=== imm_ext_pipe ===
==> imm_ext_pipe/density.png <==
Scale: 4 px per µm. 9 x 9 tiles, from black (low) to pale yellow (high), 0 to 100% covered.
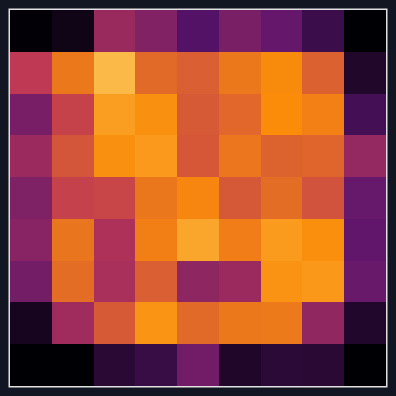

$ cat src/rtl/imm_ext_pipe_pkg.sv
// Shared mode encoding for the pipelined immediate extender.
package imm_ext_pipe_pkg;

  typedef logic [2:0] ext_mode_t;

  localparam ext_mode_t EXT_SIGN      = 3'b000;
  localparam ext_mode_t EXT_ZERO      = 3'b001;
  localparam ext_mode_t EXT_HIGH      = 3'b010;
  localparam ext_mode_t EXT_SIGN_SHL  = 3'b011;
  localparam ext_mode_t EXT_ZERO_SHL  = 3'b100;
  localparam ext_mode_t EXT_SIGN_HALF = 3'b101;
  localparam ext_mode_t EXT_ZERO_HALF = 3'b110;
  localparam ext_mode_t EXT_RSVD      = 3'b111;

endpackage

$ cat src/rtl/imm_ext_pipe_core.sv
// Combinational mode -> extended data / illegal-mode flag.
module imm_ext_core
  import imm_ext_pipe_pkg::*;
#(
  parameter int IN_W  = 16,
  parameter int OUT_W = 32,
  parameter int SHIFT = 2
) (
  input  logic [IN_W-1:0]  imm,
  input  ext_mode_t        mode,
  output logic [OUT_W-1:0] data,
  output logic             err
);

  localparam int H = IN_W / 2;

  logic [OUT_W-1:0] sext;
  logic [OUT_W-1:0] zext;

  assign sext = {{(OUT_W-IN_W){imm[IN_W-1]}}, imm};
  assign zext = {{(OUT_W-IN_W){1'b0}}, imm};

  always_comb begin
    data = '0;
    err  = 1'b0;
    case (mode)
      EXT_SIGN:      data = sext;
      EXT_ZERO:      data = zext;
      EXT_HIGH:      data = {imm, {(OUT_W-IN_W){1'b0}}};
      EXT_SIGN_SHL:  data = sext << SHIFT;
      EXT_ZERO_SHL:  data = zext << SHIFT;
      EXT_SIGN_HALF: data = {{(OUT_W-H){imm[H-1]}}, imm[H-1:0]};
      EXT_ZERO_HALF: data = {{(OUT_W-H){1'b0}}, imm[H-1:0]};
      default:       err  = 1'b1;
    endcase
  end

endmodule

$ cat src/rtl/imm_ext_pipe.sv
// Pipelined immediate extender with a 2-entry output skid buffer.
// Optional accept/illegal counters when EXT_STATS_EN is defined.
module imm_ext_pipe
  import imm_ext_pipe_pkg::*;
#(
  parameter int IN_W  = 16,
  parameter int OUT_W = 32,
  parameter int SHIFT = 2,
  parameter int TAG_W = 5
) (
  input  logic             clk,
  input  logic             reset,
  input  logic             in_valid,
  output logic             in_ready,
  input  logic [IN_W-1:0]  in_imm,
  input  ext_mode_t        in_mode,
  input  logic [TAG_W-1:0] in_tag,
  output logic             out_valid,
  input  logic             out_ready,
  output logic [OUT_W-1:0] out_data,
  output logic [TAG_W-1:0] out_tag,
  output logic             out_err
`ifdef EXT_STATS_EN
  ,
  output logic [31:0]      stat_acc,
  output logic [31:0]      stat_err
`endif
);

  typedef struct packed {
    logic [OUT_W-1:0] data;
    logic [TAG_W-1:0] tag;
    logic             err;
  } entry_t;

  entry_t     head_q, tail_q, new_e;
  logic [1:0] count;
  logic       acc, pop;

  imm_ext_core #(.IN_W(IN_W), .OUT_W(OUT_W), .SHIFT(SHIFT)) u_core (
    .imm  (in_imm),
    .mode (in_mode),
    .data (new_e.data),
    .err  (new_e.err)
  );
  assign new_e.tag = in_tag;

  // Handshake: a transfer happens on a cycle where valid && ready on the same
  // side; in_ready depends on count only, never on out_ready.
  assign in_ready  = (count != 2'd2);
  assign out_valid = (count != 2'd0);
  assign acc       = in_valid && in_ready;
  assign pop       = out_valid && out_ready;

  always_ff @(posedge clk) begin
    if (reset) begin
      count  <= 2'd0;
      head_q <= '0;
      tail_q <= '0;
    end else begin
      case ({acc, pop})
        2'b10: begin
          if (count == 2'd0) head_q <= new_e;
          else               tail_q <= new_e;
          count <= count + 2'd1;
        end
        2'b01: begin
          head_q <= tail_q;
          tail_q <= '0;
          count  <= count - 2'd1;
        end
        // Accept and pop together only happens at count 1: new op becomes head.
        2'b11:   head_q <= new_e;
        default: ;
      endcase
    end
  end

  assign out_data = out_valid ? head_q.data : '0;
  assign out_tag  = out_valid ? head_q.tag  : '0;
  assign out_err  = out_valid ? head_q.err  : 1'b0;

`ifdef EXT_STATS_EN
  always_ff @(posedge clk) begin
    if (reset) begin
      stat_acc <= 32'd0;
      stat_err <= 32'd0;
    end else if (acc) begin
      stat_acc <= stat_acc + 32'd1;
      if (new_e.err) stat_err <= stat_err + 32'd1;
    end
  end
`endif

endmodule

$ cat config.mk
export PLATFORM = sky130hd
export DESIGN_NAME = imm_ext_pipe
export DESIGN_NICKNAME = d
export VERILOG_FILES = /design/src/rtl/imm_ext_pipe_pkg.sv /design/src/rtl/imm_ext_pipe_core.sv /design/src/rtl/imm_ext_pipe.sv
export SDC_FILE = /design/constraint.sdc
export NUM_CORES = 1
export LEC_CHECK = 0
export CORE_MARGIN = 3
export CORE_UTILIZATION = 54
export DETAILED_ROUTE_END_ITERATION = 7
export DONT_BUFFER_PORTS = 1
export HOLD_SLACK_MARGIN = 0.1
export MAX_ROUTING_LAYER = met4
export PLACE_DENSITY_LB_ADDON = 0.12
export SKIP_CTS_REPAIR_TIMING = 1
export SLEW_MARGIN = 20
export SYNTH_ARGS = -nofsm -noshare
export SYNTH_HDL_FRONTEND = slang
export SYNTH_HIERARCHICAL = 1
export SYNTH_SLANG_ARGS = --single-unit
$ cat constraint.sdc
create_clock -name clk -period 6.25 [get_ports clk]
set_input_delay 0.625 -clock clk [delete_from_list [all_inputs] [get_ports clk]]
set_output_delay 0.625 -clock clk [all_outputs]
set_load 0.03 [all_outputs]
=== uart_fifo_bridge ===
`src/rtl/uart_fifo_bridge.sv`:
```
// Byte FIFO bridge between a CPU/bus port and a uart core's 32-bit data register port.
// Optional registered interrupt output enabled by defining UART_FIFO_IRQ_EN.
module uart_fifo_bridge #(
  parameter int DEPTH_LOG2    = 4,
  parameter int RX_IRQ_THRESH = 1
) (
  input  logic                clk,
  input  logic                resetn,
  input  logic                tx_we,
  input  logic [7:0]          tx_di,
  input  logic                tx_flush,
  output logic                tx_full,
  output logic [DEPTH_LOG2:0] tx_level,
  input  logic                rx_re,
  output logic [7:0]          rx_do,
  input  logic                rx_flush,
  output logic                rx_empty,
  output logic [DEPTH_LOG2:0] rx_level,
  output logic                rx_ovf,
  output logic                uart_data_we,
  output logic [31:0]         uart_data_di,
  input  logic                uart_data_wait,
  output logic                uart_data_re,
  input  logic [31:0]         uart_data_do,
  output logic                irq
);

  localparam int                  DEPTH    = 1 << DEPTH_LOG2;
  localparam logic [DEPTH_LOG2:0] LVL_FULL = (DEPTH_LOG2 + 1)'(DEPTH);
  localparam logic [DEPTH_LOG2:0] LVL_ONE  = (DEPTH_LOG2 + 1)'(1);
  localparam logic [DEPTH_LOG2-1:0] PTR_ONE = DEPTH_LOG2'(1);

  // An unusable threshold leaves this named marker block in the elaborated hierarchy.
  if (RX_IRQ_THRESH < 1 || RX_IRQ_THRESH > DEPTH) begin : g_rx_irq_thresh_out_of_range
  end

  logic [7:0]            r_tx_mem [DEPTH];
  logic [DEPTH_LOG2-1:0] r_tx_wr_ptr, r_tx_rd_ptr;
  logic [DEPTH_LOG2:0]   r_tx_level;
  logic                  w_tx_empty, w_tx_push, w_tx_pop;

  assign w_tx_empty   = (r_tx_level == '0);
  assign tx_full      = (r_tx_level == LVL_FULL);
  assign tx_level     = r_tx_level;
  assign w_tx_push    = tx_we && !tx_full;
  assign w_tx_pop     = !w_tx_empty && !uart_data_wait;
  assign uart_data_we = !w_tx_empty;
  assign uart_data_di = {24'h0, r_tx_mem[r_tx_rd_ptr]};

  // NOTE: storage arrays are left unreset; pointers and level alone decide which entries are valid.
  always_ff @(posedge clk) begin
    if (w_tx_push) r_tx_mem[r_tx_wr_ptr] <= tx_di;
  end

  // NOTE: all state updates use non-blocking assignments so every register samples pre-edge values.
  always_ff @(posedge clk) begin
    if (!resetn || tx_flush) begin
      r_tx_wr_ptr <= '0;
      r_tx_rd_ptr <= '0;
      r_tx_level  <= '0;
    end else begin
      if (w_tx_push) r_tx_wr_ptr <= r_tx_wr_ptr + PTR_ONE;
      if (w_tx_pop)  r_tx_rd_ptr <= r_tx_rd_ptr + PTR_ONE;
      case ({w_tx_push, w_tx_pop})
        2'b10:   r_tx_level <= r_tx_level + LVL_ONE;
        2'b01:   r_tx_level <= r_tx_level - LVL_ONE;
        default: ;
      endcase
    end
  end

  logic [7:0]            r_rx_mem [DEPTH];
  logic [DEPTH_LOG2-1:0] r_rx_wr_ptr, r_rx_rd_ptr;
  logic [DEPTH_LOG2:0]   r_rx_level;
  logic                  r_rx_ovf, r_rx_held;
  logic [31:0]           r_rx_held_data;
  logic                  w_rx_full, w_rx_valid, w_rx_push, w_rx_pop;

  assign w_rx_full    = (r_rx_level == LVL_FULL);
  assign rx_empty     = (r_rx_level == '0);
  assign rx_level     = r_rx_level;
  assign rx_ovf       = r_rx_ovf;
  assign w_rx_valid   = !uart_data_do[31];
  assign uart_data_re = w_rx_valid && !w_rx_full && !rx_flush;
  assign w_rx_push    = uart_data_re;
  assign w_rx_pop     = rx_re && !rx_empty;
  assign rx_do        = rx_empty ? 8'h00 : r_rx_mem[r_rx_rd_ptr];

  always_ff @(posedge clk) begin
    if (w_rx_push) r_rx_mem[r_rx_wr_ptr] <= uart_data_do[7:0];
  end

  always_ff @(posedge clk) begin
    if (!resetn || rx_flush) begin
      r_rx_wr_ptr <= '0;
      r_rx_rd_ptr <= '0;
      r_rx_level  <= '0;
    end else begin
      if (w_rx_push) r_rx_wr_ptr <= r_rx_wr_ptr + PTR_ONE;
      if (w_rx_pop)  r_rx_rd_ptr <= r_rx_rd_ptr + PTR_ONE;
      case ({w_rx_push, w_rx_pop})
        2'b10:   r_rx_level <= r_rx_level + LVL_ONE;
        2'b01:   r_rx_level <= r_rx_level - LVL_ONE;
        default: ;
      endcase
    end
  end

  // A byte held back by a full FIFO that changes value has been overwritten inside the uart.
  always_ff @(posedge clk) begin
    if (!resetn || rx_flush) begin
      r_rx_ovf       <= 1'b0;
      r_rx_held      <= 1'b0;
      r_rx_held_data <= '0;
    end else begin
      r_rx_held      <= w_rx_valid && w_rx_full;
      r_rx_held_data <= uart_data_do;
      if (r_rx_held && (uart_data_do != r_rx_held_data)) r_rx_ovf <= 1'b1;
    end
  end

`ifdef UART_FIFO_IRQ_EN
  localparam logic [DEPTH_LOG2:0] IRQ_THRESH = (DEPTH_LOG2 + 1)'(RX_IRQ_THRESH);

  logic r_irq, r_tx_was_nonempty;

  always_ff @(posedge clk) begin
    if (!resetn) begin
      r_irq             <= 1'b0;
      r_tx_was_nonempty <= 1'b0;
    end else begin
      if (tx_flush)       r_tx_was_nonempty <= 1'b0;
      else if (w_tx_push) r_tx_was_nonempty <= 1'b1;
      r_irq <= (r_rx_level >= IRQ_THRESH) || (w_tx_empty && r_tx_was_nonempty);
    end
  end

  assign irq = r_irq;
`else
  assign irq = 1'b0;
`endif

endmodule

```
`config.mk`:
```
export PLATFORM = sky130hd
export DESIGN_NAME = uart_fifo_bridge
export DESIGN_NICKNAME = d
export VERILOG_FILES = /design/src/rtl/uart_fifo_bridge.sv
export SDC_FILE = /design/constraint.sdc
export NUM_CORES = 1
export LEC_CHECK = 0
export ABC_CLOCK_PERIOD_IN_PS = 8300
export CORE_ASPECT_RATIO = 0.5
export CORE_MARGIN = 2
export CORE_UTILIZATION = 47
export DETAILED_ROUTE_END_ITERATION = 16
export PLACE_DENSITY_LB_ADDON = 0.05
export SLEW_MARGIN = 20
export SYNTH_ARGS = -nofsm -noshare
export SYNTH_HDL_FRONTEND = slang
export SYNTH_SLANG_ARGS = --single-unit
```
`constraint.sdc`:
```
create_clock -name clk -period 8.3 [get_ports clk]
set_input_delay 0.83 -clock clk [delete_from_list [all_inputs] [get_ports clk]]
set_output_delay 0.83 -clock clk [all_outputs]
set_load 0.05 [all_outputs]
```
=== rgmii_rx_parser ===
<file path="src/rtl/rgmii_pkg.sv">
// rgmii_pkg: constants and types shared by the RGMII receive path.
package rgmii_pkg;
    localparam logic [7:0] SFD      = 8'hD5;
    localparam logic [7:0] PRE_BYTE = 8'h55;
    localparam logic [1:0] SPEED_10M  = 2'b00;
    localparam logic [1:0] SPEED_100M = 2'b01;
    localparam logic [1:0] SPEED_1G   = 2'b10;
    typedef enum logic [1:0] {IDLE, PRE, DATA, DROP} rx_state_e;
endpackage

</file>
<file path="src/rtl/rgmii_rx_iddr.sv">
// rgmii_rx_iddr: same-edge-pipelined DDR capture of rxd[3:0] and ctrl into a GMII byte.
module rgmii_rx_iddr (
    input  logic       clk,
    input  logic       rx_ctrl,
    input  logic [3:0] rxd,
    output logic       rx_dv,
    output logic       rx_er,
    output logic [7:0] rx_byte
);
    logic [4:0] rise_q, fall_q, rise_p, fall_p;
    always_ff @(posedge clk) rise_q <= {rx_ctrl, rxd};
    always_ff @(negedge clk) fall_q <= {rx_ctrl, rxd};
    // Re-register both halves on the rising edge so the pair leaves together.
    always_ff @(posedge clk) begin
        rise_p <= rise_q;
        fall_p <= fall_q;
    end
    assign rx_dv   = rise_p[4];
    assign rx_er   = rise_p[4] ^ fall_p[4];
    assign rx_byte = {fall_p[3:0], rise_p[3:0]};
endmodule

</file>
<file path="src/rtl/rgmii_rx_parser.sv">
// rgmii_rx_parser: RGMII receive capture, preamble/SFD stripping, framing with length/error,
// in-band link status and good/bad frame counters.
module rgmii_rx_parser
    import rgmii_pkg::*;
#(
    parameter int PRE_MIN = 1,
    parameter int MIN_LEN = 64,
    parameter int MAX_LEN = 1518,
    parameter int LEN_W   = 16
) (
    input  logic             rgmii_rxc,
    input  logic             sys_rst_n,
    input  logic             rgmii_rx_ctrl,
    input  logic [3:0]       rgmii_rxd,
    output logic             gmii_rx_dv,
    output logic             gmii_rx_er,
    output logic [7:0]       gmii_rxd,
    output logic [7:0]       rx_data,
    output logic             rx_valid,
    output logic             rx_sof,
    output logic             rx_eof,
    output logic             rx_err,
    output logic [LEN_W-1:0] rx_len,
    output logic             link_up,
    output logic [1:0]       link_speed,
    output logic             link_fdx,
    output logic [LEN_W-1:0] cnt_ok,
    output logic [LEN_W-1:0] cnt_bad
);
    rx_state_e        state;
    logic [3:0]       pcnt;
    logic [7:0]       hold;
    logic             hold_full, first, err_acc;
    logic [LEN_W-1:0] len;
    logic             is_pre, is_sfd, at_max, bad_end, status_ok;

    rgmii_rx_iddr u_iddr (
        .clk     (rgmii_rxc),
        .rx_ctrl (rgmii_rx_ctrl),
        .rxd     (rgmii_rxd),
        .rx_dv   (gmii_rx_dv),
        .rx_er   (gmii_rx_er),
        .rx_byte (gmii_rxd)
    );

    assign is_pre    = gmii_rxd == PRE_BYTE;
    assign is_sfd    = gmii_rxd == SFD && pcnt >= 4'(PRE_MIN);
    assign at_max    = len == LEN_W'(MAX_LEN);
    assign bad_end   = err_acc || len < LEN_W'(MIN_LEN);
    assign status_ok = !gmii_rx_dv && !gmii_rx_er && gmii_rxd[3:0] == gmii_rxd[7:4];

    always_ff @(posedge rgmii_rxc or negedge sys_rst_n) begin
        if (!sys_rst_n) begin
            state      <= IDLE;
            pcnt       <= '0;
            hold       <= '0;
            hold_full  <= 1'b0;
            first      <= 1'b0;
            err_acc    <= 1'b0;
            len        <= '0;
            rx_data    <= '0;
            rx_valid   <= 1'b0;
            rx_sof     <= 1'b0;
            rx_eof     <= 1'b0;
            rx_err     <= 1'b0;
            rx_len     <= '0;
            link_up    <= 1'b0;
            link_speed <= SPEED_10M;
            link_fdx   <= 1'b0;
            cnt_ok     <= '0;
            cnt_bad    <= '0;
        end else begin
            rx_valid <= 1'b0;
            rx_sof   <= 1'b0;
            rx_eof   <= 1'b0;
            rx_err   <= 1'b0;
            if (status_ok) begin
                link_up    <= gmii_rxd[0];
                link_speed <= gmii_rxd[2:1];
                link_fdx   <= gmii_rxd[3];
            end
            case (state)
                IDLE: if (gmii_rx_dv) begin
                    state <= is_pre ? PRE : DROP;
                    pcnt  <= 4'd1;
                end
                PRE: if (!gmii_rx_dv) state <= IDLE;
                    else if (is_pre) pcnt <= (pcnt == 4'hF) ? pcnt : pcnt + 4'd1;
                    else if (is_sfd) begin
                        state     <= DATA;
                        hold_full <= 1'b0;
                        first     <= 1'b1;
                        err_acc   <= 1'b0;
                        len       <= '0;
                    end else state <= DROP;
                DATA: if (!gmii_rx_dv) begin
                        // A zero-byte frame emits nothing but still counts as bad.
                        state     <= IDLE;
                        hold_full <= 1'b0;
                        rx_valid  <= hold_full;
                        rx_data   <= hold;
                        rx_sof    <= hold_full && first;
                        rx_eof    <= hold_full;
                        rx_err    <= hold_full && bad_end;
                        rx_len    <= len;
                        if (bad_end) cnt_bad <= cnt_bad + LEN_W'(1);
                        else cnt_ok <= cnt_ok + LEN_W'(1);
                    end else if (at_max) begin
                        state     <= DROP;
                        hold_full <= 1'b0;
                        rx_valid  <= 1'b1;
                        rx_data   <= hold;
                        rx_sof    <= first;
                        rx_eof    <= 1'b1;
                        rx_err    <= 1'b1;
                        rx_len    <= len;
                        cnt_bad   <= cnt_bad + LEN_W'(1);
                    end else begin
                        rx_valid  <= hold_full;
                        rx_data   <= hold;
                        rx_sof    <= hold_full && first;
                        first     <= first && !hold_full;
                        hold      <= gmii_rxd;
                        hold_full <= 1'b1;
                        len       <= len + LEN_W'(1);
                        err_acc   <= err_acc || gmii_rx_er;
                    end
                DROP: if (!gmii_rx_dv) state <= IDLE;
                default: state <= IDLE;
            endcase
        end
    end
endmodule

</file>
<file path="config.mk">
export PLATFORM = sky130hd
export DESIGN_NAME = rgmii_rx_parser
export DESIGN_NICKNAME = d
export VERILOG_FILES = /design/src/rtl/rgmii_pkg.sv /design/src/rtl/rgmii_rx_iddr.sv /design/src/rtl/rgmii_rx_parser.sv
export SDC_FILE = /design/constraint.sdc
export NUM_CORES = 1
export LEC_CHECK = 0
export CORE_ASPECT_RATIO = 0.6
export CORE_MARGIN = 5
export CORE_UTILIZATION = 45
export DETAILED_ROUTE_END_ITERATION = 7
export PLACE_DENSITY = 0.72
export SETUP_SLACK_MARGIN = 0.3
export SYNTH_ARGS = -nofsm -noshare
export SYNTH_HDL_FRONTEND = slang
export SYNTH_SLANG_ARGS = --single-unit
</file>
<file path="constraint.sdc">
create_clock -name rgmii_rxc -period 2.52 [get_ports rgmii_rxc]
set_input_delay 0.504 -clock rgmii_rxc [delete_from_list [all_inputs] [get_ports rgmii_rxc]]
set_output_delay 0.504 -clock rgmii_rxc [all_outputs]
set_load 0.005 [all_outputs]
</file>
=== instruction_fetch ===
### config.mk
export PLATFORM = sky130hd
export DESIGN_NAME = instruction_fetch
export DESIGN_NICKNAME = d
export VERILOG_FILES = /design/src/rtl/instruction_fetch.sv
export SDC_FILE = /design/constraint.sdc
export NUM_CORES = 1
export LEC_CHECK = 0
export ABC_AREA = 0
export CAP_MARGIN = 5
export CORE_UTILIZATION = 60
export CTS_CLUSTER_SIZE = 30
export DETAILED_ROUTE_END_ITERATION = 10
export DONT_BUFFER_PORTS = 1
export GPL_TIMING_DRIVEN = 0
export PLACE_DENSITY = 0.85
export SLEW_MARGIN = 5
export SYNTH_ARGS = -nofsm -noshare
export SYNTH_HDL_FRONTEND = slang
export SYNTH_SLANG_ARGS = --single-unit
### constraint.sdc
create_clock -name i_Clk -period 1.9 [get_ports i_Clk]
set_clock_uncertainty 0.05 [all_clocks]
set_input_delay 0.285 -clock i_Clk [delete_from_list [all_inputs] [get_ports i_Clk]]
set_output_delay 0.285 -clock i_Clk [all_outputs]
set_load 0.1 [all_outputs]
### src/rtl/instruction_fetch.sv
// MicroUAZ fetch stage: req/ack program-memory read into an instruction register, valid/ready to the decoder.
// Optional macro FETCH_TIMEOUT_EN adds a sticky REQ timeout with an ERR state.
module instruction_fetch #(
    parameter int ADDR_W         = 9,
    parameter int INSTR_W        = 16,
    parameter int TIMEOUT_CYCLES = 15
) (
    input  logic               i_Clk,
    input  logic               i_Reset,
    input  logic [ADDR_W-1:0]  i_Address_Bus,
    output logic [ADDR_W-1:0]  o_Mem_Addr,
    output logic               o_Mem_Req,
    input  logic               i_Mem_Ack,
    input  logic [INSTR_W-1:0] i_Mem_Data,
    output logic [INSTR_W-1:0] o_Instr,
    output logic [4:0]         o_Opcode,
    output logic [2:0]         o_Reg,
    output logic [7:0]         o_Imm,
    output logic               o_Instr_Valid,
    input  logic               i_Instr_Ready,
    input  logic               i_Flush,
    output logic               o_Pc_Advance,
    output logic               o_Fetch_Error
);

`ifdef FETCH_TIMEOUT_EN
    typedef enum logic [2:0] {
        ST_IDLE = 3'd0,
        ST_REQ  = 3'd1,
        ST_FULL = 3'd2,
        ST_ADV  = 3'd3,
        ST_ERR  = 3'd4
    } state_t;
    localparam int CNT_W = $clog2(TIMEOUT_CYCLES + 1);
    logic [CNT_W-1:0] cnt_r, cnt_s;
    logic             err_r, err_s;
`else
    typedef enum logic [2:0] {
        ST_IDLE = 3'd0,
        ST_REQ  = 3'd1,
        ST_FULL = 3'd2,
        ST_ADV  = 3'd3
    } state_t;
`endif

    state_t             state_r, state_s;
    logic [ADDR_W-1:0]  addr_r, addr_s;
    logic               req_r, req_s;
    logic [INSTR_W-1:0] instr_r, instr_s;
    logic               valid_r, valid_s;
    logic               adv_r, adv_s;
    logic               discard_r, discard_s;

    // Next-state and next-output logic; every register holds unless a transition updates it.
    always_comb begin
        state_s   = state_r;
        addr_s    = addr_r;
        req_s     = req_r;
        instr_s   = instr_r;
        valid_s   = valid_r;
        adv_s     = adv_r;
        discard_s = discard_r;
`ifdef FETCH_TIMEOUT_EN
        cnt_s     = cnt_r;
        err_s     = err_r;
`endif
        case (state_r)
            ST_IDLE: begin
                addr_s  = i_Address_Bus;
                req_s   = 1'b1;
                state_s = ST_REQ;
`ifdef FETCH_TIMEOUT_EN
                cnt_s   = '0;
`endif
            end
            ST_REQ: begin
                if (i_Mem_Ack) begin
                    req_s = 1'b0;
                    // A flush arriving with the ack discards that very word.
                    if (discard_r || i_Flush) begin
                        discard_s = 1'b0;
                        state_s   = ST_IDLE;
                    end else begin
                        instr_s = i_Mem_Data;
                        valid_s = 1'b1;
                        state_s = ST_FULL;
                    end
                end else begin
                    if (i_Flush) begin
                        discard_s = 1'b1;
                    end else begin
                        discard_s = discard_r;
                    end
`ifdef FETCH_TIMEOUT_EN
                    if (cnt_r == CNT_W'(TIMEOUT_CYCLES - 1)) begin
                        req_s   = 1'b0;
                        err_s   = 1'b1;
                        state_s = ST_ERR;
                    end else begin
                        cnt_s = cnt_r + CNT_W'(1);
                    end
`endif
                end
            end
            ST_FULL: begin
                if (i_Flush) begin
                    valid_s = 1'b0;
                    state_s = ST_IDLE;
                end else if (i_Instr_Ready) begin
                    valid_s = 1'b0;
                    adv_s   = 1'b1;
                    state_s = ST_ADV;
                end else begin
                    state_s = ST_FULL;
                end
            end
            ST_ADV: begin
                adv_s   = 1'b0;
                state_s = ST_IDLE;
            end
`ifdef FETCH_TIMEOUT_EN
            ST_ERR: begin
                state_s = ST_ERR;
            end
`endif
            default: begin
                state_s   = ST_IDLE;
                req_s     = 1'b0;
                valid_s   = 1'b0;
                adv_s     = 1'b0;
                discard_s = 1'b0;
            end
        endcase
    end

    // State and output registers with asynchronous reset.
    always_ff @(posedge i_Clk or posedge i_Reset) begin
        if (i_Reset) begin
            state_r   <= ST_IDLE;
            addr_r    <= '0;
            req_r     <= 1'b0;
            instr_r   <= '0;
            valid_r   <= 1'b0;
            adv_r     <= 1'b0;
            discard_r <= 1'b0;
`ifdef FETCH_TIMEOUT_EN
            cnt_r     <= '0;
            err_r     <= 1'b0;
`endif
        end else begin
            state_r   <= state_s;
            addr_r    <= addr_s;
            req_r     <= req_s;
            instr_r   <= instr_s;
            valid_r   <= valid_s;
            adv_r     <= adv_s;
            discard_r <= discard_s;
`ifdef FETCH_TIMEOUT_EN
            cnt_r     <= cnt_s;
            err_r     <= err_s;
`endif
        end
    end

    assign o_Mem_Addr    = addr_r;
    assign o_Mem_Req     = req_r;
    assign o_Instr       = instr_r;
    assign o_Instr_Valid = valid_r;
    assign o_Pc_Advance  = adv_r;
    assign o_Opcode      = instr_r[15:11];
    assign o_Reg         = instr_r[10:8];
    assign o_Imm         = instr_r[7:0];
`ifdef FETCH_TIMEOUT_EN
    assign o_Fetch_Error = err_r;
`else
    assign o_Fetch_Error = 1'b0;
`endif

endmodule

==> imm_ext_pipe/pdn.png <==
Scale: 4 px per µm. Pins as bars on the die edge.
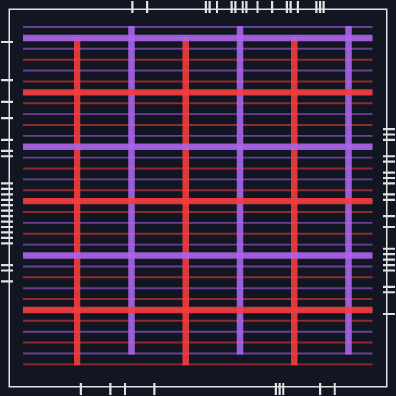
VSS: in red. VDD: in purple.
68 signal pins sit on the boundary. 32 met1 rails follow the rows.
core area: 7370 µm²
overall die height: 94.0 µm
die width: 94.0 µm

Notes on imm_ext_pipe/density.png above:
6.2% of the tiles are nearly empty. The mean over all tiles is 48%. 14% of the tiles are over 75% full. The emptiest ninth of the die: bottom left. The fullest tile reaches 85%.

==> notes.md, imm_ext_pipe <==
This note records the results obtained with Yosys and OpenROAD.

Route
The vias after detailed routing is about 3,200. The highest metal layer carrying signal wires in the routed design is met4. The met3 wire length is approximately 780 µm.

Dividing the detail-routed wire length by the instance count gives ~20 µm.

Yosys
The largest family of logic cells by area is AND-OR/OR-AND gates. The adder and majority gate portion of the synthesized area is less than 1%. The portion of synthesized area spent on multiplexers is between 10% and 20%. Post-synth the commonest register cell is dfxtp_1.

Per the synthesis report, the dominant area consumer among library cells is dfxtp_1. The flip-flop and latch count after synthesis is just under 80. Per the synthesis report, the simple-gate share of the synthesized area is ~16%. The post-synth tally of flip-flops with integrated enable is 0. The part of the Yosys area used for sequential elements is 37.3%. The fraction of post-synthesis cell area in the top cell type by area is a little under two fifths. The number of cells reported by Yosys stat comes to 435.

Hold path
Looking at the hold checks, the worst path lands on head_q[33]. In this run the worst hold path is classified as input pin to flop.

Timing
The worst max-slew margin expressed relative to the limit is between 40% and 50%. Post-route period utilization is reported as a little over half. In the final timing run, aggregate negative setup slack is 0 ns. The final hold slack is 0.345 ns.

GRT
The busiest metal layer after global routing is met1. In the global route stage, met1 resource usage came out at a little over a third.

Finish
The layout report gives the multi-input gate share of total cell area as about 54%. Of all the cell area in the finished design, the clock network holds under 10%. The number of filler instances in the final layout is approximately 670.

The layout summary lists the proportion of cells stronger than drive strength 1 as about 12%.

Clock network
CTS placed an instance of clkbuf_8 at the clock tree root.

Critical path
The startpoint of the lowest-slack register-to-register path is count[0]. The number of stages on the worst setup path is 10.

Outcome
The flow ran to the end, and the final reports show no timing, DRC or antenna violations.

Placed design
The last weighted congestion value of the routability-driven placer is around 0.86.
## imm_ext_pipe: flip-flops by register name, indices dropped and copies added, names as in the netlist
name,cells
head_q,38
count,2
tail_q,38
## imm_ext_pipe: cells in the final DEF, fill, tap and decap left out, types with 5 or more instances in the layout
master / n
dfxtp_1: 78
mux2i_1: 45
and2_1: 41
nor3_1: 39
a32o_1: 27
a211oi_2: 20
a211oi_1: 18
a21o_1: 13
a22o_1: 11
nor2_1: 11
clkbuf_8: 10
nand2_1: 8
inv_1: 8
o211a_1: 7
o32ai_1: 7
buf_4: 6
o221ai_1: 6
nor2b_1: 5
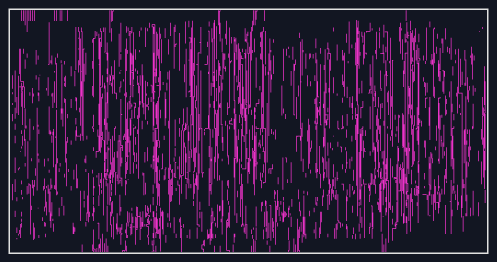
(uart_fifo_bridge/met2.png)
Scale: 2 px per µm.
The wires run mostly vertical. 747 nets have wire on it.

==> notes.md, uart_fifo_bridge <==
This note records the results obtained with Yosys and OpenROAD.

Route
The routed design has roughly 24 mm of wire. The count of nets left with antenna violations once routing finished came out at 0. The routed design shows a via density per instance of between 5 and 6. The detailed-routed wire length on met2 is 11.7 mm. In this run the top signal layer used is met4.

Finish
The layout stage reports a final design area of 15,000 µm².

GRT
The initial antenna violation count is 0. The global-route met2 utilization is between 20% and 30%.

Timing
The accumulated negative setup slack is 0 ns. The clock skew after layout is 0.0114 ns.

Clock network
Counting along the longest clock path gives a buffer depth of 3. The CTS tree is yes.

Die
The die boundary height is ~120 µm.

Hold path
Looking at hold timing, the worst path starts from rx_ovf.

Outcome
The flow ran to the end, and the final reports show no timing, DRC or antenna violations.

Critical path
The required time of the critical path is about 7.5 ns. The startpoint of the lowest-slack register-to-register path is tx_level[0].

Placed design
For this run the detailed placement stage logged an HPWL of 15.4 mm.
## uart_fifo_bridge: through the flow
step	hold WS [ns]	instances
3_5_place_dp	0.448	1132
2_1_floorplan	0.439	754
4_1_cts	0.461	1184
3_3_place_gp	0.437	1132
6_report	0.453	1184
5_1_grt	0.482	1184
## uart_fifo_bridge: final cells by class
type	count	area [µm²]	share of cell area, %
clock buffers	30	739	4.94
well taps	352	440	2.94
inverters	18	67.6	0.451
multi-input cells	354	3600	24.0
clock inverters	22	255	1.70
flip-flops and latches	324	9050	60.5
repair buffers	84	823	5.50
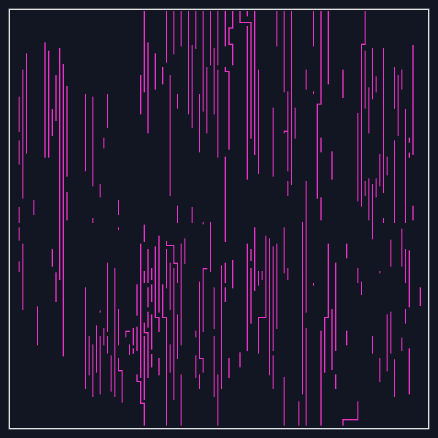
(instruction_fetch/met2.png)
Scale: 8 px per µm.
The layer holds 51% of the routed length. The longest straight run is 36.4 µm. The wires run mostly vertical. The layer carries 1,330 µm of wire. 137 nets have wire on it.
number of vias after detailed routing: 857
detailed-route wire length: 2.61 mm
met2 usage in global routing: 35.3%

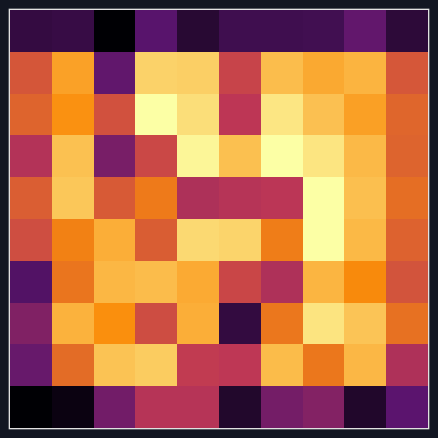
(instruction_fetch/density.png)
Scale: 8 px per µm. 10 x 10 tiles, from black (low) to pale yellow (high), 0 to 100% covered.
2.0% of the tiles are nearly empty. The fullest tile reaches 100%. 39% of the tiles are over 75% full.
post-layout util: 73.3%
core area: 2300 µm²
Initial Utilization: 65.9%

==> notes.md, instruction_fetch <==
This note records the results obtained with Yosys and OpenROAD.

GRT
The initial antenna violation count is 0. Global routing put the most usage on met2. The via count of the first global-routing pass is between 800 and 900. The aggregate global-route resource usage is 20.3%.

Finish
The area occupied by registers is approximately 800 µm². Of the total standard cell area in the layout, the multi-input combinational portion is about a third. The final layout net count is 160. The number of diodes is 0. Non-clock inverters in the final layout number 7. By instance count after routing, the leading logic cell types are buf_4 (17), mux2_2 (16), dfrtp_2 (16). Measured on the final layout, buffering overhead outside the clock network stands at a little over an eighth.

The area growth from synthesis to layout is 11.2%. The share of cells above drive strength 1 is around three fifths.

Run
The number of max-cap violations is 0. The number of warnings reported in the stage logs is 32.

Route
In the routed design, unresolved DRC markers number 0. The script logs the ratio of routed vias to standard cells as ~5.7. The total iterations of the first detailed-routing run is 4. Signal nets in the final route climb as high as met4.

Yosys
The largest area contributor in the netlist is dfrtp_1. Per the post-synthesis report, the nets total approximately 150. The synthesized design contains 0 enable-type register cells. The fraction of post-synthesis cell area in the top cell type by area is about 50%. The main area contributors are dfrtp_1 (51%), mux2_2 (12%), mux2_4 (9.9%).

Outcome
The flow ran to the end, and the final reports show no timing, DRC or antenna violations.

Placed design
The instance area after placement is 1550 µm². The worst slack at placement is between 0.08 and 0.09 ns.

Timing
On the final layout, the worst hold slack is just under 0.05 ns. The worst max-slew margin expressed relative to the limit is 39.1%. The number of setup violations in the final report is 0.

Die
The overall die area is 2730 µm². From bottom edge to top edge, the die measures roughly 52 µm. The die width is ~52 µm.

Critical path
Among cell families on the critical path, the largest total delay comes from flip-flops. The number of stages on the worst setup path is 6. Looking at the reg2reg group, the worst path ends at o_Instr[7]. Data on the critical path arrives at its endpoint at between 1.5 and 2 ns.

The critical path is of the flop to flop type.

Clock network
Hold repair after CTS inserted 2 buffers.

Hold path
The worst min-delay path startpoint is i_Mem_Data[3].

Power
instruction_fetch: kinds of logic after synthesis:
kind of cell | Yosys count | synth area share, %
flops | 31 | 51.2
buf+inv | 27 | 12.5
mux | 26 | 21.8
compound gates | 10 | 3.97
simple gates | 10 | 4.46
fa+ha+maj | 7 | 5.78
other cells | 1 | 0.248
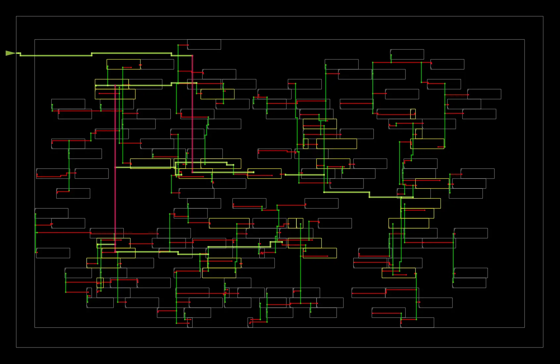
(rgmii_rx_parser/final_clocks.png)
number of buffers created by CTS: 17
source-to-sink clock delay at the later pin of the worst-skew pair: 0.44 ns

==> notes.md, rgmii_rx_parser <==
This note records the results obtained with Yosys and OpenROAD.

Outcome
The flow ran to the end, and the final reports show no timing, DRC or antenna violations.

Critical path
The number of cells on the worst reg-to-reg path is 6. Counting both buffers and inverters, the worst setup path holds a total of 2. The number of stages on the worst setup path is 6. The register-to-register setup slack is just under 0.2 ns. At the worst endpoint, the arrival time is 2.62 ns. The worst setup path is of the flop to flop kind. The timing startpoint of the critical path is len[11].

Placed design
The worst slack at placement is roughly 0.18 ns. The instance area after placement is between 5000 and 6000 µm².

Finish
The finished layout reports a core utilization of 64.2%. Per the final layout report, the fraction of cells sized above drive strength 1 comes to roughly 16%. The top cell type in the final layout, fill and taps aside, is dfrtp_1. The sequential cells in the finished layout cover a total of around 2800 µm². The total non-filler cell area in the finished layout is about 6800 µm². Leaving out buffers and inverters, the combinational logic in the layout accounts for about 2000 µm². The number of filler instances in the final layout is between 700 and 800.

GRT
Entering global routing, the biggest net connects 52 pins. The initial antenna violation count is 0.

Route
Wires add up to around 12 mm. The vias after detailed routing is about 3,800. The average wire per cell in the routed design is around 17 µm. The detailed-route wire length on metal 1 is approximately 5.6 mm. The total iterations of the first detailed-routing run is 5.

In this run, the number of DRC markers left after iteration 0 of detailed routing was 373. The highest metal layer carrying signal wires in the routed design is met4. The residual DRC count is 0.

Die
The floorplan row count is 29. The die boundary height is just over 90 µm. The total I/O pin count is between 80 and 90.

The overall die area is ~13,000 µm².

Clock network
The CTS tree is yes. The number of gates resized after cts is 7. Per the CTS log, the root buffer master is clkbuf_16.

Timing
Setup total negative slack on the finished layout was measured at 0 ns. Setup repair after global routing could not meet its margin everywhere.

Yosys
In this run, distinct cell masters in the synthesized netlist total 49. By count the netlist is led by dfrtp_1 (97), nand2_1 (75), xnor2_1 (32). Yosys reported a register bit count of 117. The synthesis run shows multiplexers occupying under 10% of the cell area.

Run
The number of warnings the tools reported is 37.
rgmii_rx_parser: sequential cells by signal, indices dropped and copies added, names as in the netlist, 2 cells and up:
signal	count
state	2
pcnt	4
link_speed	2
u_iddr.rise_p	5
u_iddr.fall_q	5
u_iddr.rise_q	5
cnt_ok	16
cnt_bad	16
rx_data	8
hold	8
rx_len	16
len	16
u_iddr.fall_p	5
rgmii_rx_parser: layout make-up:
cell class                 count  share of cell area (%)
sequential                   117                    41.6
clock buffer                  19                    6.68
clock inverter                18                    3.87
tap                          139                    2.56
multi-input combinational    297                    29.0
inverter                       9                   0.497
timing repair buffer         107                    15.7

==> layout pictures side by side <==
Sequential cells coloured by netlist name.
Plate I
Scale: 4 px per µm.
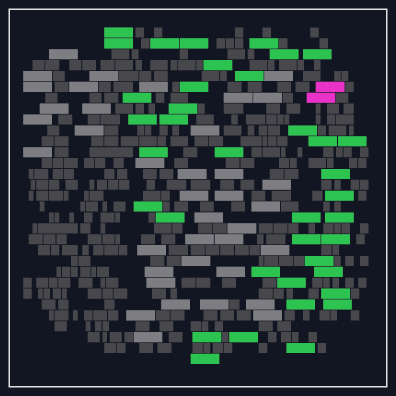
Plate II
Scale: 8 px per µm.
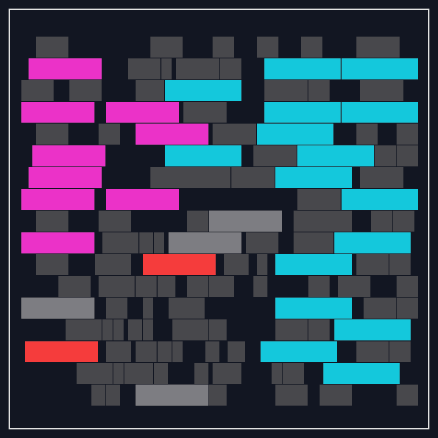
Plate III
Scale: 2 px per µm.
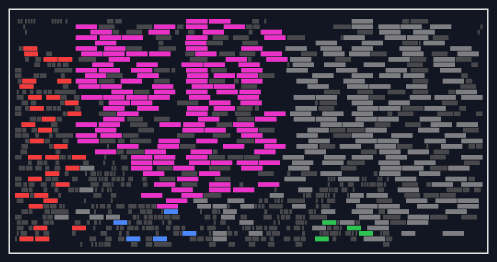
Plate IV
Scale: 2 px per µm.
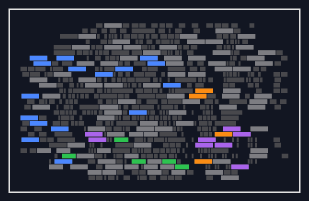
| from | picture |
|---|---|
| uart_fifo_bridge | Plate III |
| instruction_fetch | Plate II |
| rgmii_rx_parser | Plate IV |
| imm_ext_pipe | Plate I |
The one with the fewest sequential cells is Plate II.
The one with the most sequential cells is Plate III.
Power figures are unreliable (inflated default activity).


=== serial_addsub_ctrl ===
==> serial_addsub_ctrl/met2.png <==
Scale: 6 px per µm.
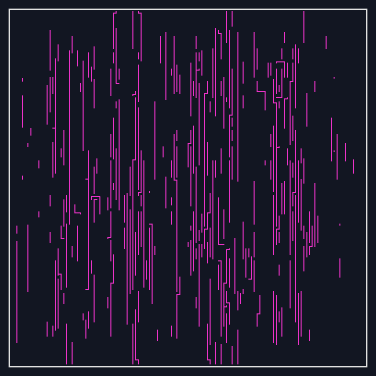

File: src/rtl/serial_addsub_ctrl.sv
// serial_addsub_ctrl: bit-serial add/subtract sequencer driving one full-adder/subtractor cell LSB-first
module serial_addsub_ctrl #(
    parameter int WIDTH = 8
) (
    input  logic             clk,
    input  logic             rst,
    input  logic             start,
    input  logic             op,
    input  logic [WIDTH-1:0] opa,
    input  logic [WIDTH-1:0] opb,
    input  logic             cin,
    output logic             busy,
    output logic             done,
    output logic [WIDTH-1:0] result,
    output logic             cout
);
    localparam int IW = (WIDTH > 1) ? $clog2(WIDTH) : 1;
    typedef enum logic [1:0] {IDLE, RUN, DONE} state_t;
    state_t           state_q, state_d;
    logic [IW-1:0]    idx_q, idx_d;
    logic [WIDTH-1:0] a_q, a_d, b_q, b_d, res_q, res_d;
    logic             op_q, op_d, c_q, c_d, cout_q, cout_d;
    logic             ai, bi, s, cn, last;
    always_comb begin
        ai      = a_q[idx_q];
        bi      = b_q[idx_q];
        s       = ai ^ bi ^ c_q;
        cn      = op_q ? ((~ai & bi) | (~(ai ^ bi) & c_q)) : ((ai & bi) | (bi & c_q) | (ai & c_q));
        last    = idx_q == IW'(WIDTH - 1);
        state_d = state_q;
        idx_d   = idx_q;
        a_d     = a_q;
        b_d     = b_q;
        op_d    = op_q;
        c_d     = c_q;
        res_d   = res_q;
        cout_d  = cout_q;
        if (start && state_q != RUN) begin
            state_d = RUN;
            idx_d   = '0;
            a_d     = opa;
            b_d     = opb;
            op_d    = op;
            c_d     = cin;
            res_d   = '0;
            cout_d  = 1'b0;
        end else if (state_q == RUN) begin
            res_d[idx_q] = s;
            c_d          = cn;
            // idx holds on the last bit so it never leaves 0..WIDTH-1
            idx_d        = last ? idx_q : idx_q + IW'(1);
            cout_d       = last ? cn : cout_q;
            state_d      = last ? DONE : RUN;
        end else if (state_q == DONE) begin
            state_d = IDLE;
        end
    end
    always_ff @(posedge clk or posedge rst) begin
        if (rst) begin
            state_q <= IDLE;
            idx_q   <= '0;
            a_q     <= '0;
            b_q     <= '0;
            op_q    <= 1'b0;
            c_q     <= 1'b0;
            res_q   <= '0;
            cout_q  <= 1'b0;
        end else begin
            state_q <= state_d;
            idx_q   <= idx_d;
            a_q     <= a_d;
            b_q     <= b_d;
            op_q    <= op_d;
            c_q     <= c_d;
            res_q   <= res_d;
            cout_q  <= cout_d;
        end
    end
    assign busy   = state_q == RUN;
    assign done   = state_q == DONE;
    assign result = res_q;
    assign cout   = cout_q;
endmodule

File: config.mk
export PLATFORM = sky130hd
export DESIGN_NAME = serial_addsub_ctrl
export DESIGN_NICKNAME = d
export VERILOG_FILES = /design/src/rtl/serial_addsub_ctrl.sv
export SDC_FILE = /design/constraint.sdc
export NUM_CORES = 1
export LEC_CHECK = 0
export ABC_AREA = 0
export CAP_MARGIN = 20
export CORE_MARGIN = 1.5
export CORE_UTILIZATION = 51
export DETAILED_ROUTE_END_ITERATION = 8
export GPL_TIMING_DRIVEN = 0
export PLACE_DENSITY_LB_ADDON = 0.05
export SLEW_MARGIN = 20
export SYNTH_ARGS = -nofsm -noshare
export SYNTH_HDL_FRONTEND = slang
export SYNTH_SLANG_ARGS = --single-unit
File: constraint.sdc
create_clock -name clk -period 5.35 [get_ports clk]
set_input_delay 1.3375 -clock clk [delete_from_list [all_inputs] [get_ports clk]]
set_output_delay 1.3375 -clock clk [all_outputs]
set_load 0.005 [all_outputs]
=== frame_tracker ===
==> src/rtl/frame_tracker.sv <==
// rtl/frame_tracker.sv - VGA frame/line tracker with dump window, end-of-run flag and heartbeat
module frame_tracker #(
    parameter bit VS_POL = 1'b0,
    parameter bit HS_POL = 1'b0
) (
    input  logic        clk,
    input  logic        rst_n,
    input  logic        VGA_VS,
    input  logic        VGA_HS,
    input  logic [31:0] start_frame,
    input  logic [31:0] stop_frame,
    input  logic [31:0] max_frames,
    output logic [31:0] frame_cnt,
    output logic        frame_pulse,
    output logic [15:0] line_cnt,
    output logic        dump_on,
    output logic        finish,
    output logic        led
);

    typedef enum logic [1:0] {
        ST_WAIT = 2'd0,
        ST_ON   = 2'd1,
        ST_OFF  = 2'd2
    } dump_state_t;

    logic        vs_s1, vs_s2, vs_h;
    logic        hs_s1, hs_s2, hs_h;
    logic        vs_edge, hs_edge;
    logic [15:0] line_acc;
    logic        first_q;
    dump_state_t state_q, state_d;

    // Sync chains idle at the inactive level so reset release never looks like an edge.
    always_ff @(posedge clk or negedge rst_n) begin
        if (!rst_n) begin
            vs_s1 <= ~VS_POL;
            vs_s2 <= ~VS_POL;
            vs_h  <= ~VS_POL;
            hs_s1 <= ~HS_POL;
            hs_s2 <= ~HS_POL;
            hs_h  <= ~HS_POL;
        end else begin
            vs_s1 <= VGA_VS;
            vs_s2 <= vs_s1;
            vs_h  <= vs_s2;
            hs_s1 <= VGA_HS;
            hs_s2 <= hs_s1;
            hs_h  <= hs_s2;
        end
    end

    assign vs_edge = (vs_s2 == VS_POL) && (vs_h == ~VS_POL);
    assign hs_edge = (hs_s2 == HS_POL) && (hs_h == ~HS_POL);

    // An HS edge landing with the frame edge belongs to the new frame.
    always_ff @(posedge clk or negedge rst_n) begin
        if (!rst_n) begin
            frame_cnt   <= 32'd0;
            frame_pulse <= 1'b0;
            line_cnt    <= 16'd0;
            line_acc    <= 16'd0;
        end else begin
            frame_pulse <= vs_edge;
            if (vs_edge) begin
                frame_cnt <= frame_cnt + 32'd1;
                line_cnt  <= line_acc;
                line_acc  <= hs_edge ? 16'd1 : 16'd0;
            end else if (hs_edge && (line_acc != 16'hFFFF)) begin
                line_acc <= line_acc + 16'd1;
            end
        end
    end

    always_ff @(posedge clk or negedge rst_n) begin
        if (!rst_n) begin
            first_q <= 1'b1;
            state_q <= ST_WAIT;
        end else begin
            first_q <= 1'b0;
            state_q <= state_d;
        end
    end

    // Transitions look at the frame number already advanced alongside frame_pulse.
    always_comb begin
        state_d = state_q;
        case (state_q)
            ST_WAIT: begin
                if (frame_pulse) begin
                    if (frame_cnt == stop_frame) begin
                        state_d = ST_OFF;
                    end else if (frame_cnt == start_frame) begin
                        state_d = ST_ON;
                    end
                end else if (first_q && (start_frame == 32'd0) && (stop_frame != 32'd0)) begin
                    state_d = ST_ON;
                end
            end
            ST_ON: begin
                if (frame_pulse && (frame_cnt == stop_frame)) begin
                    state_d = ST_OFF;
                end
            end
            default: state_d = state_q;
        endcase
    end

    assign dump_on = (state_q == ST_ON);

    always_ff @(posedge clk or negedge rst_n) begin
        if (!rst_n) begin
            finish <= 1'b0;
            led    <= 1'b0;
        end else if (frame_pulse) begin
            if ((max_frames != 32'd0) && (frame_cnt == max_frames)) begin
                finish <= 1'b1;
            end
            if (frame_cnt[4:0] == 5'd0) begin
                led <= ~led;
            end
        end
    end

endmodule

==> config.mk <==
export PLATFORM = sky130hd
export DESIGN_NAME = frame_tracker
export DESIGN_NICKNAME = d
export VERILOG_FILES = /design/src/rtl/frame_tracker.sv
export SDC_FILE = /design/constraint.sdc
export NUM_CORES = 1
export LEC_CHECK = 0
export ABC_AREA = 1
export CORE_UTILIZATION = 50
export CTS_BUF_LIST = sky130_fd_sc_hd__clkbuf_16
export DETAILED_ROUTE_END_ITERATION = 8
export DONT_BUFFER_PORTS = 1
export GPL_TIMING_DRIVEN = 0
export HOLD_SLACK_MARGIN = 0.06
export PLACE_DENSITY = 0.62
export SLEW_MARGIN = 20
export SYNTH_ARGS = -nofsm -noshare
export SYNTH_HDL_FRONTEND = slang
export SYNTH_SLANG_ARGS = --single-unit
==> constraint.sdc <==
create_clock -name clk -period 2.2 [get_ports clk]
set_input_delay 0.44 -clock clk [delete_from_list [all_inputs] [get_ports clk]]
set_output_delay 0.44 -clock clk [all_outputs]
set_load 0.005 [all_outputs]
=== datapath_seq ===
$ cat src/rtl/datapath_seq.sv
// datapath_seq: four-state sequencer that accepts one register-to-register
// instruction, reads two source registers, drives the external ALU, latches
// the result and writes it back to the destination register.
module datapath_seq #(
  parameter int WIDTH = 32,
  parameter int CNT_W = 8
) (
  input  logic             clk,
  input  logic             rst,
  input  logic             instr_valid,
  input  logic [8:0]       instr,
  output logic             instr_ready,
  output logic [1:0]       rf_addr1,
  output logic [1:0]       rf_addr2,
  output logic [1:0]       rf_addr3,
  output logic             rf_wr,
  output logic [WIDTH-1:0] rf_wdata,
  input  logic [WIDTH-1:0] rf_data1,
  input  logic [WIDTH-1:0] rf_data2,
  output logic [WIDTH-1:0] alu_a,
  output logic [WIDTH-1:0] alu_b,
  output logic [2:0]       alu_op,
  input  logic [WIDTH-1:0] alu_result,
  output logic [WIDTH-1:0] result,
  output logic             zero,
  output logic             done,
  output logic [CNT_W-1:0] retired
);

  typedef enum logic [1:0] {
    IDLE = 2'd0,
    READ = 2'd1,
    EXEC = 2'd2,
    WB   = 2'd3
  } state_t;

  localparam logic [2:0] OP_NOP = 3'b111;

  state_t             state;
  logic               ready_q;
  logic [8:0]         ir_p0;
  logic [WIDTH-1:0]   opa_p1;
  logic [WIDTH-1:0]   opb_p1;
  logic [WIDTH-1:0]   res_p2;
  logic               zero_q;
  logic               wr_q;
  logic               done_q;
  logic [CNT_W-1:0]   retired_q;

  logic               is_nop;

  assign is_nop = (ir_p0[8:6] == OP_NOP);

  // Sequencer: accept, operand read, ALU capture, writeback; reset wins in every state
  always_ff @(posedge clk) begin
    if (rst) begin
      state     <= IDLE;
      ready_q   <= 1'b1;
      ir_p0     <= '0;
      opa_p1    <= '0;
      opb_p1    <= '0;
      res_p2    <= '0;
      zero_q    <= 1'b1;
      wr_q      <= 1'b0;
      done_q    <= 1'b0;
      retired_q <= '0;
    end else begin
      case (state)
        // Stage boundary p0: instruction register loaded on accept
        IDLE: begin
          wr_q   <= 1'b0;
          done_q <= 1'b0;
          if (instr_valid) begin
            ir_p0   <= instr;
            ready_q <= 1'b0;
            state   <= READ;
          end
        end
        // Stage boundary p1: operands captured from the asynchronous read ports
        READ: begin
          opa_p1 <= rf_data1;
          opb_p1 <= rf_data2;
          done_q <= is_nop;
          state  <= EXEC;
        end
        // Stage boundary p2: ALU result captured, or a NOP retires here
        EXEC: begin
          if (is_nop) begin
            done_q    <= 1'b0;
            retired_q <= retired_q + CNT_W'(1);
            ready_q   <= 1'b1;
            state     <= IDLE;
          end else begin
            res_p2 <= alu_result;
            zero_q <= (alu_result == '0);
            wr_q   <= 1'b1;
            done_q <= 1'b1;
            state  <= WB;
          end
        end
        WB: begin
          wr_q      <= 1'b0;
          done_q    <= 1'b0;
          retired_q <= retired_q + CNT_W'(1);
          ready_q   <= 1'b1;
          state     <= IDLE;
        end
        default: begin
          state   <= IDLE;
          ready_q <= 1'b1;
          wr_q    <= 1'b0;
          done_q  <= 1'b0;
        end
      endcase
    end
  end

  assign instr_ready = ready_q;
  assign rf_addr1    = ir_p0[5:4];
  assign rf_addr2    = ir_p0[3:2];
  assign rf_addr3    = ir_p0[1:0];
  assign alu_op      = ir_p0[8:6];
  assign alu_a       = opa_p1;
  assign alu_b       = opb_p1;
  assign rf_wdata    = res_p2;
  // A reset arriving during writeback must suppress the write in that same cycle
  assign rf_wr       = wr_q & ~rst;
  assign result      = res_p2;
  assign zero        = zero_q;
  assign done        = done_q;
  assign retired     = retired_q;

endmodule
$ cat config.mk
export PLATFORM = sky130hd
export DESIGN_NAME = datapath_seq
export DESIGN_NICKNAME = d
export VERILOG_FILES = /design/src/rtl/datapath_seq.sv
export SDC_FILE = /design/constraint.sdc
export NUM_CORES = 1
export LEC_CHECK = 0
export CORE_UTILIZATION = 29
export DETAILED_ROUTE_END_ITERATION = 16
export PLACE_DENSITY = 0.62
export SYNTH_ARGS = -nofsm -noshare
export SYNTH_HDL_FRONTEND = slang
export SYNTH_SLANG_ARGS = --single-unit
$ cat constraint.sdc
create_clock -name clk -period 1.4 [get_ports clk]
set_input_delay 0.14 -clock clk [delete_from_list [all_inputs] [get_ports clk]]
set_output_delay 0.14 -clock clk [all_outputs]
set_load 0.1 [all_outputs]

## Gallery

The clock network.
image #1
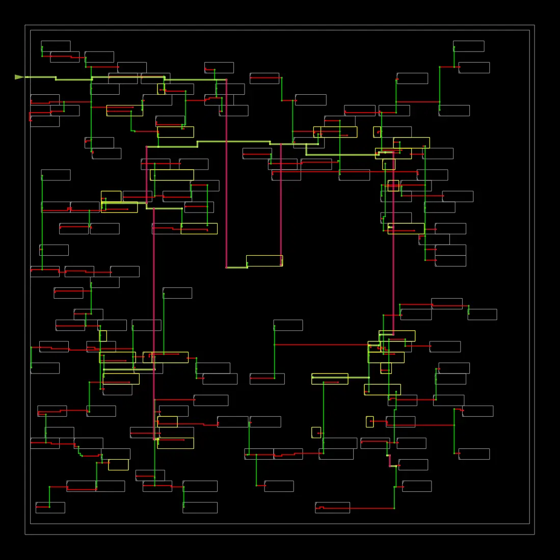
image #2
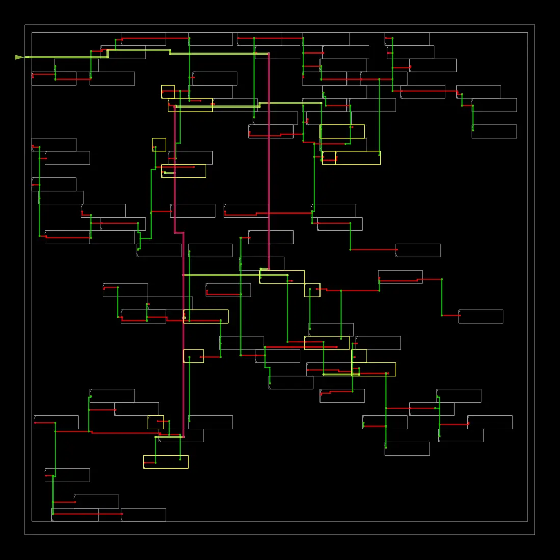
image #3
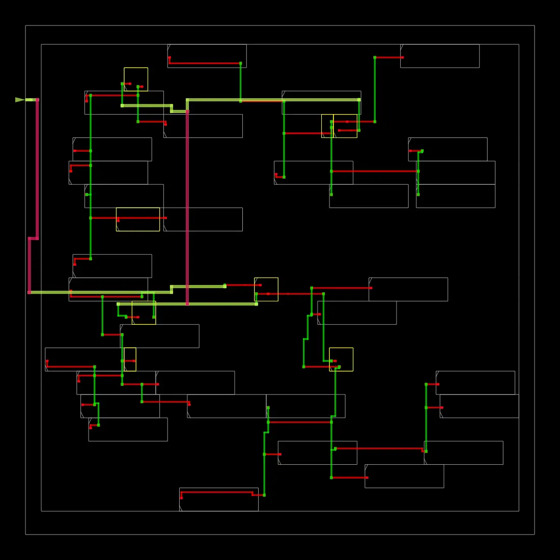
The one with the most clock buffers is image #1.
The one with the fewest sequential cells is image #3.
- serial_addsub_ctrl = image #3
- frame_tracker = image #2
- datapath_seq = image #1

==> frame_tracker/registers.png <==
Scale: 4 px per µm.
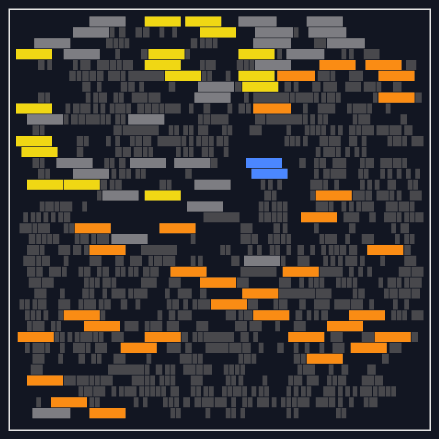
`state_q`: in blue, flops 2. `line_cnt`: in yellow, flops 16. `frame_cnt`: in orange, flops 32, where all over the die.
storage element area: 1910 µm²
power drawn by the sequential cells: 0.00159 W
post-layout util: 55.9%
share of cell area taken by flip-flops and latches: 33.3%

==> notes.md, frame_tracker <==
This note records the results obtained with Yosys and OpenROAD.

Critical path
The worst setup path is launched from a flop. For the worst setup path, the data required time is 2.42 ns. The timing report notes that buffer and inverter cells on the critical path total 0. The register-to-register setup slack is between 0.2 and 0.25 ns. STA lists the endpoint of the worst register-to-register path as frame_cnt[29]. Looking at the setup timing report, the critical path kind is flop to flop.

GRT
The met1 track utilization from global routing is 32.0%. The via count of the first global-routing pass is around 4,700. Summed over all routing layers, the global router reports a total usage of around a quarter. The busiest metal layer after global routing is met2.

Die
From bottom edge to top edge, the die measures approximately 100 µm. For this configuration, the core starts out at a cell density of 51.5%. The overall die area is ~11,000 µm².

Yosys
The main flop type is dfrtp_1. Synthesis handed over a netlist of 726 instances. The fraction of post-synthesis cell area in the top cell type by area is about a third. The unique cell type count in the Yosys netlist is 37.

In the post-synthesis netlist, the biggest area contributors are dfrtp_1 (33%), nand2_1 (14%), xnor2_1 (8.4%). Counting flops with an async set or reset pin after synthesis yields a share of 100%.

Finish
Per the cell usage report, the commonest logic cells after layout are nand2_1 (194), inv_1 (93), nor2_1 (82). The multi-input combinational cells in the finished layout cover a total of 2890 µm². The clock-cell share of area is 4.96%. After layout, the clock buffer instance count stands at 9. The flip-flop count of the largest register after layout is 32.

Outcome
The flow ran to the end, but the final reports show violations. The final reports fail on hold timing.

Clock network
The worst-case clock buffer depth is 2. TritonCTS built the clock tree. The tree is rooted in a clkbuf_16.

Timing
The clock arrives with 0.00626 ns of skew. The count of endpoints failing hold in the final timing report is 76. Across all hold checks on the routed design, the worst slack comes to -0.209 ns.

Route
The detailed router reports a met2 wire length of roughly 6.4 mm. The detailed-route wire length on metal 1 is around 5.7 mm. The met3 wire length is 1.26 mm.

Placed design
The worst slack at placement is ~0.085 ns.

Run
The report counts max-capacitance violations totalling 0.
[frame_tracker: logic make-up (layout without fill, tap and decap cells)]
group	count (synthesis)	in the layout	share of synthesized area (%)
buffers and inverters	120	136	9.25
and+or+nand+nor	393	393	34.5
other	1	1	0.0709
DFF	76	76	36.1
xor gates and xnor gates	91	91	15.1
adders and majority gates	3	3	0.709
AOI/OAI and AO/OA	42	42	4.28
[frame_tracker: report_power, final]
part / switching (W) / internal (W) / total [W]
sequential: 0.000101 / 0.00149 / 0.00159
clock: 0.000633 / 0.000781 / 0.00141
combinational: 0.000320 / 0.000246 / 0.000566
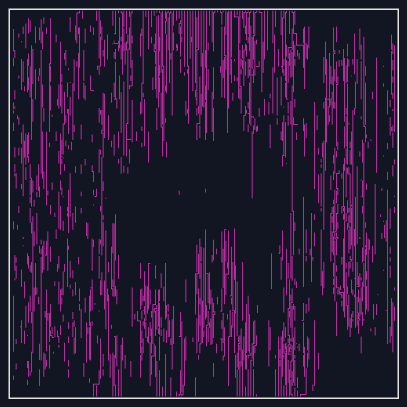
(datapath_seq/met2.png)
Scale: 3 px per µm.
The layer holds 50% of the routed length. 760 nets have wire on it. The wires run mostly vertical.
number of vias after detailed routing: 4,413
met2 usage in global routing: 30.8%

==> notes.md, datapath_seq <==
This note records the results obtained with Yosys and OpenROAD.

Power
The analysis attributes to net switching a power of roughly 0.0070 W. Of the total power, combinational logic draws 48.1%. Looking at the group totals, the largest power group turns out to be combinational cells. Dividing total power by cell area gives a power density of between 1500 and 2000 nW/µm². The sequential group share of total power is roughly a quarter.

Timing
In this run the tightest slew margin relative to its limit is between 70% and 80%. The worst path uses 96.0% of the clock period. The pin closest to its max-slew limit shows a slew of approximately 0.40 ns.

For reference, the final report shows the hold violation count at 0. The last timing report of the flow puts the setup violation total at 0. Setup repair after global routing could not meet its margin everywhere. The minimum setup slack in the final design is between 0.05 and 0.06 ns.

Route
The script logs the ratio of routed vias to standard cells as roughly 4.5. The routed design has between 15 and 20 mm of wire. The number of violations reported at the end of detailed-routing iteration 0 is slightly below 200.

Clock network
The count of H-tree levels built during CTS is 4.

Critical path
The worst setup path is launched from a flop. STA lists the endpoint of the worst register-to-register path as retired[6]. For flop-to-flop paths, the worst setup slack is between 0.05 and 0.06 ns. The critical path maximum fanout is 8. The startpoint of the lowest-slack register-to-register path is state[0].

At the worst endpoint, the arrival time is 1.64 ns.

Yosys
Synthesis produced 508 cells. The number of nets handed over by synthesis was between 600 and 700. The post-synth tally of flip-flops with integrated enable is 0. The part of the Yosys area used for sequential elements is around half.

After synthesis the netlist holds a flip-flop and latch count of between 100 and 150. By count the netlist is led by dfxtp_1 (119), nand2_1 (79), nor2_1 (74). The number of different library cells used by synthesis comes to 27. The biggest area contributor in the post-synthesis netlist is dfxtp_1.

In the synthesized netlist the dominant register cell turns out to be dfxtp_1. The cell area after synthesis is roughly 4700 µm².

GRT
The via count of the first global-routing pass is approximately 4,500. Looking at the global route congestion table, the highest-usage layer is met2. The aggregate global-route resource usage is 17.8%. The pin count of the biggest net entering global routing is ~55.

Finish
In the final layout, the share of cells above drive strength 1 is 36.4%. The number of filler instances in the final layout is approximately 1,200. The clock-cell share of area is approximately 5.8%. Non-clock inverters in the final layout number 4. The finished layout holds around 1,000 standard cells, fillers aside.

Die
The die width is around 130 µm. The starting density of the core is 29.6%. According to the I/O placement log, the pin count is about 260.

Placed design
Per the gpl log, the routability congestion estimate is 0.766. The worst slack at placement is -0.230 ns. As logged by OpenROAD, the buffers inserted on ports number 256.

Outcome
The flow ran to the end, and the final reports show no timing, DRC or antenna violations.
datapath_seq: stage by stage:
stage	hold slack, ns	util, %
after CTS	0.106	60.6
after global routing	0.121	61.4
after global placement	0.460	56.8
after floorplan	0.268	-
after detailed placement	0.476	56.8
final	0.124	61.4
datapath_seq: cells by family after synthesis:
family | after synthesis
simple gates | 186
mux | 65
buf+inv | 67
flops | 119
fa+ha+maj | 7
compound gates | 57
xor+xnor | 7
datapath_seq: critical path: stages (launching register included):
cell	delay (ns)
dfxtp_4	0.36
inv_4	0.07
ha_4	0.17
nand4_4	0.16
a211oi_2	0.27
xnor2_1	0.14
nor2_1	0.06
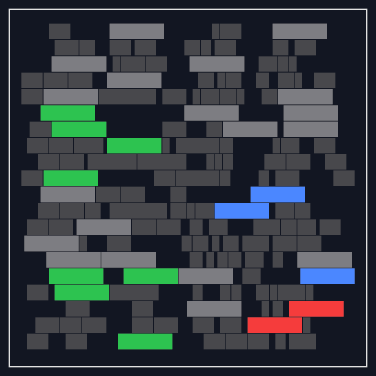
(serial_addsub_ctrl/registers.png)
Scale: 6 px per µm.
`state_q`: in red, flops 2. `a_q`: in green, flops 8. `idx_q`: in blue, flops 3.
Another 19 sequential cells are not coloured.
post-layout util: 67.4%
power drawn by the sequential cells: 0.000409 W
share of cell area taken by flip-flops and latches: 39.2%
storage element area: 801 µm²

Notes on serial_addsub_ctrl/met2.png above:
The wires run mostly vertical. 165 nets have wire on it.

==> notes.md, serial_addsub_ctrl <==
This note records the results obtained with Yosys and OpenROAD.

Clock network
TritonCTS reports the number of clock sinks as 32. Per the CTS log, the root buffer master is clkbuf_4. The clock tree synthesis step divided the H-tree into 2 levels.

Finish
By instance count after routing, the leading logic cell type is dfrtp_1.

Yosys
The synthesized netlist has a Yosys-reported chip area of between 1500 and 2000 µm². Ranked by total cell area, the synthesized netlist is headed by dfrtp_1 (49%), mux2_2 (14%), mux4_1 (3.2%).

Route
After detailed routing, the number of remaining DRC violations is 0. The routed layout has 1,122 vias. Per the detail_route report, vias per standard cell equal approximately 5.4.

Power
Per the power-grid run, VDD falls by no more than between 0.2 and 0.3 mV.

GRT
Global routing consumed, on the met2 layer, 32.3% of the routing resources. The global-route wire length before repair is 5.22 mm.

Critical path
The number of stages on the worst setup path is 3. The timing report gives the worst reg2reg path a setup slack of 2.82 ns. STA classifies the critical path endpoint as an output pin. Of all nets on the critical path, the largest fanout is 3. Counting both buffers and inverters, the worst setup path holds a total of 2.

Outcome
The flow ran to the end, and the final reports show no timing, DRC or antenna violations.

Timing
The highest achievable clock rate is roughly 0.35 GHz.

Hold path
The worst hold path endpoint is b_q[1].
serial_addsub_ctrl: metal layers:
layer  up-vias  routed length, µm
met5         -                  0
met1       571               1330
met2        21               1540
met3         4                117
met4         0                 45
li1        526                  -
serial_addsub_ctrl: layout make-up:
cell class	count	area (µm²)	share of cell area, %
timing repair buffer	31	310	15.2
sequential	32	801	39.2
buffer	8	56.3	2.76
inverter	7	26.3	1.29
multi-input combinational	77	734	36.0
tap	44	55.1	2.70
clock buffer	8	58.8	2.88

=== seg_scan_mux ===
==> seg_scan_mux/met2.png <==
Scale: 4 px per µm.
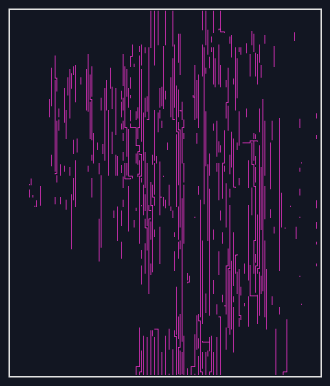

File: src/rtl/seg_pkg.sv
// seg_pkg: constants and helpers shared by the 7-segment scan driver and the
// segment encoders that feed it.
//   SEG_DP_BIT : decimal-point bit position in a standard 8-bit pattern
//   SEG_BLANK  : all-segments-off pattern (active-high)
//   pin_pol()  : active-high to pin-polarity conversion for output registers
package seg_pkg;

    localparam int SEG_W_STD  = 8;
    localparam int SEG_DP_BIT = SEG_W_STD - 1;
    localparam logic [SEG_W_STD-1:0] SEG_BLANK = '0;

    // Widest pin bus the helper handles; callers cast in and out.
    localparam int PIN_MAX_W = 64;

    // Converts an active-high internal vector to pin polarity.
    function automatic logic [PIN_MAX_W-1:0] pin_pol(
        input logic [PIN_MAX_W-1:0] v,
        input bit                   active_low
    );
        return active_low ? ~v : v;
    endfunction

endpackage

File: src/rtl/scan_tick_gen.sv
// scan_tick_gen: slot timer for the digit scanner.
//   clk, reset : clock, async active-high reset
//   slot_cnt   : position within the current digit slot, 0..SLOT_CYCLES-1
//   slot_wrap  : high on the last cycle of a slot (slot_cnt == SLOT_CYCLES-1)
module scan_tick_gen #(
    parameter int SLOT_CYCLES = 200000,
    parameter int CNT_W       = (SLOT_CYCLES > 1) ? $clog2(SLOT_CYCLES) : 1
) (
    input  logic             clk,
    input  logic             reset,
    output logic [CNT_W-1:0] slot_cnt,
    output logic             slot_wrap
);

    assign slot_wrap = (slot_cnt == CNT_W'(SLOT_CYCLES - 1));

    always_ff @(posedge clk or posedge reset) begin
        if (reset)          slot_cnt <= '0;
        else if (slot_wrap) slot_cnt <= '0;
        else                slot_cnt <= slot_cnt + 1'b1;
    end

endmodule

File: src/rtl/seg_scan_mux.sv
// seg_scan_mux: time-multiplexed 7-segment bank driver.
// Scans NUM_DIGITS digits round-robin, one SLOT_CYCLES slot each. Every slot
// opens with BLANK_CYCLES dark cycles (anti-ghosting), then drives the digit
// with the pattern captured at the slot start, gated by the per-digit enable
// and a PWM brightness comparator.
//   clk, reset  : clock, async active-high reset
//   seg_in      : active-high patterns, digit i at [i*SEG_W +: SEG_W]
//   dp_mask     : per-digit decimal-point force-on
//   digit_en    : per-digit enable (0 = dark whole slot)
//   brightness  : PWM duty code, all-ones = always on
//   digitSelect : one-hot digit drive, pin polarity, registered
//   out         : segment drive, pin polarity, registered
//   frame_start : pulse marking the start of digit 0's slot, registered
module seg_scan_mux
    import seg_pkg::*;
#(
    parameter int NUM_DIGITS     = 4,
    parameter int SEG_W          = 8,
    parameter int SLOT_CYCLES    = 200000,
    parameter int BLANK_CYCLES   = 64,
    parameter int BRIGHT_W       = 4,
    parameter int SEG_ACTIVE_LOW = 1,
    parameter int DIG_ACTIVE_LOW = 1
) (
    input  logic                        clk,
    input  logic                        reset,
    input  logic [NUM_DIGITS*SEG_W-1:0] seg_in,
    input  logic [NUM_DIGITS-1:0]       dp_mask,
    input  logic [NUM_DIGITS-1:0]       digit_en,
    input  logic [BRIGHT_W-1:0]         brightness,
    output logic [NUM_DIGITS-1:0]       digitSelect,
    output logic [SEG_W-1:0]            out,
    output logic                        frame_start
);

    localparam int CNT_W  = (SLOT_CYCLES > 1) ? $clog2(SLOT_CYCLES) : 1;
    localparam int IDX_W  = $clog2(NUM_DIGITS);
    localparam bit SEG_AL = (SEG_ACTIVE_LOW != 0);
    localparam bit DIG_AL = (DIG_ACTIVE_LOW != 0);

    // ---------------------------------------------------------------- timing
    logic [CNT_W-1:0] slot_cnt;
    logic             slot_wrap;
    logic             slot_start;
    logic             in_blank;

    scan_tick_gen #(
        .SLOT_CYCLES (SLOT_CYCLES),
        .CNT_W       (CNT_W)
    ) u_tick (
        .clk       (clk),
        .reset     (reset),
        .slot_cnt  (slot_cnt),
        .slot_wrap (slot_wrap)
    );

    assign slot_start = (slot_cnt == '0);

    // With no blanking the comparison would be constant-false; tie it off.
    generate
        if (BLANK_CYCLES == 0) begin : g_no_blank
            assign in_blank = 1'b0;
        end else begin : g_blank
            assign in_blank = (slot_cnt < CNT_W'(BLANK_CYCLES));
        end
    endgenerate

    // ---------------------------------------------------------- digit index
    logic [IDX_W-1:0] idx;

    always_ff @(posedge clk or posedge reset) begin
        if (reset)
            idx <= '0;
        else if (slot_wrap)
            idx <= (idx == IDX_W'(NUM_DIGITS - 1)) ? '0 : idx + 1'b1;
    end

    // ------------------------------------------------- per-digit patterns
    // Decimal point merged with the force mask before the snapshot.
    logic [NUM_DIGITS-1:0][SEG_W-1:0] seg_arr;

    generate
        for (genvar g = 0; g < NUM_DIGITS; g++) begin : g_dig
            assign seg_arr[g] = {seg_in[g*SEG_W + SEG_W - 1] | dp_mask[g],
                                 seg_in[g*SEG_W +: SEG_W-1]};
        end
    endgenerate

    // ------------------------------------------------------------- snapshot
    logic [SEG_W-1:0] snap_pat;
    logic             snap_en;
    logic [SEG_W-1:0] live_pat;
    logic             live_en;

    always_ff @(posedge clk or posedge reset) begin
        if (reset) begin
            snap_pat <= SEG_W'(SEG_BLANK);
            snap_en  <= 1'b0;
        end else if (slot_start) begin
            snap_pat <= seg_arr[idx];
            snap_en  <= digit_en[idx];
        end
    end

    // On the first cycle of a slot the snapshot register is still loading,
    // so use the value being captured; this is what lets a zero-blank slot
    // light from its first cycle.
    assign live_pat = slot_start ? seg_arr[idx]  : snap_pat;
    assign live_en  = slot_start ? digit_en[idx] : snap_en;

    // ------------------------------------------------------------------ PWM
    logic [BRIGHT_W-1:0] pwm_cnt;
    logic                pwm_on;

    always_ff @(posedge clk or posedge reset) begin
        if (reset) pwm_cnt <= '0;
        else       pwm_cnt <= pwm_cnt + 1'b1;
    end

    // All-ones is special-cased so full brightness has no dark cycle.
    assign pwm_on = (&brightness) | (pwm_cnt < brightness);

    // ---------------------------------------------------------------- drive
    logic                  lit;
    logic [NUM_DIGITS-1:0] dig_drive;
    logic [SEG_W-1:0]      seg_drive;

    assign lit       = !in_blank && live_en && pwm_on;
    assign dig_drive = lit ? (NUM_DIGITS'(1) << idx) : '0;
    assign seg_drive = lit ? live_pat : SEG_W'(SEG_BLANK);

    // Polarity applied only here; everything upstream is active-high.
    always_ff @(posedge clk or posedge reset) begin
        if (reset) begin
            digitSelect <= NUM_DIGITS'(pin_pol('0, DIG_AL));
            out         <= SEG_W'(pin_pol('0, SEG_AL));
            frame_start <= 1'b0;
        end else begin
            digitSelect <= NUM_DIGITS'(pin_pol(PIN_MAX_W'(dig_drive), DIG_AL));
            out         <= SEG_W'(pin_pol(PIN_MAX_W'(seg_drive), SEG_AL));
            frame_start <= slot_start && (idx == '0);
        end
    end

endmodule

File: config.mk
export PLATFORM = sky130hd
export DESIGN_NAME = seg_scan_mux
export DESIGN_NICKNAME = d
export VERILOG_FILES = /design/src/rtl/seg_pkg.sv /design/src/rtl/scan_tick_gen.sv /design/src/rtl/seg_scan_mux.sv
export SDC_FILE = /design/constraint.sdc
export NUM_CORES = 1
export LEC_CHECK = 0
export CORE_ASPECT_RATIO = 1.2
export CORE_MARGIN = 4
export CORE_UTILIZATION = 40
export CTS_CLUSTER_SIZE = 12
export DETAILED_ROUTE_END_ITERATION = 16
export DONT_BUFFER_PORTS = 1
export SLEW_MARGIN = 20
export SYNTH_ARGS = -nofsm -noshare
export SYNTH_HDL_FRONTEND = slang
export SYNTH_HIERARCHICAL = 1
export SYNTH_SLANG_ARGS = --single-unit
export TNS_END_PERCENT = 5
File: constraint.sdc
create_clock -name clk -period 1.8 [get_ports clk]
set_clock_uncertainty 0.1 [all_clocks]
set_input_delay 0.36 -clock clk [delete_from_list [all_inputs] [get_ports clk]]
set_output_delay 0.36 -clock clk [all_outputs]
set_load 0.02 [all_outputs]
=== aes_host_sequencer ===
[src/rtl/aes_host_sequencer.sv]
// aes_host_sequencer
//   Host-side controller for the 32-bit word / 6-bit command interface of an
//   AES core. It takes one 128-bit block plus a direction over a valid/ready
//   request port, then issues: clear, four word loads (each followed by a
//   separator), encrypt/decrypt held OP_WAIT cycles plus a separator, and
//   four word reads (each followed by a separator). It then returns the
//   128-bit result on a valid/ready response port.
//
// Parameters
//   OP_WAIT      cycles the encrypt/decrypt command is held (1..255)
// Ports
//   clk          system clock, rising edge
//   rst_n        asynchronous active-low reset
//   req_valid    request block present
//   req_ready    sequencer idle and able to accept a request
//   req_decrypt  0 = encrypt, 1 = decrypt (sampled with req_data)
//   req_data     input block, [127:96] is word 0 (loaded first)
//   rsp_valid    result block present
//   rsp_ready    consumer accepts the result
//   rsp_data     result block, [127:96] is word 0 (read first)
//   aes_in       word driven to the core's data input
//   aes_control  core command: 0 clear, 1 load, 2 enc, 3 dec, 4 read, 5 sep
//   aes_out      word from the core's data output
module aes_host_sequencer #(
  parameter int OP_WAIT = 1
) (
  input  logic         clk,
  input  logic         rst_n,
  input  logic         req_valid,
  output logic         req_ready,
  input  logic         req_decrypt,
  input  logic [127:0] req_data,
  output logic         rsp_valid,
  input  logic         rsp_ready,
  output logic [127:0] rsp_data,
  output logic [31:0]  aes_in,
  output logic [5:0]   aes_control,
  input  logic [31:0]  aes_out
);

  localparam logic [5:0] CMD_CLEAR   = 6'd0;
  localparam logic [5:0] CMD_LOAD    = 6'd1;
  localparam logic [5:0] CMD_ENCRYPT = 6'd2;
  localparam logic [5:0] CMD_DECRYPT = 6'd3;
  localparam logic [5:0] CMD_READ    = 6'd4;
  localparam logic [5:0] CMD_SEP     = 6'd5;

  // Last value of the op counter before leaving OP.
  localparam logic [7:0] OP_LAST = 8'(OP_WAIT - 1);

  typedef enum logic [3:0] {
    IDLE,
    CLEAR,
    LOAD,
    LSEP,
    OP,
    OSEP,
    READ,
    RSEP,
    DONE
  } state_t;

  state_t       state_reg, state_next;
  logic [1:0]   idx_reg, idx_next;
  logic [7:0]   op_cnt_reg, op_cnt_next;
  logic [127:0] block_reg;
  logic         decrypt_reg;
  logic [127:0] result_reg;
  logic         capture;

  // Word view of the captured block; word 0 is the most significant.
  logic [31:0] block_word [4];

  genvar gi;
  generate
    for (gi = 0; gi < 4; gi++) begin : g_block_word
      assign block_word[gi] = block_reg[127 - 32*gi -: 32];
    end
  endgenerate

  // State, index and op counter.
  always_ff @(posedge clk or negedge rst_n) begin
    if (!rst_n) begin
      state_reg  <= IDLE;
      idx_reg    <= 2'd0;
      op_cnt_reg <= 8'd0;
    end else begin
      state_reg  <= state_next;
      idx_reg    <= idx_next;
      op_cnt_reg <= op_cnt_next;
    end
  end

  // Request capture; the port is ignored everywhere except the IDLE handshake.
  always_ff @(posedge clk or negedge rst_n) begin
    if (!rst_n) begin
      block_reg   <= 128'd0;
      decrypt_reg <= 1'b0;
    end else if (capture) begin
      block_reg   <= req_data;
      decrypt_reg <= req_decrypt;
    end
  end

  // Result assembly: aes_out is sampled once, at the edge that ends READ.
  // Reset wipes any partially assembled block.
  always_ff @(posedge clk or negedge rst_n) begin
    if (!rst_n) begin
      result_reg <= 128'd0;
    end else if (state_reg == READ) begin
      case (idx_reg)
        2'd0:    result_reg[127:96] <= aes_out;
        2'd1:    result_reg[95:64]  <= aes_out;
        2'd2:    result_reg[63:32]  <= aes_out;
        default: result_reg[31:0]   <= aes_out;
      endcase
    end
  end

  assign rsp_data = result_reg;

  // Next state and outputs. Inputs only steer the next state, so every
  // output is a decode of registered state.
  always_comb begin
    state_next  = state_reg;
    idx_next    = idx_reg;
    op_cnt_next = op_cnt_reg;
    capture     = 1'b0;
    req_ready   = 1'b0;
    rsp_valid   = 1'b0;
    aes_control = CMD_CLEAR;
    aes_in      = 32'd0;

    case (state_reg)
      IDLE: begin
        req_ready = 1'b1;
        if (req_valid) begin
          capture    = 1'b1;
          idx_next   = 2'd0;
          state_next = CLEAR;
        end
      end

      CLEAR: begin
        state_next = LOAD;
      end

      LOAD: begin
        aes_control = CMD_LOAD;
        aes_in      = block_word[idx_reg];
        state_next  = LSEP;
      end

      LSEP: begin
        // The word stays on the bus through its separator.
        aes_control = CMD_SEP;
        aes_in      = block_word[idx_reg];
        idx_next    = idx_reg + 2'd1;
        if (idx_reg == 2'd3) begin
          op_cnt_next = 8'd0;
          state_next  = OP;
        end else begin
          state_next = LOAD;
        end
      end

      OP: begin
        aes_control = decrypt_reg ? CMD_DECRYPT : CMD_ENCRYPT;
        aes_in      = block_word[3];
        if (op_cnt_reg == OP_LAST) begin
          state_next = OSEP;
        end else begin
          op_cnt_next = op_cnt_reg + 8'd1;
        end
      end

      OSEP: begin
        aes_control = CMD_SEP;
        aes_in      = block_word[3];
        idx_next    = 2'd0;
        state_next  = READ;
      end

      READ: begin
        aes_control = CMD_READ;
        aes_in      = block_word[3];
        state_next  = RSEP;
      end

      RSEP: begin
        aes_control = CMD_SEP;
        aes_in      = block_word[3];
        idx_next    = idx_reg + 2'd1;
        state_next  = (idx_reg == 2'd3) ? DONE : READ;
      end

      DONE: begin
        rsp_valid = 1'b1;
        aes_in    = block_word[3];
        if (rsp_ready) begin
          state_next = IDLE;
        end
      end

      default: begin
        state_next = IDLE;
      end
    endcase
  end

endmodule

[config.mk]
export PLATFORM = sky130hd
export DESIGN_NAME = aes_host_sequencer
export DESIGN_NICKNAME = d
export VERILOG_FILES = /design/src/rtl/aes_host_sequencer.sv
export SDC_FILE = /design/constraint.sdc
export NUM_CORES = 1
export LEC_CHECK = 0
export CORE_UTILIZATION = 52
export CTS_CLUSTER_DIAMETER = 60
export DETAILED_ROUTE_END_ITERATION = 6
export GPL_ROUTABILITY_DRIVEN = 0
export HOLD_SLACK_MARGIN = 0.08
export PLACE_DENSITY = 0.87
export SLEW_MARGIN = 20
export SYNTH_ARGS = -nofsm -noshare
export SYNTH_HDL_FRONTEND = slang
export SYNTH_SLANG_ARGS = --single-unit
[constraint.sdc]
create_clock -name clk -period 5.9 [get_ports clk]
set_input_delay 0.885 -clock clk [delete_from_list [all_inputs] [get_ports clk]]
set_output_delay 0.885 -clock clk [all_outputs]
set_load 0.1 [all_outputs]
=== mshr_refill_ctrl ===
[src/rtl/mshr_refill_ctrl_pkg.sv]
// Shared cache-side definitions: refill FSM encoding and index-width rule,
// reused by the MSHR file and the refill controller.
package mshr_refill_ctrl_pkg;

  typedef enum logic [2:0] {
    ST_IDLE   = 3'd0,
    ST_REQ    = 3'd1,
    ST_DATA   = 3'd2,
    ST_RETIRE = 3'd3,
    ST_DRAIN  = 3'd4
  } refill_state_e;

  // Index width for an n-entry structure; never narrower than 1 bit.
  function automatic int idx_w(input int n);
    return (n > 1) ? $clog2(n) : 1;
  endfunction

endpackage

[src/rtl/mshr_refill_ctrl_rr_arbiter.sv]
// Round-robin arbiter: searches from the entry after the last accepted grant.
module rr_arbiter
  import mshr_refill_ctrl_pkg::*;
#(
  parameter  int N  = 8,
  localparam int IW = idx_w(N)
) (
  input  logic          clk,
  input  logic          rst,
  input  logic [N-1:0]  req,
  input  logic          accept,
  output logic          gnt_valid,
  output logic [IW-1:0] gnt_id
);

  logic [IW-1:0] ptr_q;
  logic [IW-1:0] idx;

  // Walk offsets high to low so the closest requester to ptr_q wins.
  always_comb begin
    gnt_valid = 1'b0;
    gnt_id    = ptr_q;
    idx       = '0;
    for (int i = N - 1; i >= 0; i--) begin
      idx = ptr_q + IW'(i);
      if (req[idx]) begin
        gnt_valid = 1'b1;
        gnt_id    = idx;
      end
    end
  end

  always_ff @(posedge clk) begin
    if (!rst) begin
      ptr_q <= '0;
    end else if (accept && gnt_valid) begin
      ptr_q <= gnt_id + IW'(1);
    end
  end

endmodule

[src/rtl/mshr_refill_ctrl.sv]
// Line refill controller: picks one pending MSHR, issues a line read, streams
// beats into the cache array with requester wakeups, then retires the entry.
module mshr_refill_ctrl
  import mshr_refill_ctrl_pkg::*;
#(
  parameter  int NUM_MSHR       = 8,
  parameter  int ADDR_WIDTH     = 32,
  parameter  int DATA_WIDTH     = 32,
  parameter  int WORDS_PER_LINE = 16,
  localparam int ID_W           = idx_w(NUM_MSHR),
  localparam int OFF_W          = idx_w(WORDS_PER_LINE)
) (
  input  logic                                clk,
  input  logic                                rst,
  input  logic [NUM_MSHR-1:0]                 mshr_valid,
  input  logic [NUM_MSHR*ADDR_WIDTH-1:0]      mshr_addr_flat,
  input  logic [NUM_MSHR*WORDS_PER_LINE-1:0]  mshr_word_mask_flat,
  output logic                                retire_req,
  output logic [ID_W-1:0]                     retire_id,
  output logic                                mem_req_valid,
  input  logic                                mem_req_ready,
  output logic [ADDR_WIDTH-1:0]               mem_req_addr,
  input  logic                                mem_resp_valid,
  output logic                                mem_resp_ready,
  input  logic [DATA_WIDTH-1:0]               mem_resp_data,
  input  logic                                mem_resp_last,
  output logic                                fill_valid,
  output logic [ADDR_WIDTH-1:0]               fill_addr,
  output logic [DATA_WIDTH-1:0]               fill_data,
  output logic                                fill_critical,
  output logic                                busy,
  output logic                                err_protocol
);

  refill_state_e         state_q;
  logic [ID_W-1:0]       id_q;
  logic [ADDR_WIDTH-1:0] addr_q;
  logic [OFF_W-1:0]      beat_q;
  logic                  mem_req_valid_q, mem_resp_ready_q, retire_q, err_q;
  logic                  fill_valid_q, fill_crit_q;
  logic [ADDR_WIDTH-1:0] fill_addr_q;
  logic [DATA_WIDTH-1:0] fill_data_q;

  logic                  gnt_valid;
  logic [ID_W-1:0]       gnt_id;
  logic                  last_beat;
  logic                  crit_live;
  logic [ADDR_WIDTH-1:0] addr_arr [NUM_MSHR];

  for (genvar g = 0; g < NUM_MSHR; g++) begin : g_addr
    assign addr_arr[g] = mshr_addr_flat[g*ADDR_WIDTH +: ADDR_WIDTH];
  end

  rr_arbiter #(.N(NUM_MSHR)) u_arb (
    .clk       (clk),
    .rst       (rst),
    .req       (mshr_valid),
    .accept    (state_q == ST_IDLE),
    .gnt_valid (gnt_valid),
    .gnt_id    (gnt_id)
  );

  assign last_beat = (beat_q == OFF_W'(WORDS_PER_LINE - 1));
  // Live mask read so words coalesced mid-refill still get their wakeup.
  assign crit_live = mshr_word_mask_flat[{id_q, beat_q}];

  always_ff @(posedge clk) begin
    if (!rst) begin
      state_q          <= ST_IDLE;
      id_q             <= '0;
      addr_q           <= '0;
      beat_q           <= '0;
      mem_req_valid_q  <= 1'b0;
      mem_resp_ready_q <= 1'b0;
      fill_valid_q     <= 1'b0;
      fill_addr_q      <= '0;
      fill_data_q      <= '0;
      fill_crit_q      <= 1'b0;
      retire_q         <= 1'b0;
      err_q            <= 1'b0;
    end else begin
      fill_valid_q <= 1'b0;
      retire_q     <= 1'b0;
      case (state_q)
        ST_IDLE: if (gnt_valid) begin
          id_q            <= gnt_id;
          addr_q          <= addr_arr[gnt_id];
          beat_q          <= '0;
          mem_req_valid_q <= 1'b1;
          state_q         <= ST_REQ;
        end
        ST_REQ: if (mem_req_ready) begin
          mem_req_valid_q  <= 1'b0;
          mem_resp_ready_q <= 1'b1;
          state_q          <= ST_DATA;
        end
        ST_DATA: if (mem_resp_valid) begin
          fill_valid_q <= 1'b1;
          fill_addr_q  <= addr_q + ADDR_WIDTH'({beat_q, 2'b00});
          fill_data_q  <= mem_resp_data;
          fill_crit_q  <= crit_live;
          if (mem_resp_last != last_beat) err_q <= 1'b1;
          // The beat counter, not mem_resp_last, decides completion.
          if (last_beat) begin
            beat_q           <= '0;
            mem_resp_ready_q <= 1'b0;
            retire_q         <= 1'b1;
            state_q          <= ST_RETIRE;
          end else begin
            beat_q <= beat_q + OFF_W'(1);
          end
        end
        ST_RETIRE: state_q <= ST_DRAIN;
        ST_DRAIN:  state_q <= ST_IDLE;
        default:   state_q <= ST_IDLE;
      endcase
    end
  end

  assign busy           = (state_q != ST_IDLE);
  assign mem_req_valid  = mem_req_valid_q;
  assign mem_req_addr   = addr_q;
  assign mem_resp_ready = mem_resp_ready_q;
  assign fill_valid     = fill_valid_q;
  assign fill_addr      = fill_addr_q;
  assign fill_data      = fill_data_q;
  assign fill_critical  = fill_crit_q;
  assign retire_req     = retire_q;
  assign retire_id      = id_q;
  assign err_protocol   = err_q;

endmodule

[config.mk]
export PLATFORM = sky130hd
export DESIGN_NAME = mshr_refill_ctrl
export DESIGN_NICKNAME = d
export VERILOG_FILES = /design/src/rtl/mshr_refill_ctrl_pkg.sv /design/src/rtl/mshr_refill_ctrl_rr_arbiter.sv /design/src/rtl/mshr_refill_ctrl.sv
export SDC_FILE = /design/constraint.sdc
export NUM_CORES = 1
export LEC_CHECK = 0
export ABC_CLOCK_PERIOD_IN_PS = 5080
export CAP_MARGIN = 10
export CORE_AREA = 3 3 210 212
export DETAILED_ROUTE_END_ITERATION = 7
export DIE_AREA = 0 0 213 215
export PLACE_DENSITY_LB_ADDON = 0.3
export SKIP_LAST_GASP = 1
export SLEW_MARGIN = 25
export SYNTH_ARGS = -nofsm -noshare
export SYNTH_HDL_FRONTEND = slang
export SYNTH_SLANG_ARGS = --single-unit
[constraint.sdc]
create_clock -name clk -period 5.08 [get_ports clk]
set_input_delay 0.762 -clock clk [delete_from_list [all_inputs] [get_ports clk]]
set_output_delay 0.762 -clock clk [all_outputs]
set_load 0.02 [all_outputs]
==> seg_scan_mux/registers.png <==
Scale: 4 px per µm.
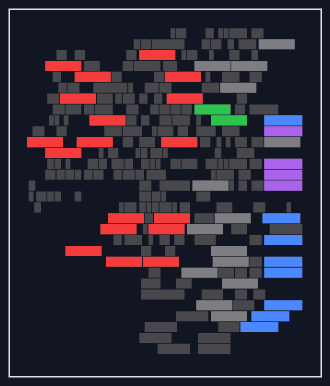
`u_tick/slot_cnt`: in red, flops 18. `out`: in blue, flops 8. `digitSelect`: in purple, flops 4, where right middle. `idx`: in green, flops 2.
Another 14 sequential cells are not coloured.

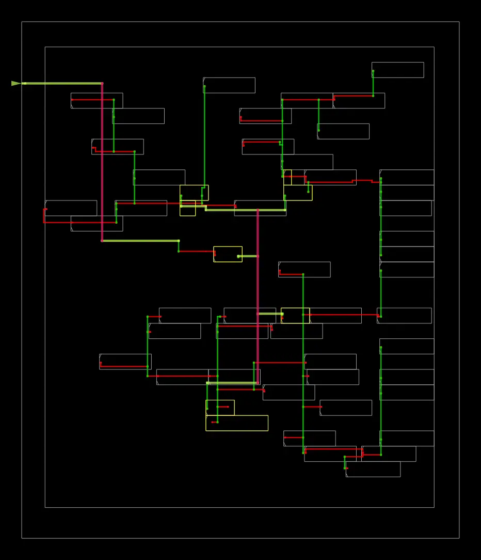
(seg_scan_mux/final_clocks.png)
source-to-sink clock delay at the later pin of the worst-skew pair: 0.29 ns
number of buffers created by CTS: 5
clock tree sinks: 46

About seg_scan_mux/met2.png:
The longest straight run is 47.9 µm. The layer holds 52% of the routed length.
detailed-route wire length: 4.75 mm
number of vias after detailed routing: 1,585
met2 usage in global routing: 23.6%

==> notes.md, seg_scan_mux <==
This note records the results obtained with Yosys and OpenROAD.

Timing
Setup slack on the critical path of the routed design comes to -0.105 ns. Setup repair after global routing could not meet its margin everywhere. The number of setup violations in the final report is 18. The highest achievable clock rate is 0.525 GHz.

Finish
The number of cells in the finished layout apart from fillers is around 290. Cells with a size suffix above 1 make up between 30% and 40% of the layout. The share of cell area taken by multi-input logic gates is 40.2%. The number of logic inverters in the finished layout is 11.

In the final layout, excluding clock buffers the buffer count is 33.

Outcome
The final reports fail on setup timing. The flow ran to the end, but the final reports show violations.

Yosys
The area fraction of the largest cell type after synthesis is roughly 37%. The largest area contributor in the netlist is dfrtp_1. The number of warnings issued by yosys is 6.

The post-synth count of flops with an enable pin is 0.

Clock network
The hold-fix buffer count after cts is 1. After clock tree synthesis, the clock-pin slew on the worst setup and hold paths is roughly 0.080 ns.

Die
The floorplan step defined a core boundary enclosing approximately 5600 µm². The starting density of the core is between 40% and 50%.

Route
Per the log, the first TritonRoute iteration ended with a DRC count of about 100.

Critical path
Looking at the reg2reg group, the worst path ends at snap_pat[0]. STA classifies the critical path startpoint as a flop.
-- seg_scan_mux: metal layers --
layer,up-vias,part of all wire [%],track usage (%)
met5,-,0,0
met3,6,3.4,2.88
met2,32,52,23.6
met4,0,1.2,4.01
met1,778,44,17.7
li1,769,-,-
-- seg_scan_mux: registers in the layout (all words and copies together), names as in the netlist --
signal	flops
u_tick/slot_cnt	18
out	8
frame_start	1
snap_en	1
snap_pat	8
idx	2
pwm_cnt	4
digitSelect	4
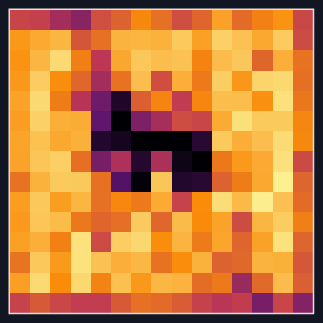
(aes_host_sequencer/density.png)
Scale: 2 px per µm. 15 x 15 tiles, from black (low) to pale yellow (high), 0 to 100% covered.
The fullest tile reaches 97%. 50% of the tiles are over 75% full. The mean over all tiles is 69%. The emptiest ninth of the die: middle.

==> notes.md, aes_host_sequencer <==
This note records the results obtained with Yosys and OpenROAD.

Die
The starting density of the core is a little over half. In this run the horizontal extent of the chip is roughly 150 µm. The floorplan row count is 54.

Finish
The area occupied by registers is slightly below 7000 µm². In the final layout, clock buffers and inverters account for roughly 6.6% of the cell area. The count of clock buffers in the final design is between 40 and 50. After layout, the inverter instance count without clock inverters stands at 9. The repair_antennas step left the layout with diodes totalling 1.

The proportion of final cell area spent on non-clock buffers is about a fifth.

GRT
The first global-routing pass estimated roughly 46 mm of wire. The via count of the first global-routing pass is between 8,000 and 9,000. Across every metal layer, demand over resource in global routing totals 26.8%. met3 track demand over resource after global routing is 8.86%. The initial antenna violation count came to 2.

Critical path
For the worst flop-to-flop path, the logic depth is 4. In this run the critical path is formed by nor3_2 > buf_4 > a22o_1 > clkdlybuf4s50_1. The critical-path cell with the highest stage delay is clkdlybuf4s50_1. The kind of start point of the critical path is a flop. According to the timing report, the critical path is launched from state_reg[3].

Among all stages on the critical path, the maximum delay recorded is between 1 and 1.5 ns. The critical path start-end classification is flop to output pin. The startpoint of the lowest-slack register-to-register path is state_reg[3].

Clock network
The CTS tree is yes. The count of H-tree levels built during CTS is 1. Post-CTS repair changed the size of 0 cells.

Timing
The highest achievable clock rate is approximately 0.21 GHz. The routed design could run at a clock period as short as 4.66 ns. The pin closest to its max-slew limit shows a slew of approximately 1.0 ns. In this run the tightest slew margin relative to its limit is a little under a third. The count of final max-slew check failures is 0.

Yosys
The main area contributors are dfrtp_1 (58%), mux2_2 (25%), mux4_2 (6.2%). According to the Yosys statistics, the synthesized design has a chip area of around 12,000 µm². In the Yosys report the total cell count is 723. The most common cell in the synthesized netlist is dfrtp_1. Yosys mapped the design onto approximately 47 distinct sky130hd cell types.

Route
The first detailed-routing pass took 6 iterations. The routed layout has 7,566 vias. The residual DRC count is 0. The number of violations reported at the end of detailed-routing iteration 0 is between 150 and 200.

Outcome
The flow ran to the end, and the final reports show no timing, DRC or antenna violations.

Placed design
The post-placement cell area is 15,000 µm².
==> aes_host_sequencer: stage by stage <==
step           instances  util [%]  setup WS [ns]  hold slack [ns]
2_1_floorplan        725         -           2.12            0.474
3_3_place_gp        1299      68.9           1.92            0.482
3_5_place_dp        1299      68.9           1.86            0.488
4_1_cts             1354      73.8           1.27            0.445
5_1_grt             1355      73.8           1.07            0.466
6_report            1355      73.8           1.24            0.392
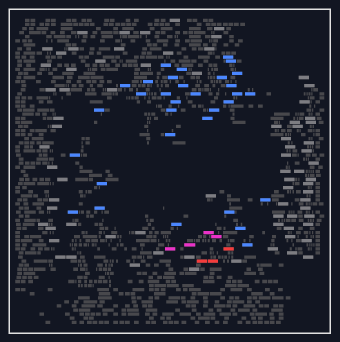
(mshr_refill_ctrl/registers.png)
Scale: 1.5 px per µm.
`beat_q`: in magenta, flops 4. `fill_addr`: in blue, flops 32. `state_q`: in red, flops 3.
Another 76 sequential cells are not coloured.

==> notes.md, mshr_refill_ctrl <==
This note records the results obtained with Yosys and OpenROAD.

Yosys
The fraction of post-synthesis cell area in the top cell type by area is between 20 and 30%. The adder and majority gate portion of the synthesized area is between 1 and 1.5%. Of the post-synthesis cell area, the part taken by muxes is 33.8%. Per the Yosys statistics, synthesis produced ~800 cells. The number of warnings issued by yosys is 0.

Route
Summed over all nets, wire length on met2 after detailed routing comes to between 20 and 25 mm.

Finish
The clock-cell share of area is between 3 and 4%.

Clock network
Looking at the clock tree report, the maximum root-to-sink buffer count equals 2. The clock tree has to reach 115 sinks.

Timing
After layout, the minimum clock period comes to about 4.4 ns. The number of setup violations in the final report is 0.

Critical path
The startpoint of the lowest-slack register-to-register path is u_arb.ptr_q[1]. The timing startpoint of the critical path is u_arb.ptr_q[1]. The endpoint kind of the worst setup timing path is a flop.

Hold path
The cell count of the worst hold path is 2.

Outcome
The run finished with clean final reports.
[mshr_refill_ctrl: worst max-delay path: cells and delay by family, from the launching register on]
kind                     cells  cell delay, ns
adder cells (fa/ha/maj)      1            0.55
buffers and inverters        2            0.55
multiplexers                 3            1.28
AND-OR/OR-AND                3            0.69
XOR/XNOR                     1            0.55
flip-flops                   1            0.63
[mshr_refill_ctrl: flip-flops by register name, indices dropped and copies added, names as in the netlist, 3 cells and up]
register,flops
fill_data,32
u_arb.ptr_q,3
state_q,3
fill_addr,32
beat_q,4
mem_req_addr,32
retire_id,3

==> screenshots <==
Supply network.
picture 1
Scale: 1.5 px per µm. Pins as bars on the die edge.
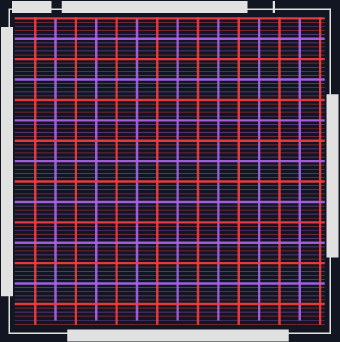
picture 2
Scale: 2 px per µm. Pins as bars on the die edge.
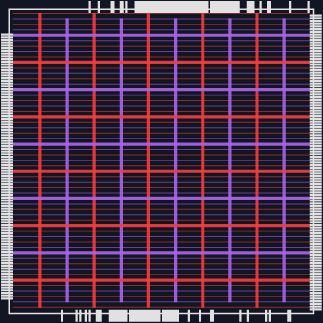
picture 3
Scale: 4 px per µm. Pins as bars on the die edge.
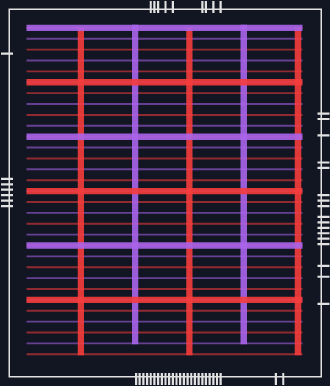
The one with the most pins is picture 1.
| from | picture |
|---|---|
| seg_scan_mux | picture 3 |
| mshr_refill_ctrl | picture 1 |
| aes_host_sequencer | picture 2 |


=== lcd_frame_sink_flat ===
===== config.mk =====
export PLATFORM = sky130hd
export DESIGN_NAME = lcd_frame_sink_flat
export DESIGN_NICKNAME = d
export VERILOG_FILES = /design/src/rtl/lcd_frame_sink_if.sv /design/src/rtl/lcd_frame_sink.sv /design/src/flat_wrapper.sv
export SDC_FILE = /design/constraint.sdc
export NUM_CORES = 1
export LEC_CHECK = 0
export CAP_MARGIN = 20
export CORE_MARGIN = 5
export CORE_UTILIZATION = 40
export DETAILED_ROUTE_END_ITERATION = 8
export PLACE_DENSITY = 0.65
export SYNTH_ARGS = -nofsm -noshare
export SYNTH_HDL_FRONTEND = slang
export SYNTH_SLANG_ARGS = --single-unit

===== constraint.sdc =====
create_clock -name clk -period 5.25 [get_ports clk]
set_clock_uncertainty 0.15 [all_clocks]
set_input_delay 1.05 -clock clk [delete_from_list [all_inputs] [get_ports clk]]
set_output_delay 1.05 -clock clk [all_outputs]
set_load 0.1 [all_outputs]

===== src/rtl/lcd_frame_sink_if.sv =====
// Framebuffer write bus between lcd_frame_sink and the scan-out RAM.
// A write happens in every cycle where fb_write && fb_ready.
interface lcd_frame_sink_if;
    logic [12:0] fb_adr;
    logic [7:0]  fb_dout;
    logic        fb_write;
    logic        fb_ready;

    modport master (output fb_adr, output fb_dout, output fb_write, input fb_ready);
    modport slave  (input fb_adr, input fb_dout, input fb_write, output fb_ready);
endinterface


===== src/rtl/lcd_frame_sink.sv =====
// lcd_frame_sink: rebuilds PPU pixel stream into packed framebuffer bytes.
// Four 2-bit pixels per byte (first pixel in [7:6]), byte address y*40 + x/4,
// written through a small byte FIFO with a valid/ready handshake.
// Optional macro LCD_FRAME_SINK_ERR_EN builds the sticky err register;
// without it err reads 0 and err_clr is ignored (drop behaviour unchanged).
module lcd_frame_sink #(
    parameter int WIDTH      = 160,
    parameter int HEIGHT     = 144,
    parameter int FIFO_DEPTH = 4
) (
    input  logic             clk,
    input  logic             reset,
    input  logic             disp_on,
    input  logic             hsync,
    input  logic             vsync,
    input  logic             px_out,
    input  logic [1:0]       px,
    lcd_frame_sink_if.master fb,
    output logic             frame_done,
    output logic [7:0]       frame_cnt,
    output logic [3:0]       err,
    input  logic             err_clr
);
    localparam int          AW         = $clog2(FIFO_DEPTH);
    localparam logic [7:0]  W8         = 8'(WIDTH);
    localparam logic [7:0]  H8         = 8'(HEIGHT);
    localparam logic [12:0] LINE_BYTES = 13'(WIDTH / 4);
    localparam logic [AW:0] FULL_CNT   = (AW + 1)'(FIFO_DEPTH);

    typedef enum logic [1:0] {IDLE, SYNC, LINE, VBL} state_t;

    state_t        state, ln_state;
    logic [7:0]    x, y, ln_x, ln_y;
    logic [12:0]   line_base, adr, ln_base, ln_adr;
    logic [5:0]    pack;
    logic          px_take, push, pop, full, wr_ok, head_v, done_sent;
    logic          set_sf, set_sl, set_sp, set_ov;
    logic [20:0]   mem [FIFO_DEPTH];
    logic [AW-1:0] rd_ptr, wr_ptr;
    logic [AW:0]   count;

    // Apply frame/line starts first so a coincident pixel lands at x=0 of the new line
    always_comb begin
        ln_state = state;
        ln_x     = x;
        ln_y     = y;
        ln_base  = line_base;
        ln_adr   = adr;
        set_sf   = 1'b0;
        set_sl   = 1'b0;
        set_sp   = 1'b0;
        px_take  = 1'b0;
        if (disp_on && state != IDLE) begin
            if (vsync) begin
                ln_state = LINE;
                ln_x     = '0;
                ln_y     = '0;
                ln_base  = '0;
                ln_adr   = '0;
                set_sf   = (state == LINE);
            end else if (hsync && state == LINE) begin
                set_sl  = (x != '0) && (x < W8);
                ln_x    = '0;
                ln_y    = y + 8'd1;
                ln_base = line_base + LINE_BYTES;
                ln_adr  = line_base + LINE_BYTES;
                if (ln_y == H8)
                    ln_state = VBL;
            end
            if (px_out) begin
                if (ln_state == LINE && ln_x < W8)
                    px_take = 1'b1;
                else
                    set_sp = 1'b1;
            end
        end
    end

    assign push   = px_take && (ln_x[1:0] == 2'd3);
    assign head_v = (count != '0);
    assign pop    = head_v && fb.fb_ready;
    assign full   = (count == FULL_CNT);
    assign wr_ok  = push && (!full || pop);
    assign set_ov = push && full && !pop;

    assign fb.fb_write = head_v;
    assign fb.fb_adr   = head_v ? mem[rd_ptr][20:8] : '0;
    assign fb.fb_dout  = head_v ? mem[rd_ptr][7:0]  : '0;

    // Frame FSM, pixel packing, FIFO pointers and frame completion
    always_ff @(posedge clk) begin
        if (reset) begin
            state      <= IDLE;
            x          <= '0;
            y          <= '0;
            line_base  <= '0;
            adr        <= '0;
            pack       <= '0;
            rd_ptr     <= '0;
            wr_ptr     <= '0;
            count      <= '0;
            frame_done <= 1'b0;
            frame_cnt  <= '0;
            done_sent  <= 1'b0;
        end else if (!disp_on) begin
            state      <= IDLE;
            x          <= '0;
            y          <= '0;
            line_base  <= '0;
            adr        <= '0;
            rd_ptr     <= '0;
            wr_ptr     <= '0;
            count      <= '0;
            frame_done <= 1'b0;
            done_sent  <= 1'b0;
        end else begin
            frame_done <= 1'b0;
            if (state == IDLE) begin
                state <= SYNC;
            end else begin
                state     <= ln_state;
                x         <= px_take ? ln_x + 8'd1 : ln_x;
                y         <= ln_y;
                line_base <= ln_base;
                adr       <= push ? ln_adr + 13'd1 : ln_adr;
                if (px_take)
                    pack <= {pack[3:0], px};
            end
            if (wr_ok)
                wr_ptr <= wr_ptr + 1'b1;
            if (pop)
                rd_ptr <= rd_ptr + 1'b1;
            count <= count + (AW + 1)'(wr_ok) - (AW + 1)'(pop);
            if (state == VBL && !head_v && !done_sent) begin
                frame_done <= 1'b1;
                frame_cnt  <= frame_cnt + 8'd1;
                done_sent  <= 1'b1;
            end else if (state != VBL) begin
                done_sent <= 1'b0;
            end
        end
    end

    // FIFO storage: {address, packed byte}
    always_ff @(posedge clk) begin
        if (wr_ok)
            mem[wr_ptr] <= {ln_adr, pack, px};
    end

`ifdef LCD_FRAME_SINK_ERR_EN
    logic [3:0] err_r;

    // Sticky error flags; a new set beats a simultaneous clear
    always_ff @(posedge clk) begin
        if (reset)
            err_r <= '0;
        else
            err_r <= (err_clr ? 4'b0 : err_r) | {set_ov, set_sp, set_sl, set_sf};
    end

    assign err = err_r;
`else
    logic unused_err;
    assign unused_err = ^{set_ov, set_sp, set_sl, set_sf, err_clr};
    assign err        = '0;
`endif
endmodule


===== src/flat_wrapper.sv =====
// flat-port wrapper written by rule: the top's interface ports become plain ports
module lcd_frame_sink_flat 
#(
    parameter int WIDTH      = 160,
    parameter int HEIGHT     = 144,
    parameter int FIFO_DEPTH = 4
)
  (clk, reset, disp_on, hsync, vsync, px_out, px, frame_done, frame_cnt, err, err_clr, fb_fb_adr, fb_fb_dout, fb_fb_write, fb_fb_ready);
  lcd_frame_sink_if fb_i ();
  input  logic clk;
  input  logic reset;
  input  logic disp_on;
  input  logic hsync;
  input  logic vsync;
  input  logic px_out;
  input  logic [1:0] px;
  output logic frame_done;
  output logic [7:0] frame_cnt;
  output logic [3:0] err;
  input  logic err_clr;
  output wire logic [$bits(fb_i.fb_adr)-1:0] fb_fb_adr;
  output wire logic [$bits(fb_i.fb_dout)-1:0] fb_fb_dout;
  output wire logic [$bits(fb_i.fb_write)-1:0] fb_fb_write;
  input wire logic [$bits(fb_i.fb_ready)-1:0] fb_fb_ready;
  assign fb_fb_adr = fb_i.fb_adr;
  assign fb_fb_dout = fb_i.fb_dout;
  assign fb_fb_write = fb_i.fb_write;
  assign fb_i.fb_ready = fb_fb_ready;
  lcd_frame_sink #(.WIDTH(WIDTH), .HEIGHT(HEIGHT), .FIFO_DEPTH(FIFO_DEPTH)) u_core (.clk(clk), .reset(reset), .disp_on(disp_on), .hsync(hsync), .vsync(vsync), .px_out(px_out), .px(px), .fb(fb_i), .frame_done(frame_done), .frame_cnt(frame_cnt), .err(err), .err_clr(err_clr));
endmodule

=== instruction_fetch_buffer ===
### src/rtl/instruction_fetch_buffer.sv
// ============================================================================
// Module   : instruction_fetch_buffer
// Purpose  : In-order instruction fetch queue between the PC and decode.
//            Optional macro IFB_BYPASS_EN enables response-to-decode bypass.
// Revision : 1.0 - initial release
// ============================================================================
`default_nettype none

module instruction_fetch_buffer #(
  parameter int DEPTH  = 4,
  parameter int ADDR_W = 32,
  parameter int DATA_W = 32
) (
  input  logic              Clk,
  input  logic              Reset,
  input  logic [ADDR_W-1:0] PCResult,
  output logic              PCStall,
  input  logic              Flush,
  output logic              MemReq,
  output logic [ADDR_W-1:0] MemAddr,
  input  logic              MemReady,
  input  logic              MemRespValid,
  input  logic [DATA_W-1:0] MemRespData,
  output logic              InstrValid,
  output logic [DATA_W-1:0] Instruction,
  output logic [ADDR_W-1:0] InstrPC,
  input  logic              InstrReady
);

  localparam int                 C_IDX_W   = $clog2(DEPTH);
  localparam int                 C_PTR_W   = C_IDX_W + 1;
  localparam logic [C_PTR_W-1:0] C_DEPTH   = C_PTR_W'(DEPTH);
  localparam logic [C_PTR_W-1:0] C_PTR_ONE = C_PTR_W'(1);

  logic [C_PTR_W-1:0] r_alloc, r_fill, r_rd, r_discard;
  logic [ADDR_W-1:0]  r_pc   [DEPTH];
  logic [DATA_W-1:0]  r_data [DEPTH];
  logic [DEPTH-1:0]   r_filled;
  logic               r_instr_valid;
  logic [DATA_W-1:0]  r_instr;
  logic [ADDR_W-1:0]  r_instr_pc;

  logic               w_mem_req, w_issue, w_resp_acc, w_pop, w_instr_valid;
  logic [C_PTR_W-1:0] w_occ, w_alloc_nxt, w_fill_nxt, w_rd_nxt;
  logic [C_PTR_W-1:0] w_flush_sum, w_discard_flush;
  logic [C_IDX_W-1:0] w_alloc_idx, w_fill_idx, w_head_idx;
  logic               w_head_filled;
  logic [DATA_W-1:0]  w_head_data;
  logic [ADDR_W-1:0]  w_head_pc;

  assign w_occ      = r_alloc - r_rd;
  assign w_mem_req  = Reset & ~Flush & (w_occ < C_DEPTH) & (r_discard == '0);
  assign w_issue    = w_mem_req & MemReady;
  // Responses with nothing outstanding are protocol errors and are ignored.
  assign w_resp_acc = MemRespValid & ~Flush & (r_discard == '0) & (r_fill != r_alloc);
  assign w_pop      = w_instr_valid & InstrReady & ~Flush;

  assign w_alloc_nxt = r_alloc + C_PTR_W'(w_issue);
  assign w_fill_nxt  = r_fill  + C_PTR_W'(w_resp_acc);
  assign w_rd_nxt    = r_rd    + C_PTR_W'(w_pop);

  assign w_alloc_idx = r_alloc[C_IDX_W-1:0];
  assign w_fill_idx  = r_fill[C_IDX_W-1:0];
  assign w_head_idx  = w_rd_nxt[C_IDX_W-1:0];

  // Next head view, forwarding this cycle's writes into the head slot.
  assign w_head_filled = (w_resp_acc && (w_fill_idx == w_head_idx)) ||
                         (r_filled[w_head_idx] && !(w_issue && (w_alloc_idx == w_head_idx)));
  assign w_head_data   = (w_resp_acc && (w_fill_idx == w_head_idx)) ? MemRespData : r_data[w_head_idx];
  assign w_head_pc     = (w_issue && (w_alloc_idx == w_head_idx)) ? PCResult : r_pc[w_head_idx];

  // Only one of discard / outstanding can be nonzero, so the sum fits the pointer width.
  assign w_flush_sum     = r_discard + (r_alloc - r_fill);
  assign w_discard_flush = (MemRespValid && (w_flush_sum != '0)) ? (w_flush_sum - C_PTR_ONE) : w_flush_sum;

  always_ff @(posedge Clk or negedge Reset) begin
    if (!Reset) begin
      r_alloc       <= '0;
      r_fill        <= '0;
      r_rd          <= '0;
      r_discard     <= '0;
      r_filled      <= '0;
      r_instr_valid <= 1'b0;
      r_instr       <= '0;
      r_instr_pc    <= '0;
    end else if (Flush) begin
      r_alloc       <= '0;
      r_fill        <= '0;
      r_rd          <= '0;
      r_filled      <= '0;
      r_instr_valid <= 1'b0;
      r_discard     <= w_discard_flush;
    end else begin
      r_alloc <= w_alloc_nxt;
      r_fill  <= w_fill_nxt;
      r_rd    <= w_rd_nxt;
      if ((r_discard != '0) && MemRespValid)
        r_discard <= r_discard - C_PTR_ONE;
      if (w_issue)
        r_filled[w_alloc_idx] <= 1'b0;
      if (w_resp_acc)
        r_filled[w_fill_idx] <= 1'b1;
      r_instr_valid <= (w_rd_nxt != w_fill_nxt) && w_head_filled;
      r_instr       <= w_head_data;
      r_instr_pc    <= w_head_pc;
    end
  end

  always_ff @(posedge Clk) begin
    if (w_issue)
      r_pc[w_alloc_idx] <= PCResult;
    if (w_resp_acc)
      r_data[w_fill_idx] <= MemRespData;
  end

  assign MemReq  = w_mem_req;
  assign MemAddr = PCResult;
  assign PCStall = ~w_issue;

`ifdef IFB_BYPASS_EN
  logic w_bypass;
  // Empty buffer and the response lands in the head slot: present it directly.
  assign w_bypass      = w_resp_acc & (r_fill == r_rd);
  assign w_instr_valid = r_instr_valid | w_bypass;
  assign Instruction   = w_bypass ? MemRespData : r_instr;
  assign InstrPC       = w_bypass ? r_pc[r_rd[C_IDX_W-1:0]] : r_instr_pc;
`else
  assign w_instr_valid = r_instr_valid;
  assign Instruction   = r_instr;
  assign InstrPC       = r_instr_pc;
`endif
  assign InstrValid = w_instr_valid;

endmodule

`default_nettype wire

### config.mk
export PLATFORM = sky130hd
export DESIGN_NAME = instruction_fetch_buffer
export DESIGN_NICKNAME = d
export VERILOG_FILES = /design/src/rtl/instruction_fetch_buffer.sv
export SDC_FILE = /design/constraint.sdc
export NUM_CORES = 1
export LEC_CHECK = 0
export CORE_ASPECT_RATIO = 2
export CORE_UTILIZATION = 53
export DETAILED_ROUTE_END_ITERATION = 12
export GPL_TIMING_DRIVEN = 0
export PLACE_DENSITY = 0.77
export SLEW_MARGIN = 5
export SYNTH_ARGS = -nofsm -noshare
export SYNTH_HDL_FRONTEND = slang
export SYNTH_SLANG_ARGS = --single-unit
export TNS_END_PERCENT = 5
### constraint.sdc
create_clock -name Clk -period 11.9 [get_ports Clk]
set_input_delay 1.785 -clock Clk [delete_from_list [all_inputs] [get_ports Clk]]
set_output_delay 1.785 -clock Clk [all_outputs]
set_load 0.02 [all_outputs]

==> notes/layouts.md <==
Pictures saved along the way, in no particular order.

Signal wires on met2.
shot_01.png
Scale: 3 px per µm.
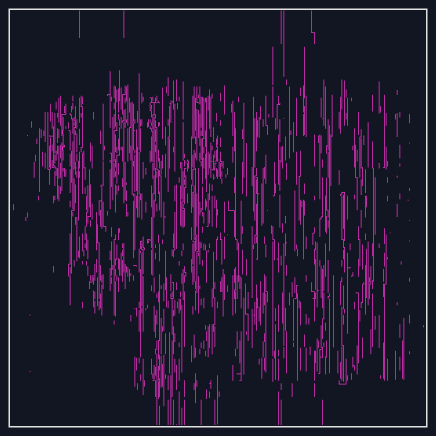
shot_02.png
Scale: 2 px per µm.
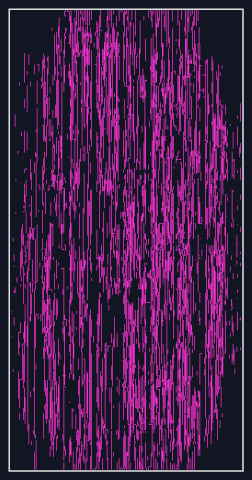
shot_01.png is lcd_frame_sink_flat.
shot_02.png is instruction_fetch_buffer.
Of these, largest die: shot_02.png

==> instruction_fetch_buffer/registers.png <==
Scale: 2 px per µm.
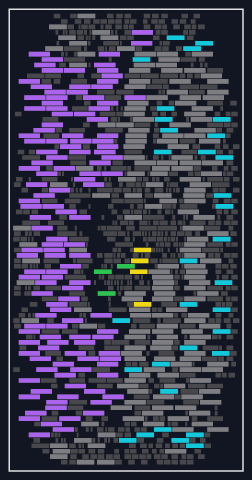
`InstrPC`: in cyan, flops 32. `r_filled`: in yellow, flops 4, where middle. `r_data`: in purple, flops 128. `r_discard`: in green, flops 3.

==> notes.md, instruction_fetch_buffer <==
This note records the results obtained with Yosys and OpenROAD.

Yosys
Yosys attributes the largest share of cell area to edfxtp_1 (56%), dfrtp_1 (15%), mux4_2 (11%). Yosys reports a chip area of roughly 14,000 µm². The yosys stat cell total is approximately 790. Yosys reported that registers with async set or reset make up 24.0%. The top cell type by area accounts for a little under three fifths of the synthesized area.

Finish
According to the finish report, the design has a final net count of between 1,000 and 1,500. The layout has 43 clock buffers. The post-route netlist has between 10% and 20% of its cells at a drive strength greater than 1.

The final antenna diode tally reported by the flow is 0. The final layout report lists a non-clock inverter count of 12.

Timing
Summed over all failing endpoints, the final setup total negative slack is 0 ns. The count of final max-slew check failures is 0. The minimum clock period is approximately 6.0 ns. Setup repair after global routing left no endpoint under its margin. The final clock period utilization by the worst path is between 50% and 60%.

Timing would allow up to about 0.17 GHz.

Route
Wire segments on met3 add up to between 1 and 1.5 mm in the final route. For this block, wires on met1 add up to roughly 12 mm. The final route contains between 8,000 and 9,000 vias.

Critical path
The buffer and inverter count on the worst path is 4. STA lists the maximum fanout along the critical path as 10. The number of stages on the worst setup path is 6.

GRT
The busiest metal layer after global routing is met2. The initial antenna violation count is 0. The via count of the first global-routing pass is a little under 9,000.

Power
Combinational cells account for between 10% and 20% of the total power. In this run the power spent charging and discharging nets is ~0.00058 W. Summed over all combinational cells, the power is about 0.00028 W.

Die
According to the floorplan log, the row count is around 83.

Outcome
The flow ran to the end, and the final reports show no timing, DRC or antenna violations.

Placed design
Input and output buffers added on the ports amount to about 170. Once placement completed, the tool counted placed cells totaling around 1,300.

Clock network
The longest clock path from root to sink contains 3 buffers. TritonCTS built the clock tree.

Hold path
In this run the worst hold path is classified as flop to flop. The cell count of the worst hold path is 2.
instruction_fetch_buffer: cells by family (layout without fill, tap and decap cells):
| family | Yosys count | count (layout) | share of synthesized area, % |
|---|---|---|---|
| DFF | 337 | 337 | 70.4 |
| AOI/OAI and AO/OA | 146 | 146 | 7.41 |
| muxes | 99 | 99 | 13.1 |
| buffers and inverters | 98 | 342 | 3.80 |
| and+or+nand+nor | 75 | 75 | 2.56 |
| xor gates and xnor gates | 18 | 18 | 1.14 |
| adders and majority gates | 16 | 16 | 1.56 |
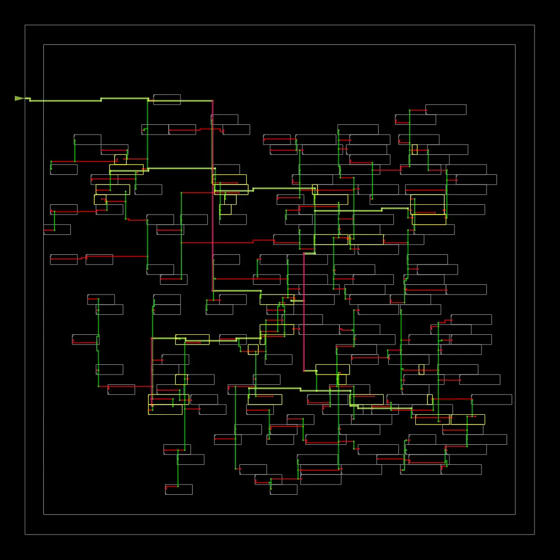
(lcd_frame_sink_flat/final_clocks.png)
P_clk: 0.00118 W
registers: 150
source-to-sink clock delay at the later pin of the worst-skew pair: 0.41 ns
clock tree sinks: 150

==> notes.md, lcd_frame_sink_flat <==
This note records the results obtained with Yosys and OpenROAD.

Critical path
The buffer and inverter count on the worst path is 2. The arrival time at the worst endpoint is approximately 2.9 ns. The endpoint of the worst setup timing path is fb_fb_adr[4]. The maximum fanout count along the critical path is 26. The kind of start point of the critical path is a flop.

Clock network
The hold-fix buffer count after cts is 0. The number of gates resized after cts is 0.

Power
Across the VDD grid, the largest voltage drop is 0.230 mV. The part of the power in the clock network is a little under half. In this run, the combinational gates consume under 10% of the power.

Yosys
The unique cell type count in the Yosys netlist is 63. The yosys stat cell total is between 500 and 600. The instance tally after logic synthesis is around 530.

The part of the Yosys area used for sequential elements is 58.1%. In this run, the synthesized area fraction spent on and/or/nand/nor cells is recorded as around 17%. Measured against the total synthesized area, the mux share comes to between 8 and 9%.

A synthesized cell averages about 12 µm². After Yosys synthesis, AND-OR and OR-AND compound gates account for 7.37% of the synthesized area.

GRT
Global routing finished with a remaining overflow of 0. The via count of the first global-routing pass was roughly 4,400.

Route
Per the detail_route report, routed wire per instance is ~16 µm. The per-cell via count in the routed design is about 5.3.

Hold path
For hold timing, the worst endpoint is u_core.x[7].

Outcome
The flow ran to the end, and the final reports show no timing, DRC or antenna violations.

Finish
The area occupied by registers is between 3000 and 4000 µm². Per the cell usage report, the commonest logic cells after layout are edfxtp_1 (84), dfxtp_1 (66), nor2_1 (60). The number of diodes is 0.

The number of filler instances in the final layout is ~1,400.

Die
The vertical die dimension reported for this design is 139 µm.

Placed design
The instance area after placement is between 7000 and 8000 µm².
[lcd_frame_sink_flat: per-layer routing]
metal,vias to the layer above,global-route usage (%),share of wire [%],wire [µm]
met5,-,0,0,0
met2,95,23.6,50,6510
li1,2031,-,-,-
met4,0,3.71,0.78,102
met1,2108,17.7,44,5770
met3,7,4.21,5.6,731
[lcd_frame_sink_flat: flip-flops by register name, indices dropped and copies added, names as in the netlist, 3 cells and up, named ones only]
signal            count
u_core.adr           13
u_core.x              8
u_core.mem           84
u_core.line_base     10
u_core.count          3
u_core.pack           6
u_core.y              8
u_core.frame_cnt      8


==> screenshots <==
Sequential cells coloured by netlist name.
(a)
Scale: 3 px per µm.
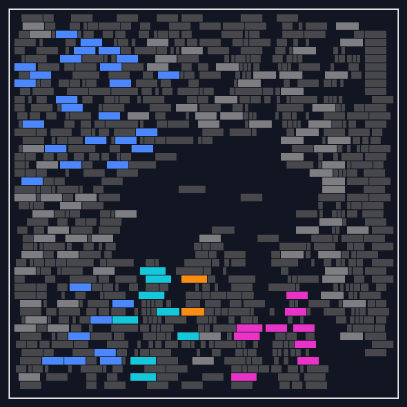
(b)
Scale: 3 px per µm.
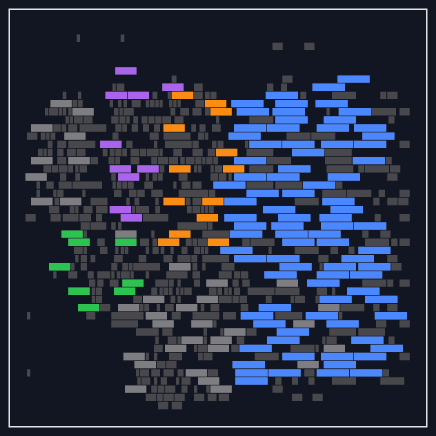
(c)
Scale: 2 px per µm.
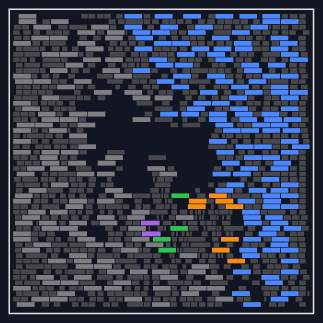
datapath_seq is (a).
lcd_frame_sink_flat is (b).
aes_host_sequencer is (c).

Key to (b):
`u_core.adr`: in orange, flops 13. `u_core.x`: in green, flops 8. `u_core.line_base`: in purple, flops 10. `u_core.mem`: in blue, flops 84.
Another 35 sequential cells are not coloured.


==> gallery <==
Supply network.
panel A
Scale: 8 px per µm. Pins as bars on the die edge.
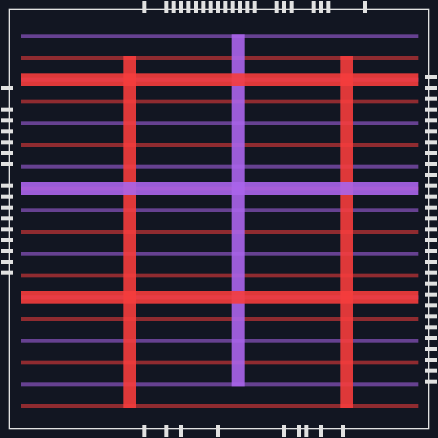
panel B
Scale: 2 px per µm. Pins as bars on the die edge.
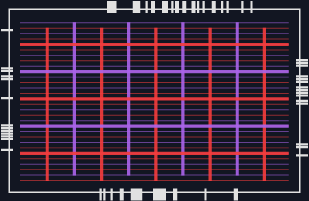
panel C
Scale: 4 px per µm. Pins as bars on the die edge.
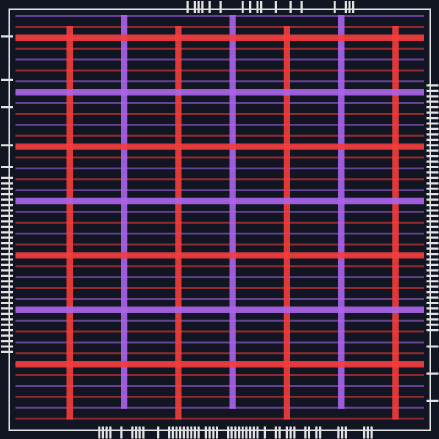
panel D
Scale: 6 px per µm. Pins as bars on the die edge.
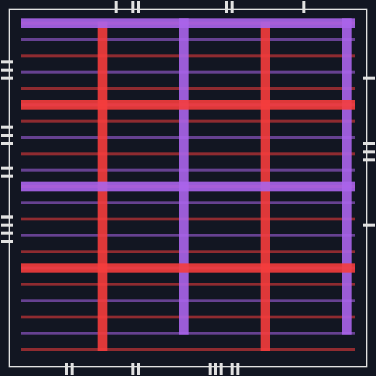
panel E
Scale: 2 px per µm. Pins as bars on the die edge.
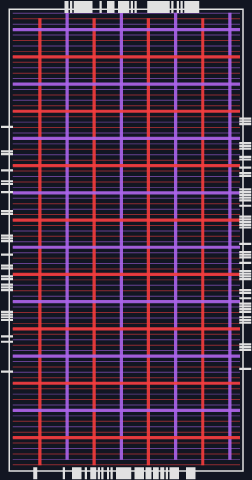
panel F
Scale: 3 px per µm. Pins as bars on the die edge.
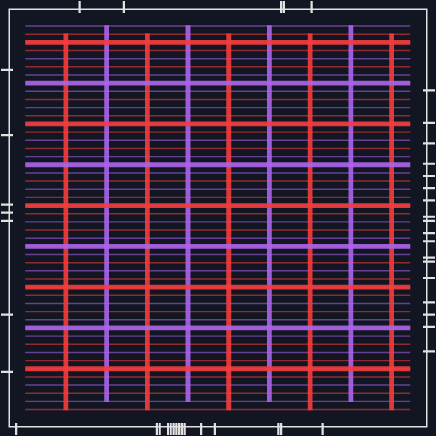
Of these, smallest die: panel A
panel D: serial_addsub_ctrl
panel F: lcd_frame_sink_flat
panel C: frame_tracker
panel B: rgmii_rx_parser
panel A: instruction_fetch
panel E: instruction_fetch_buffer

Key to panel C:
VDD: in purple. VSS: in red.
7 straps on met4. 38 met1 rails follow the rows.

Power and IR drop assume default switching activity.
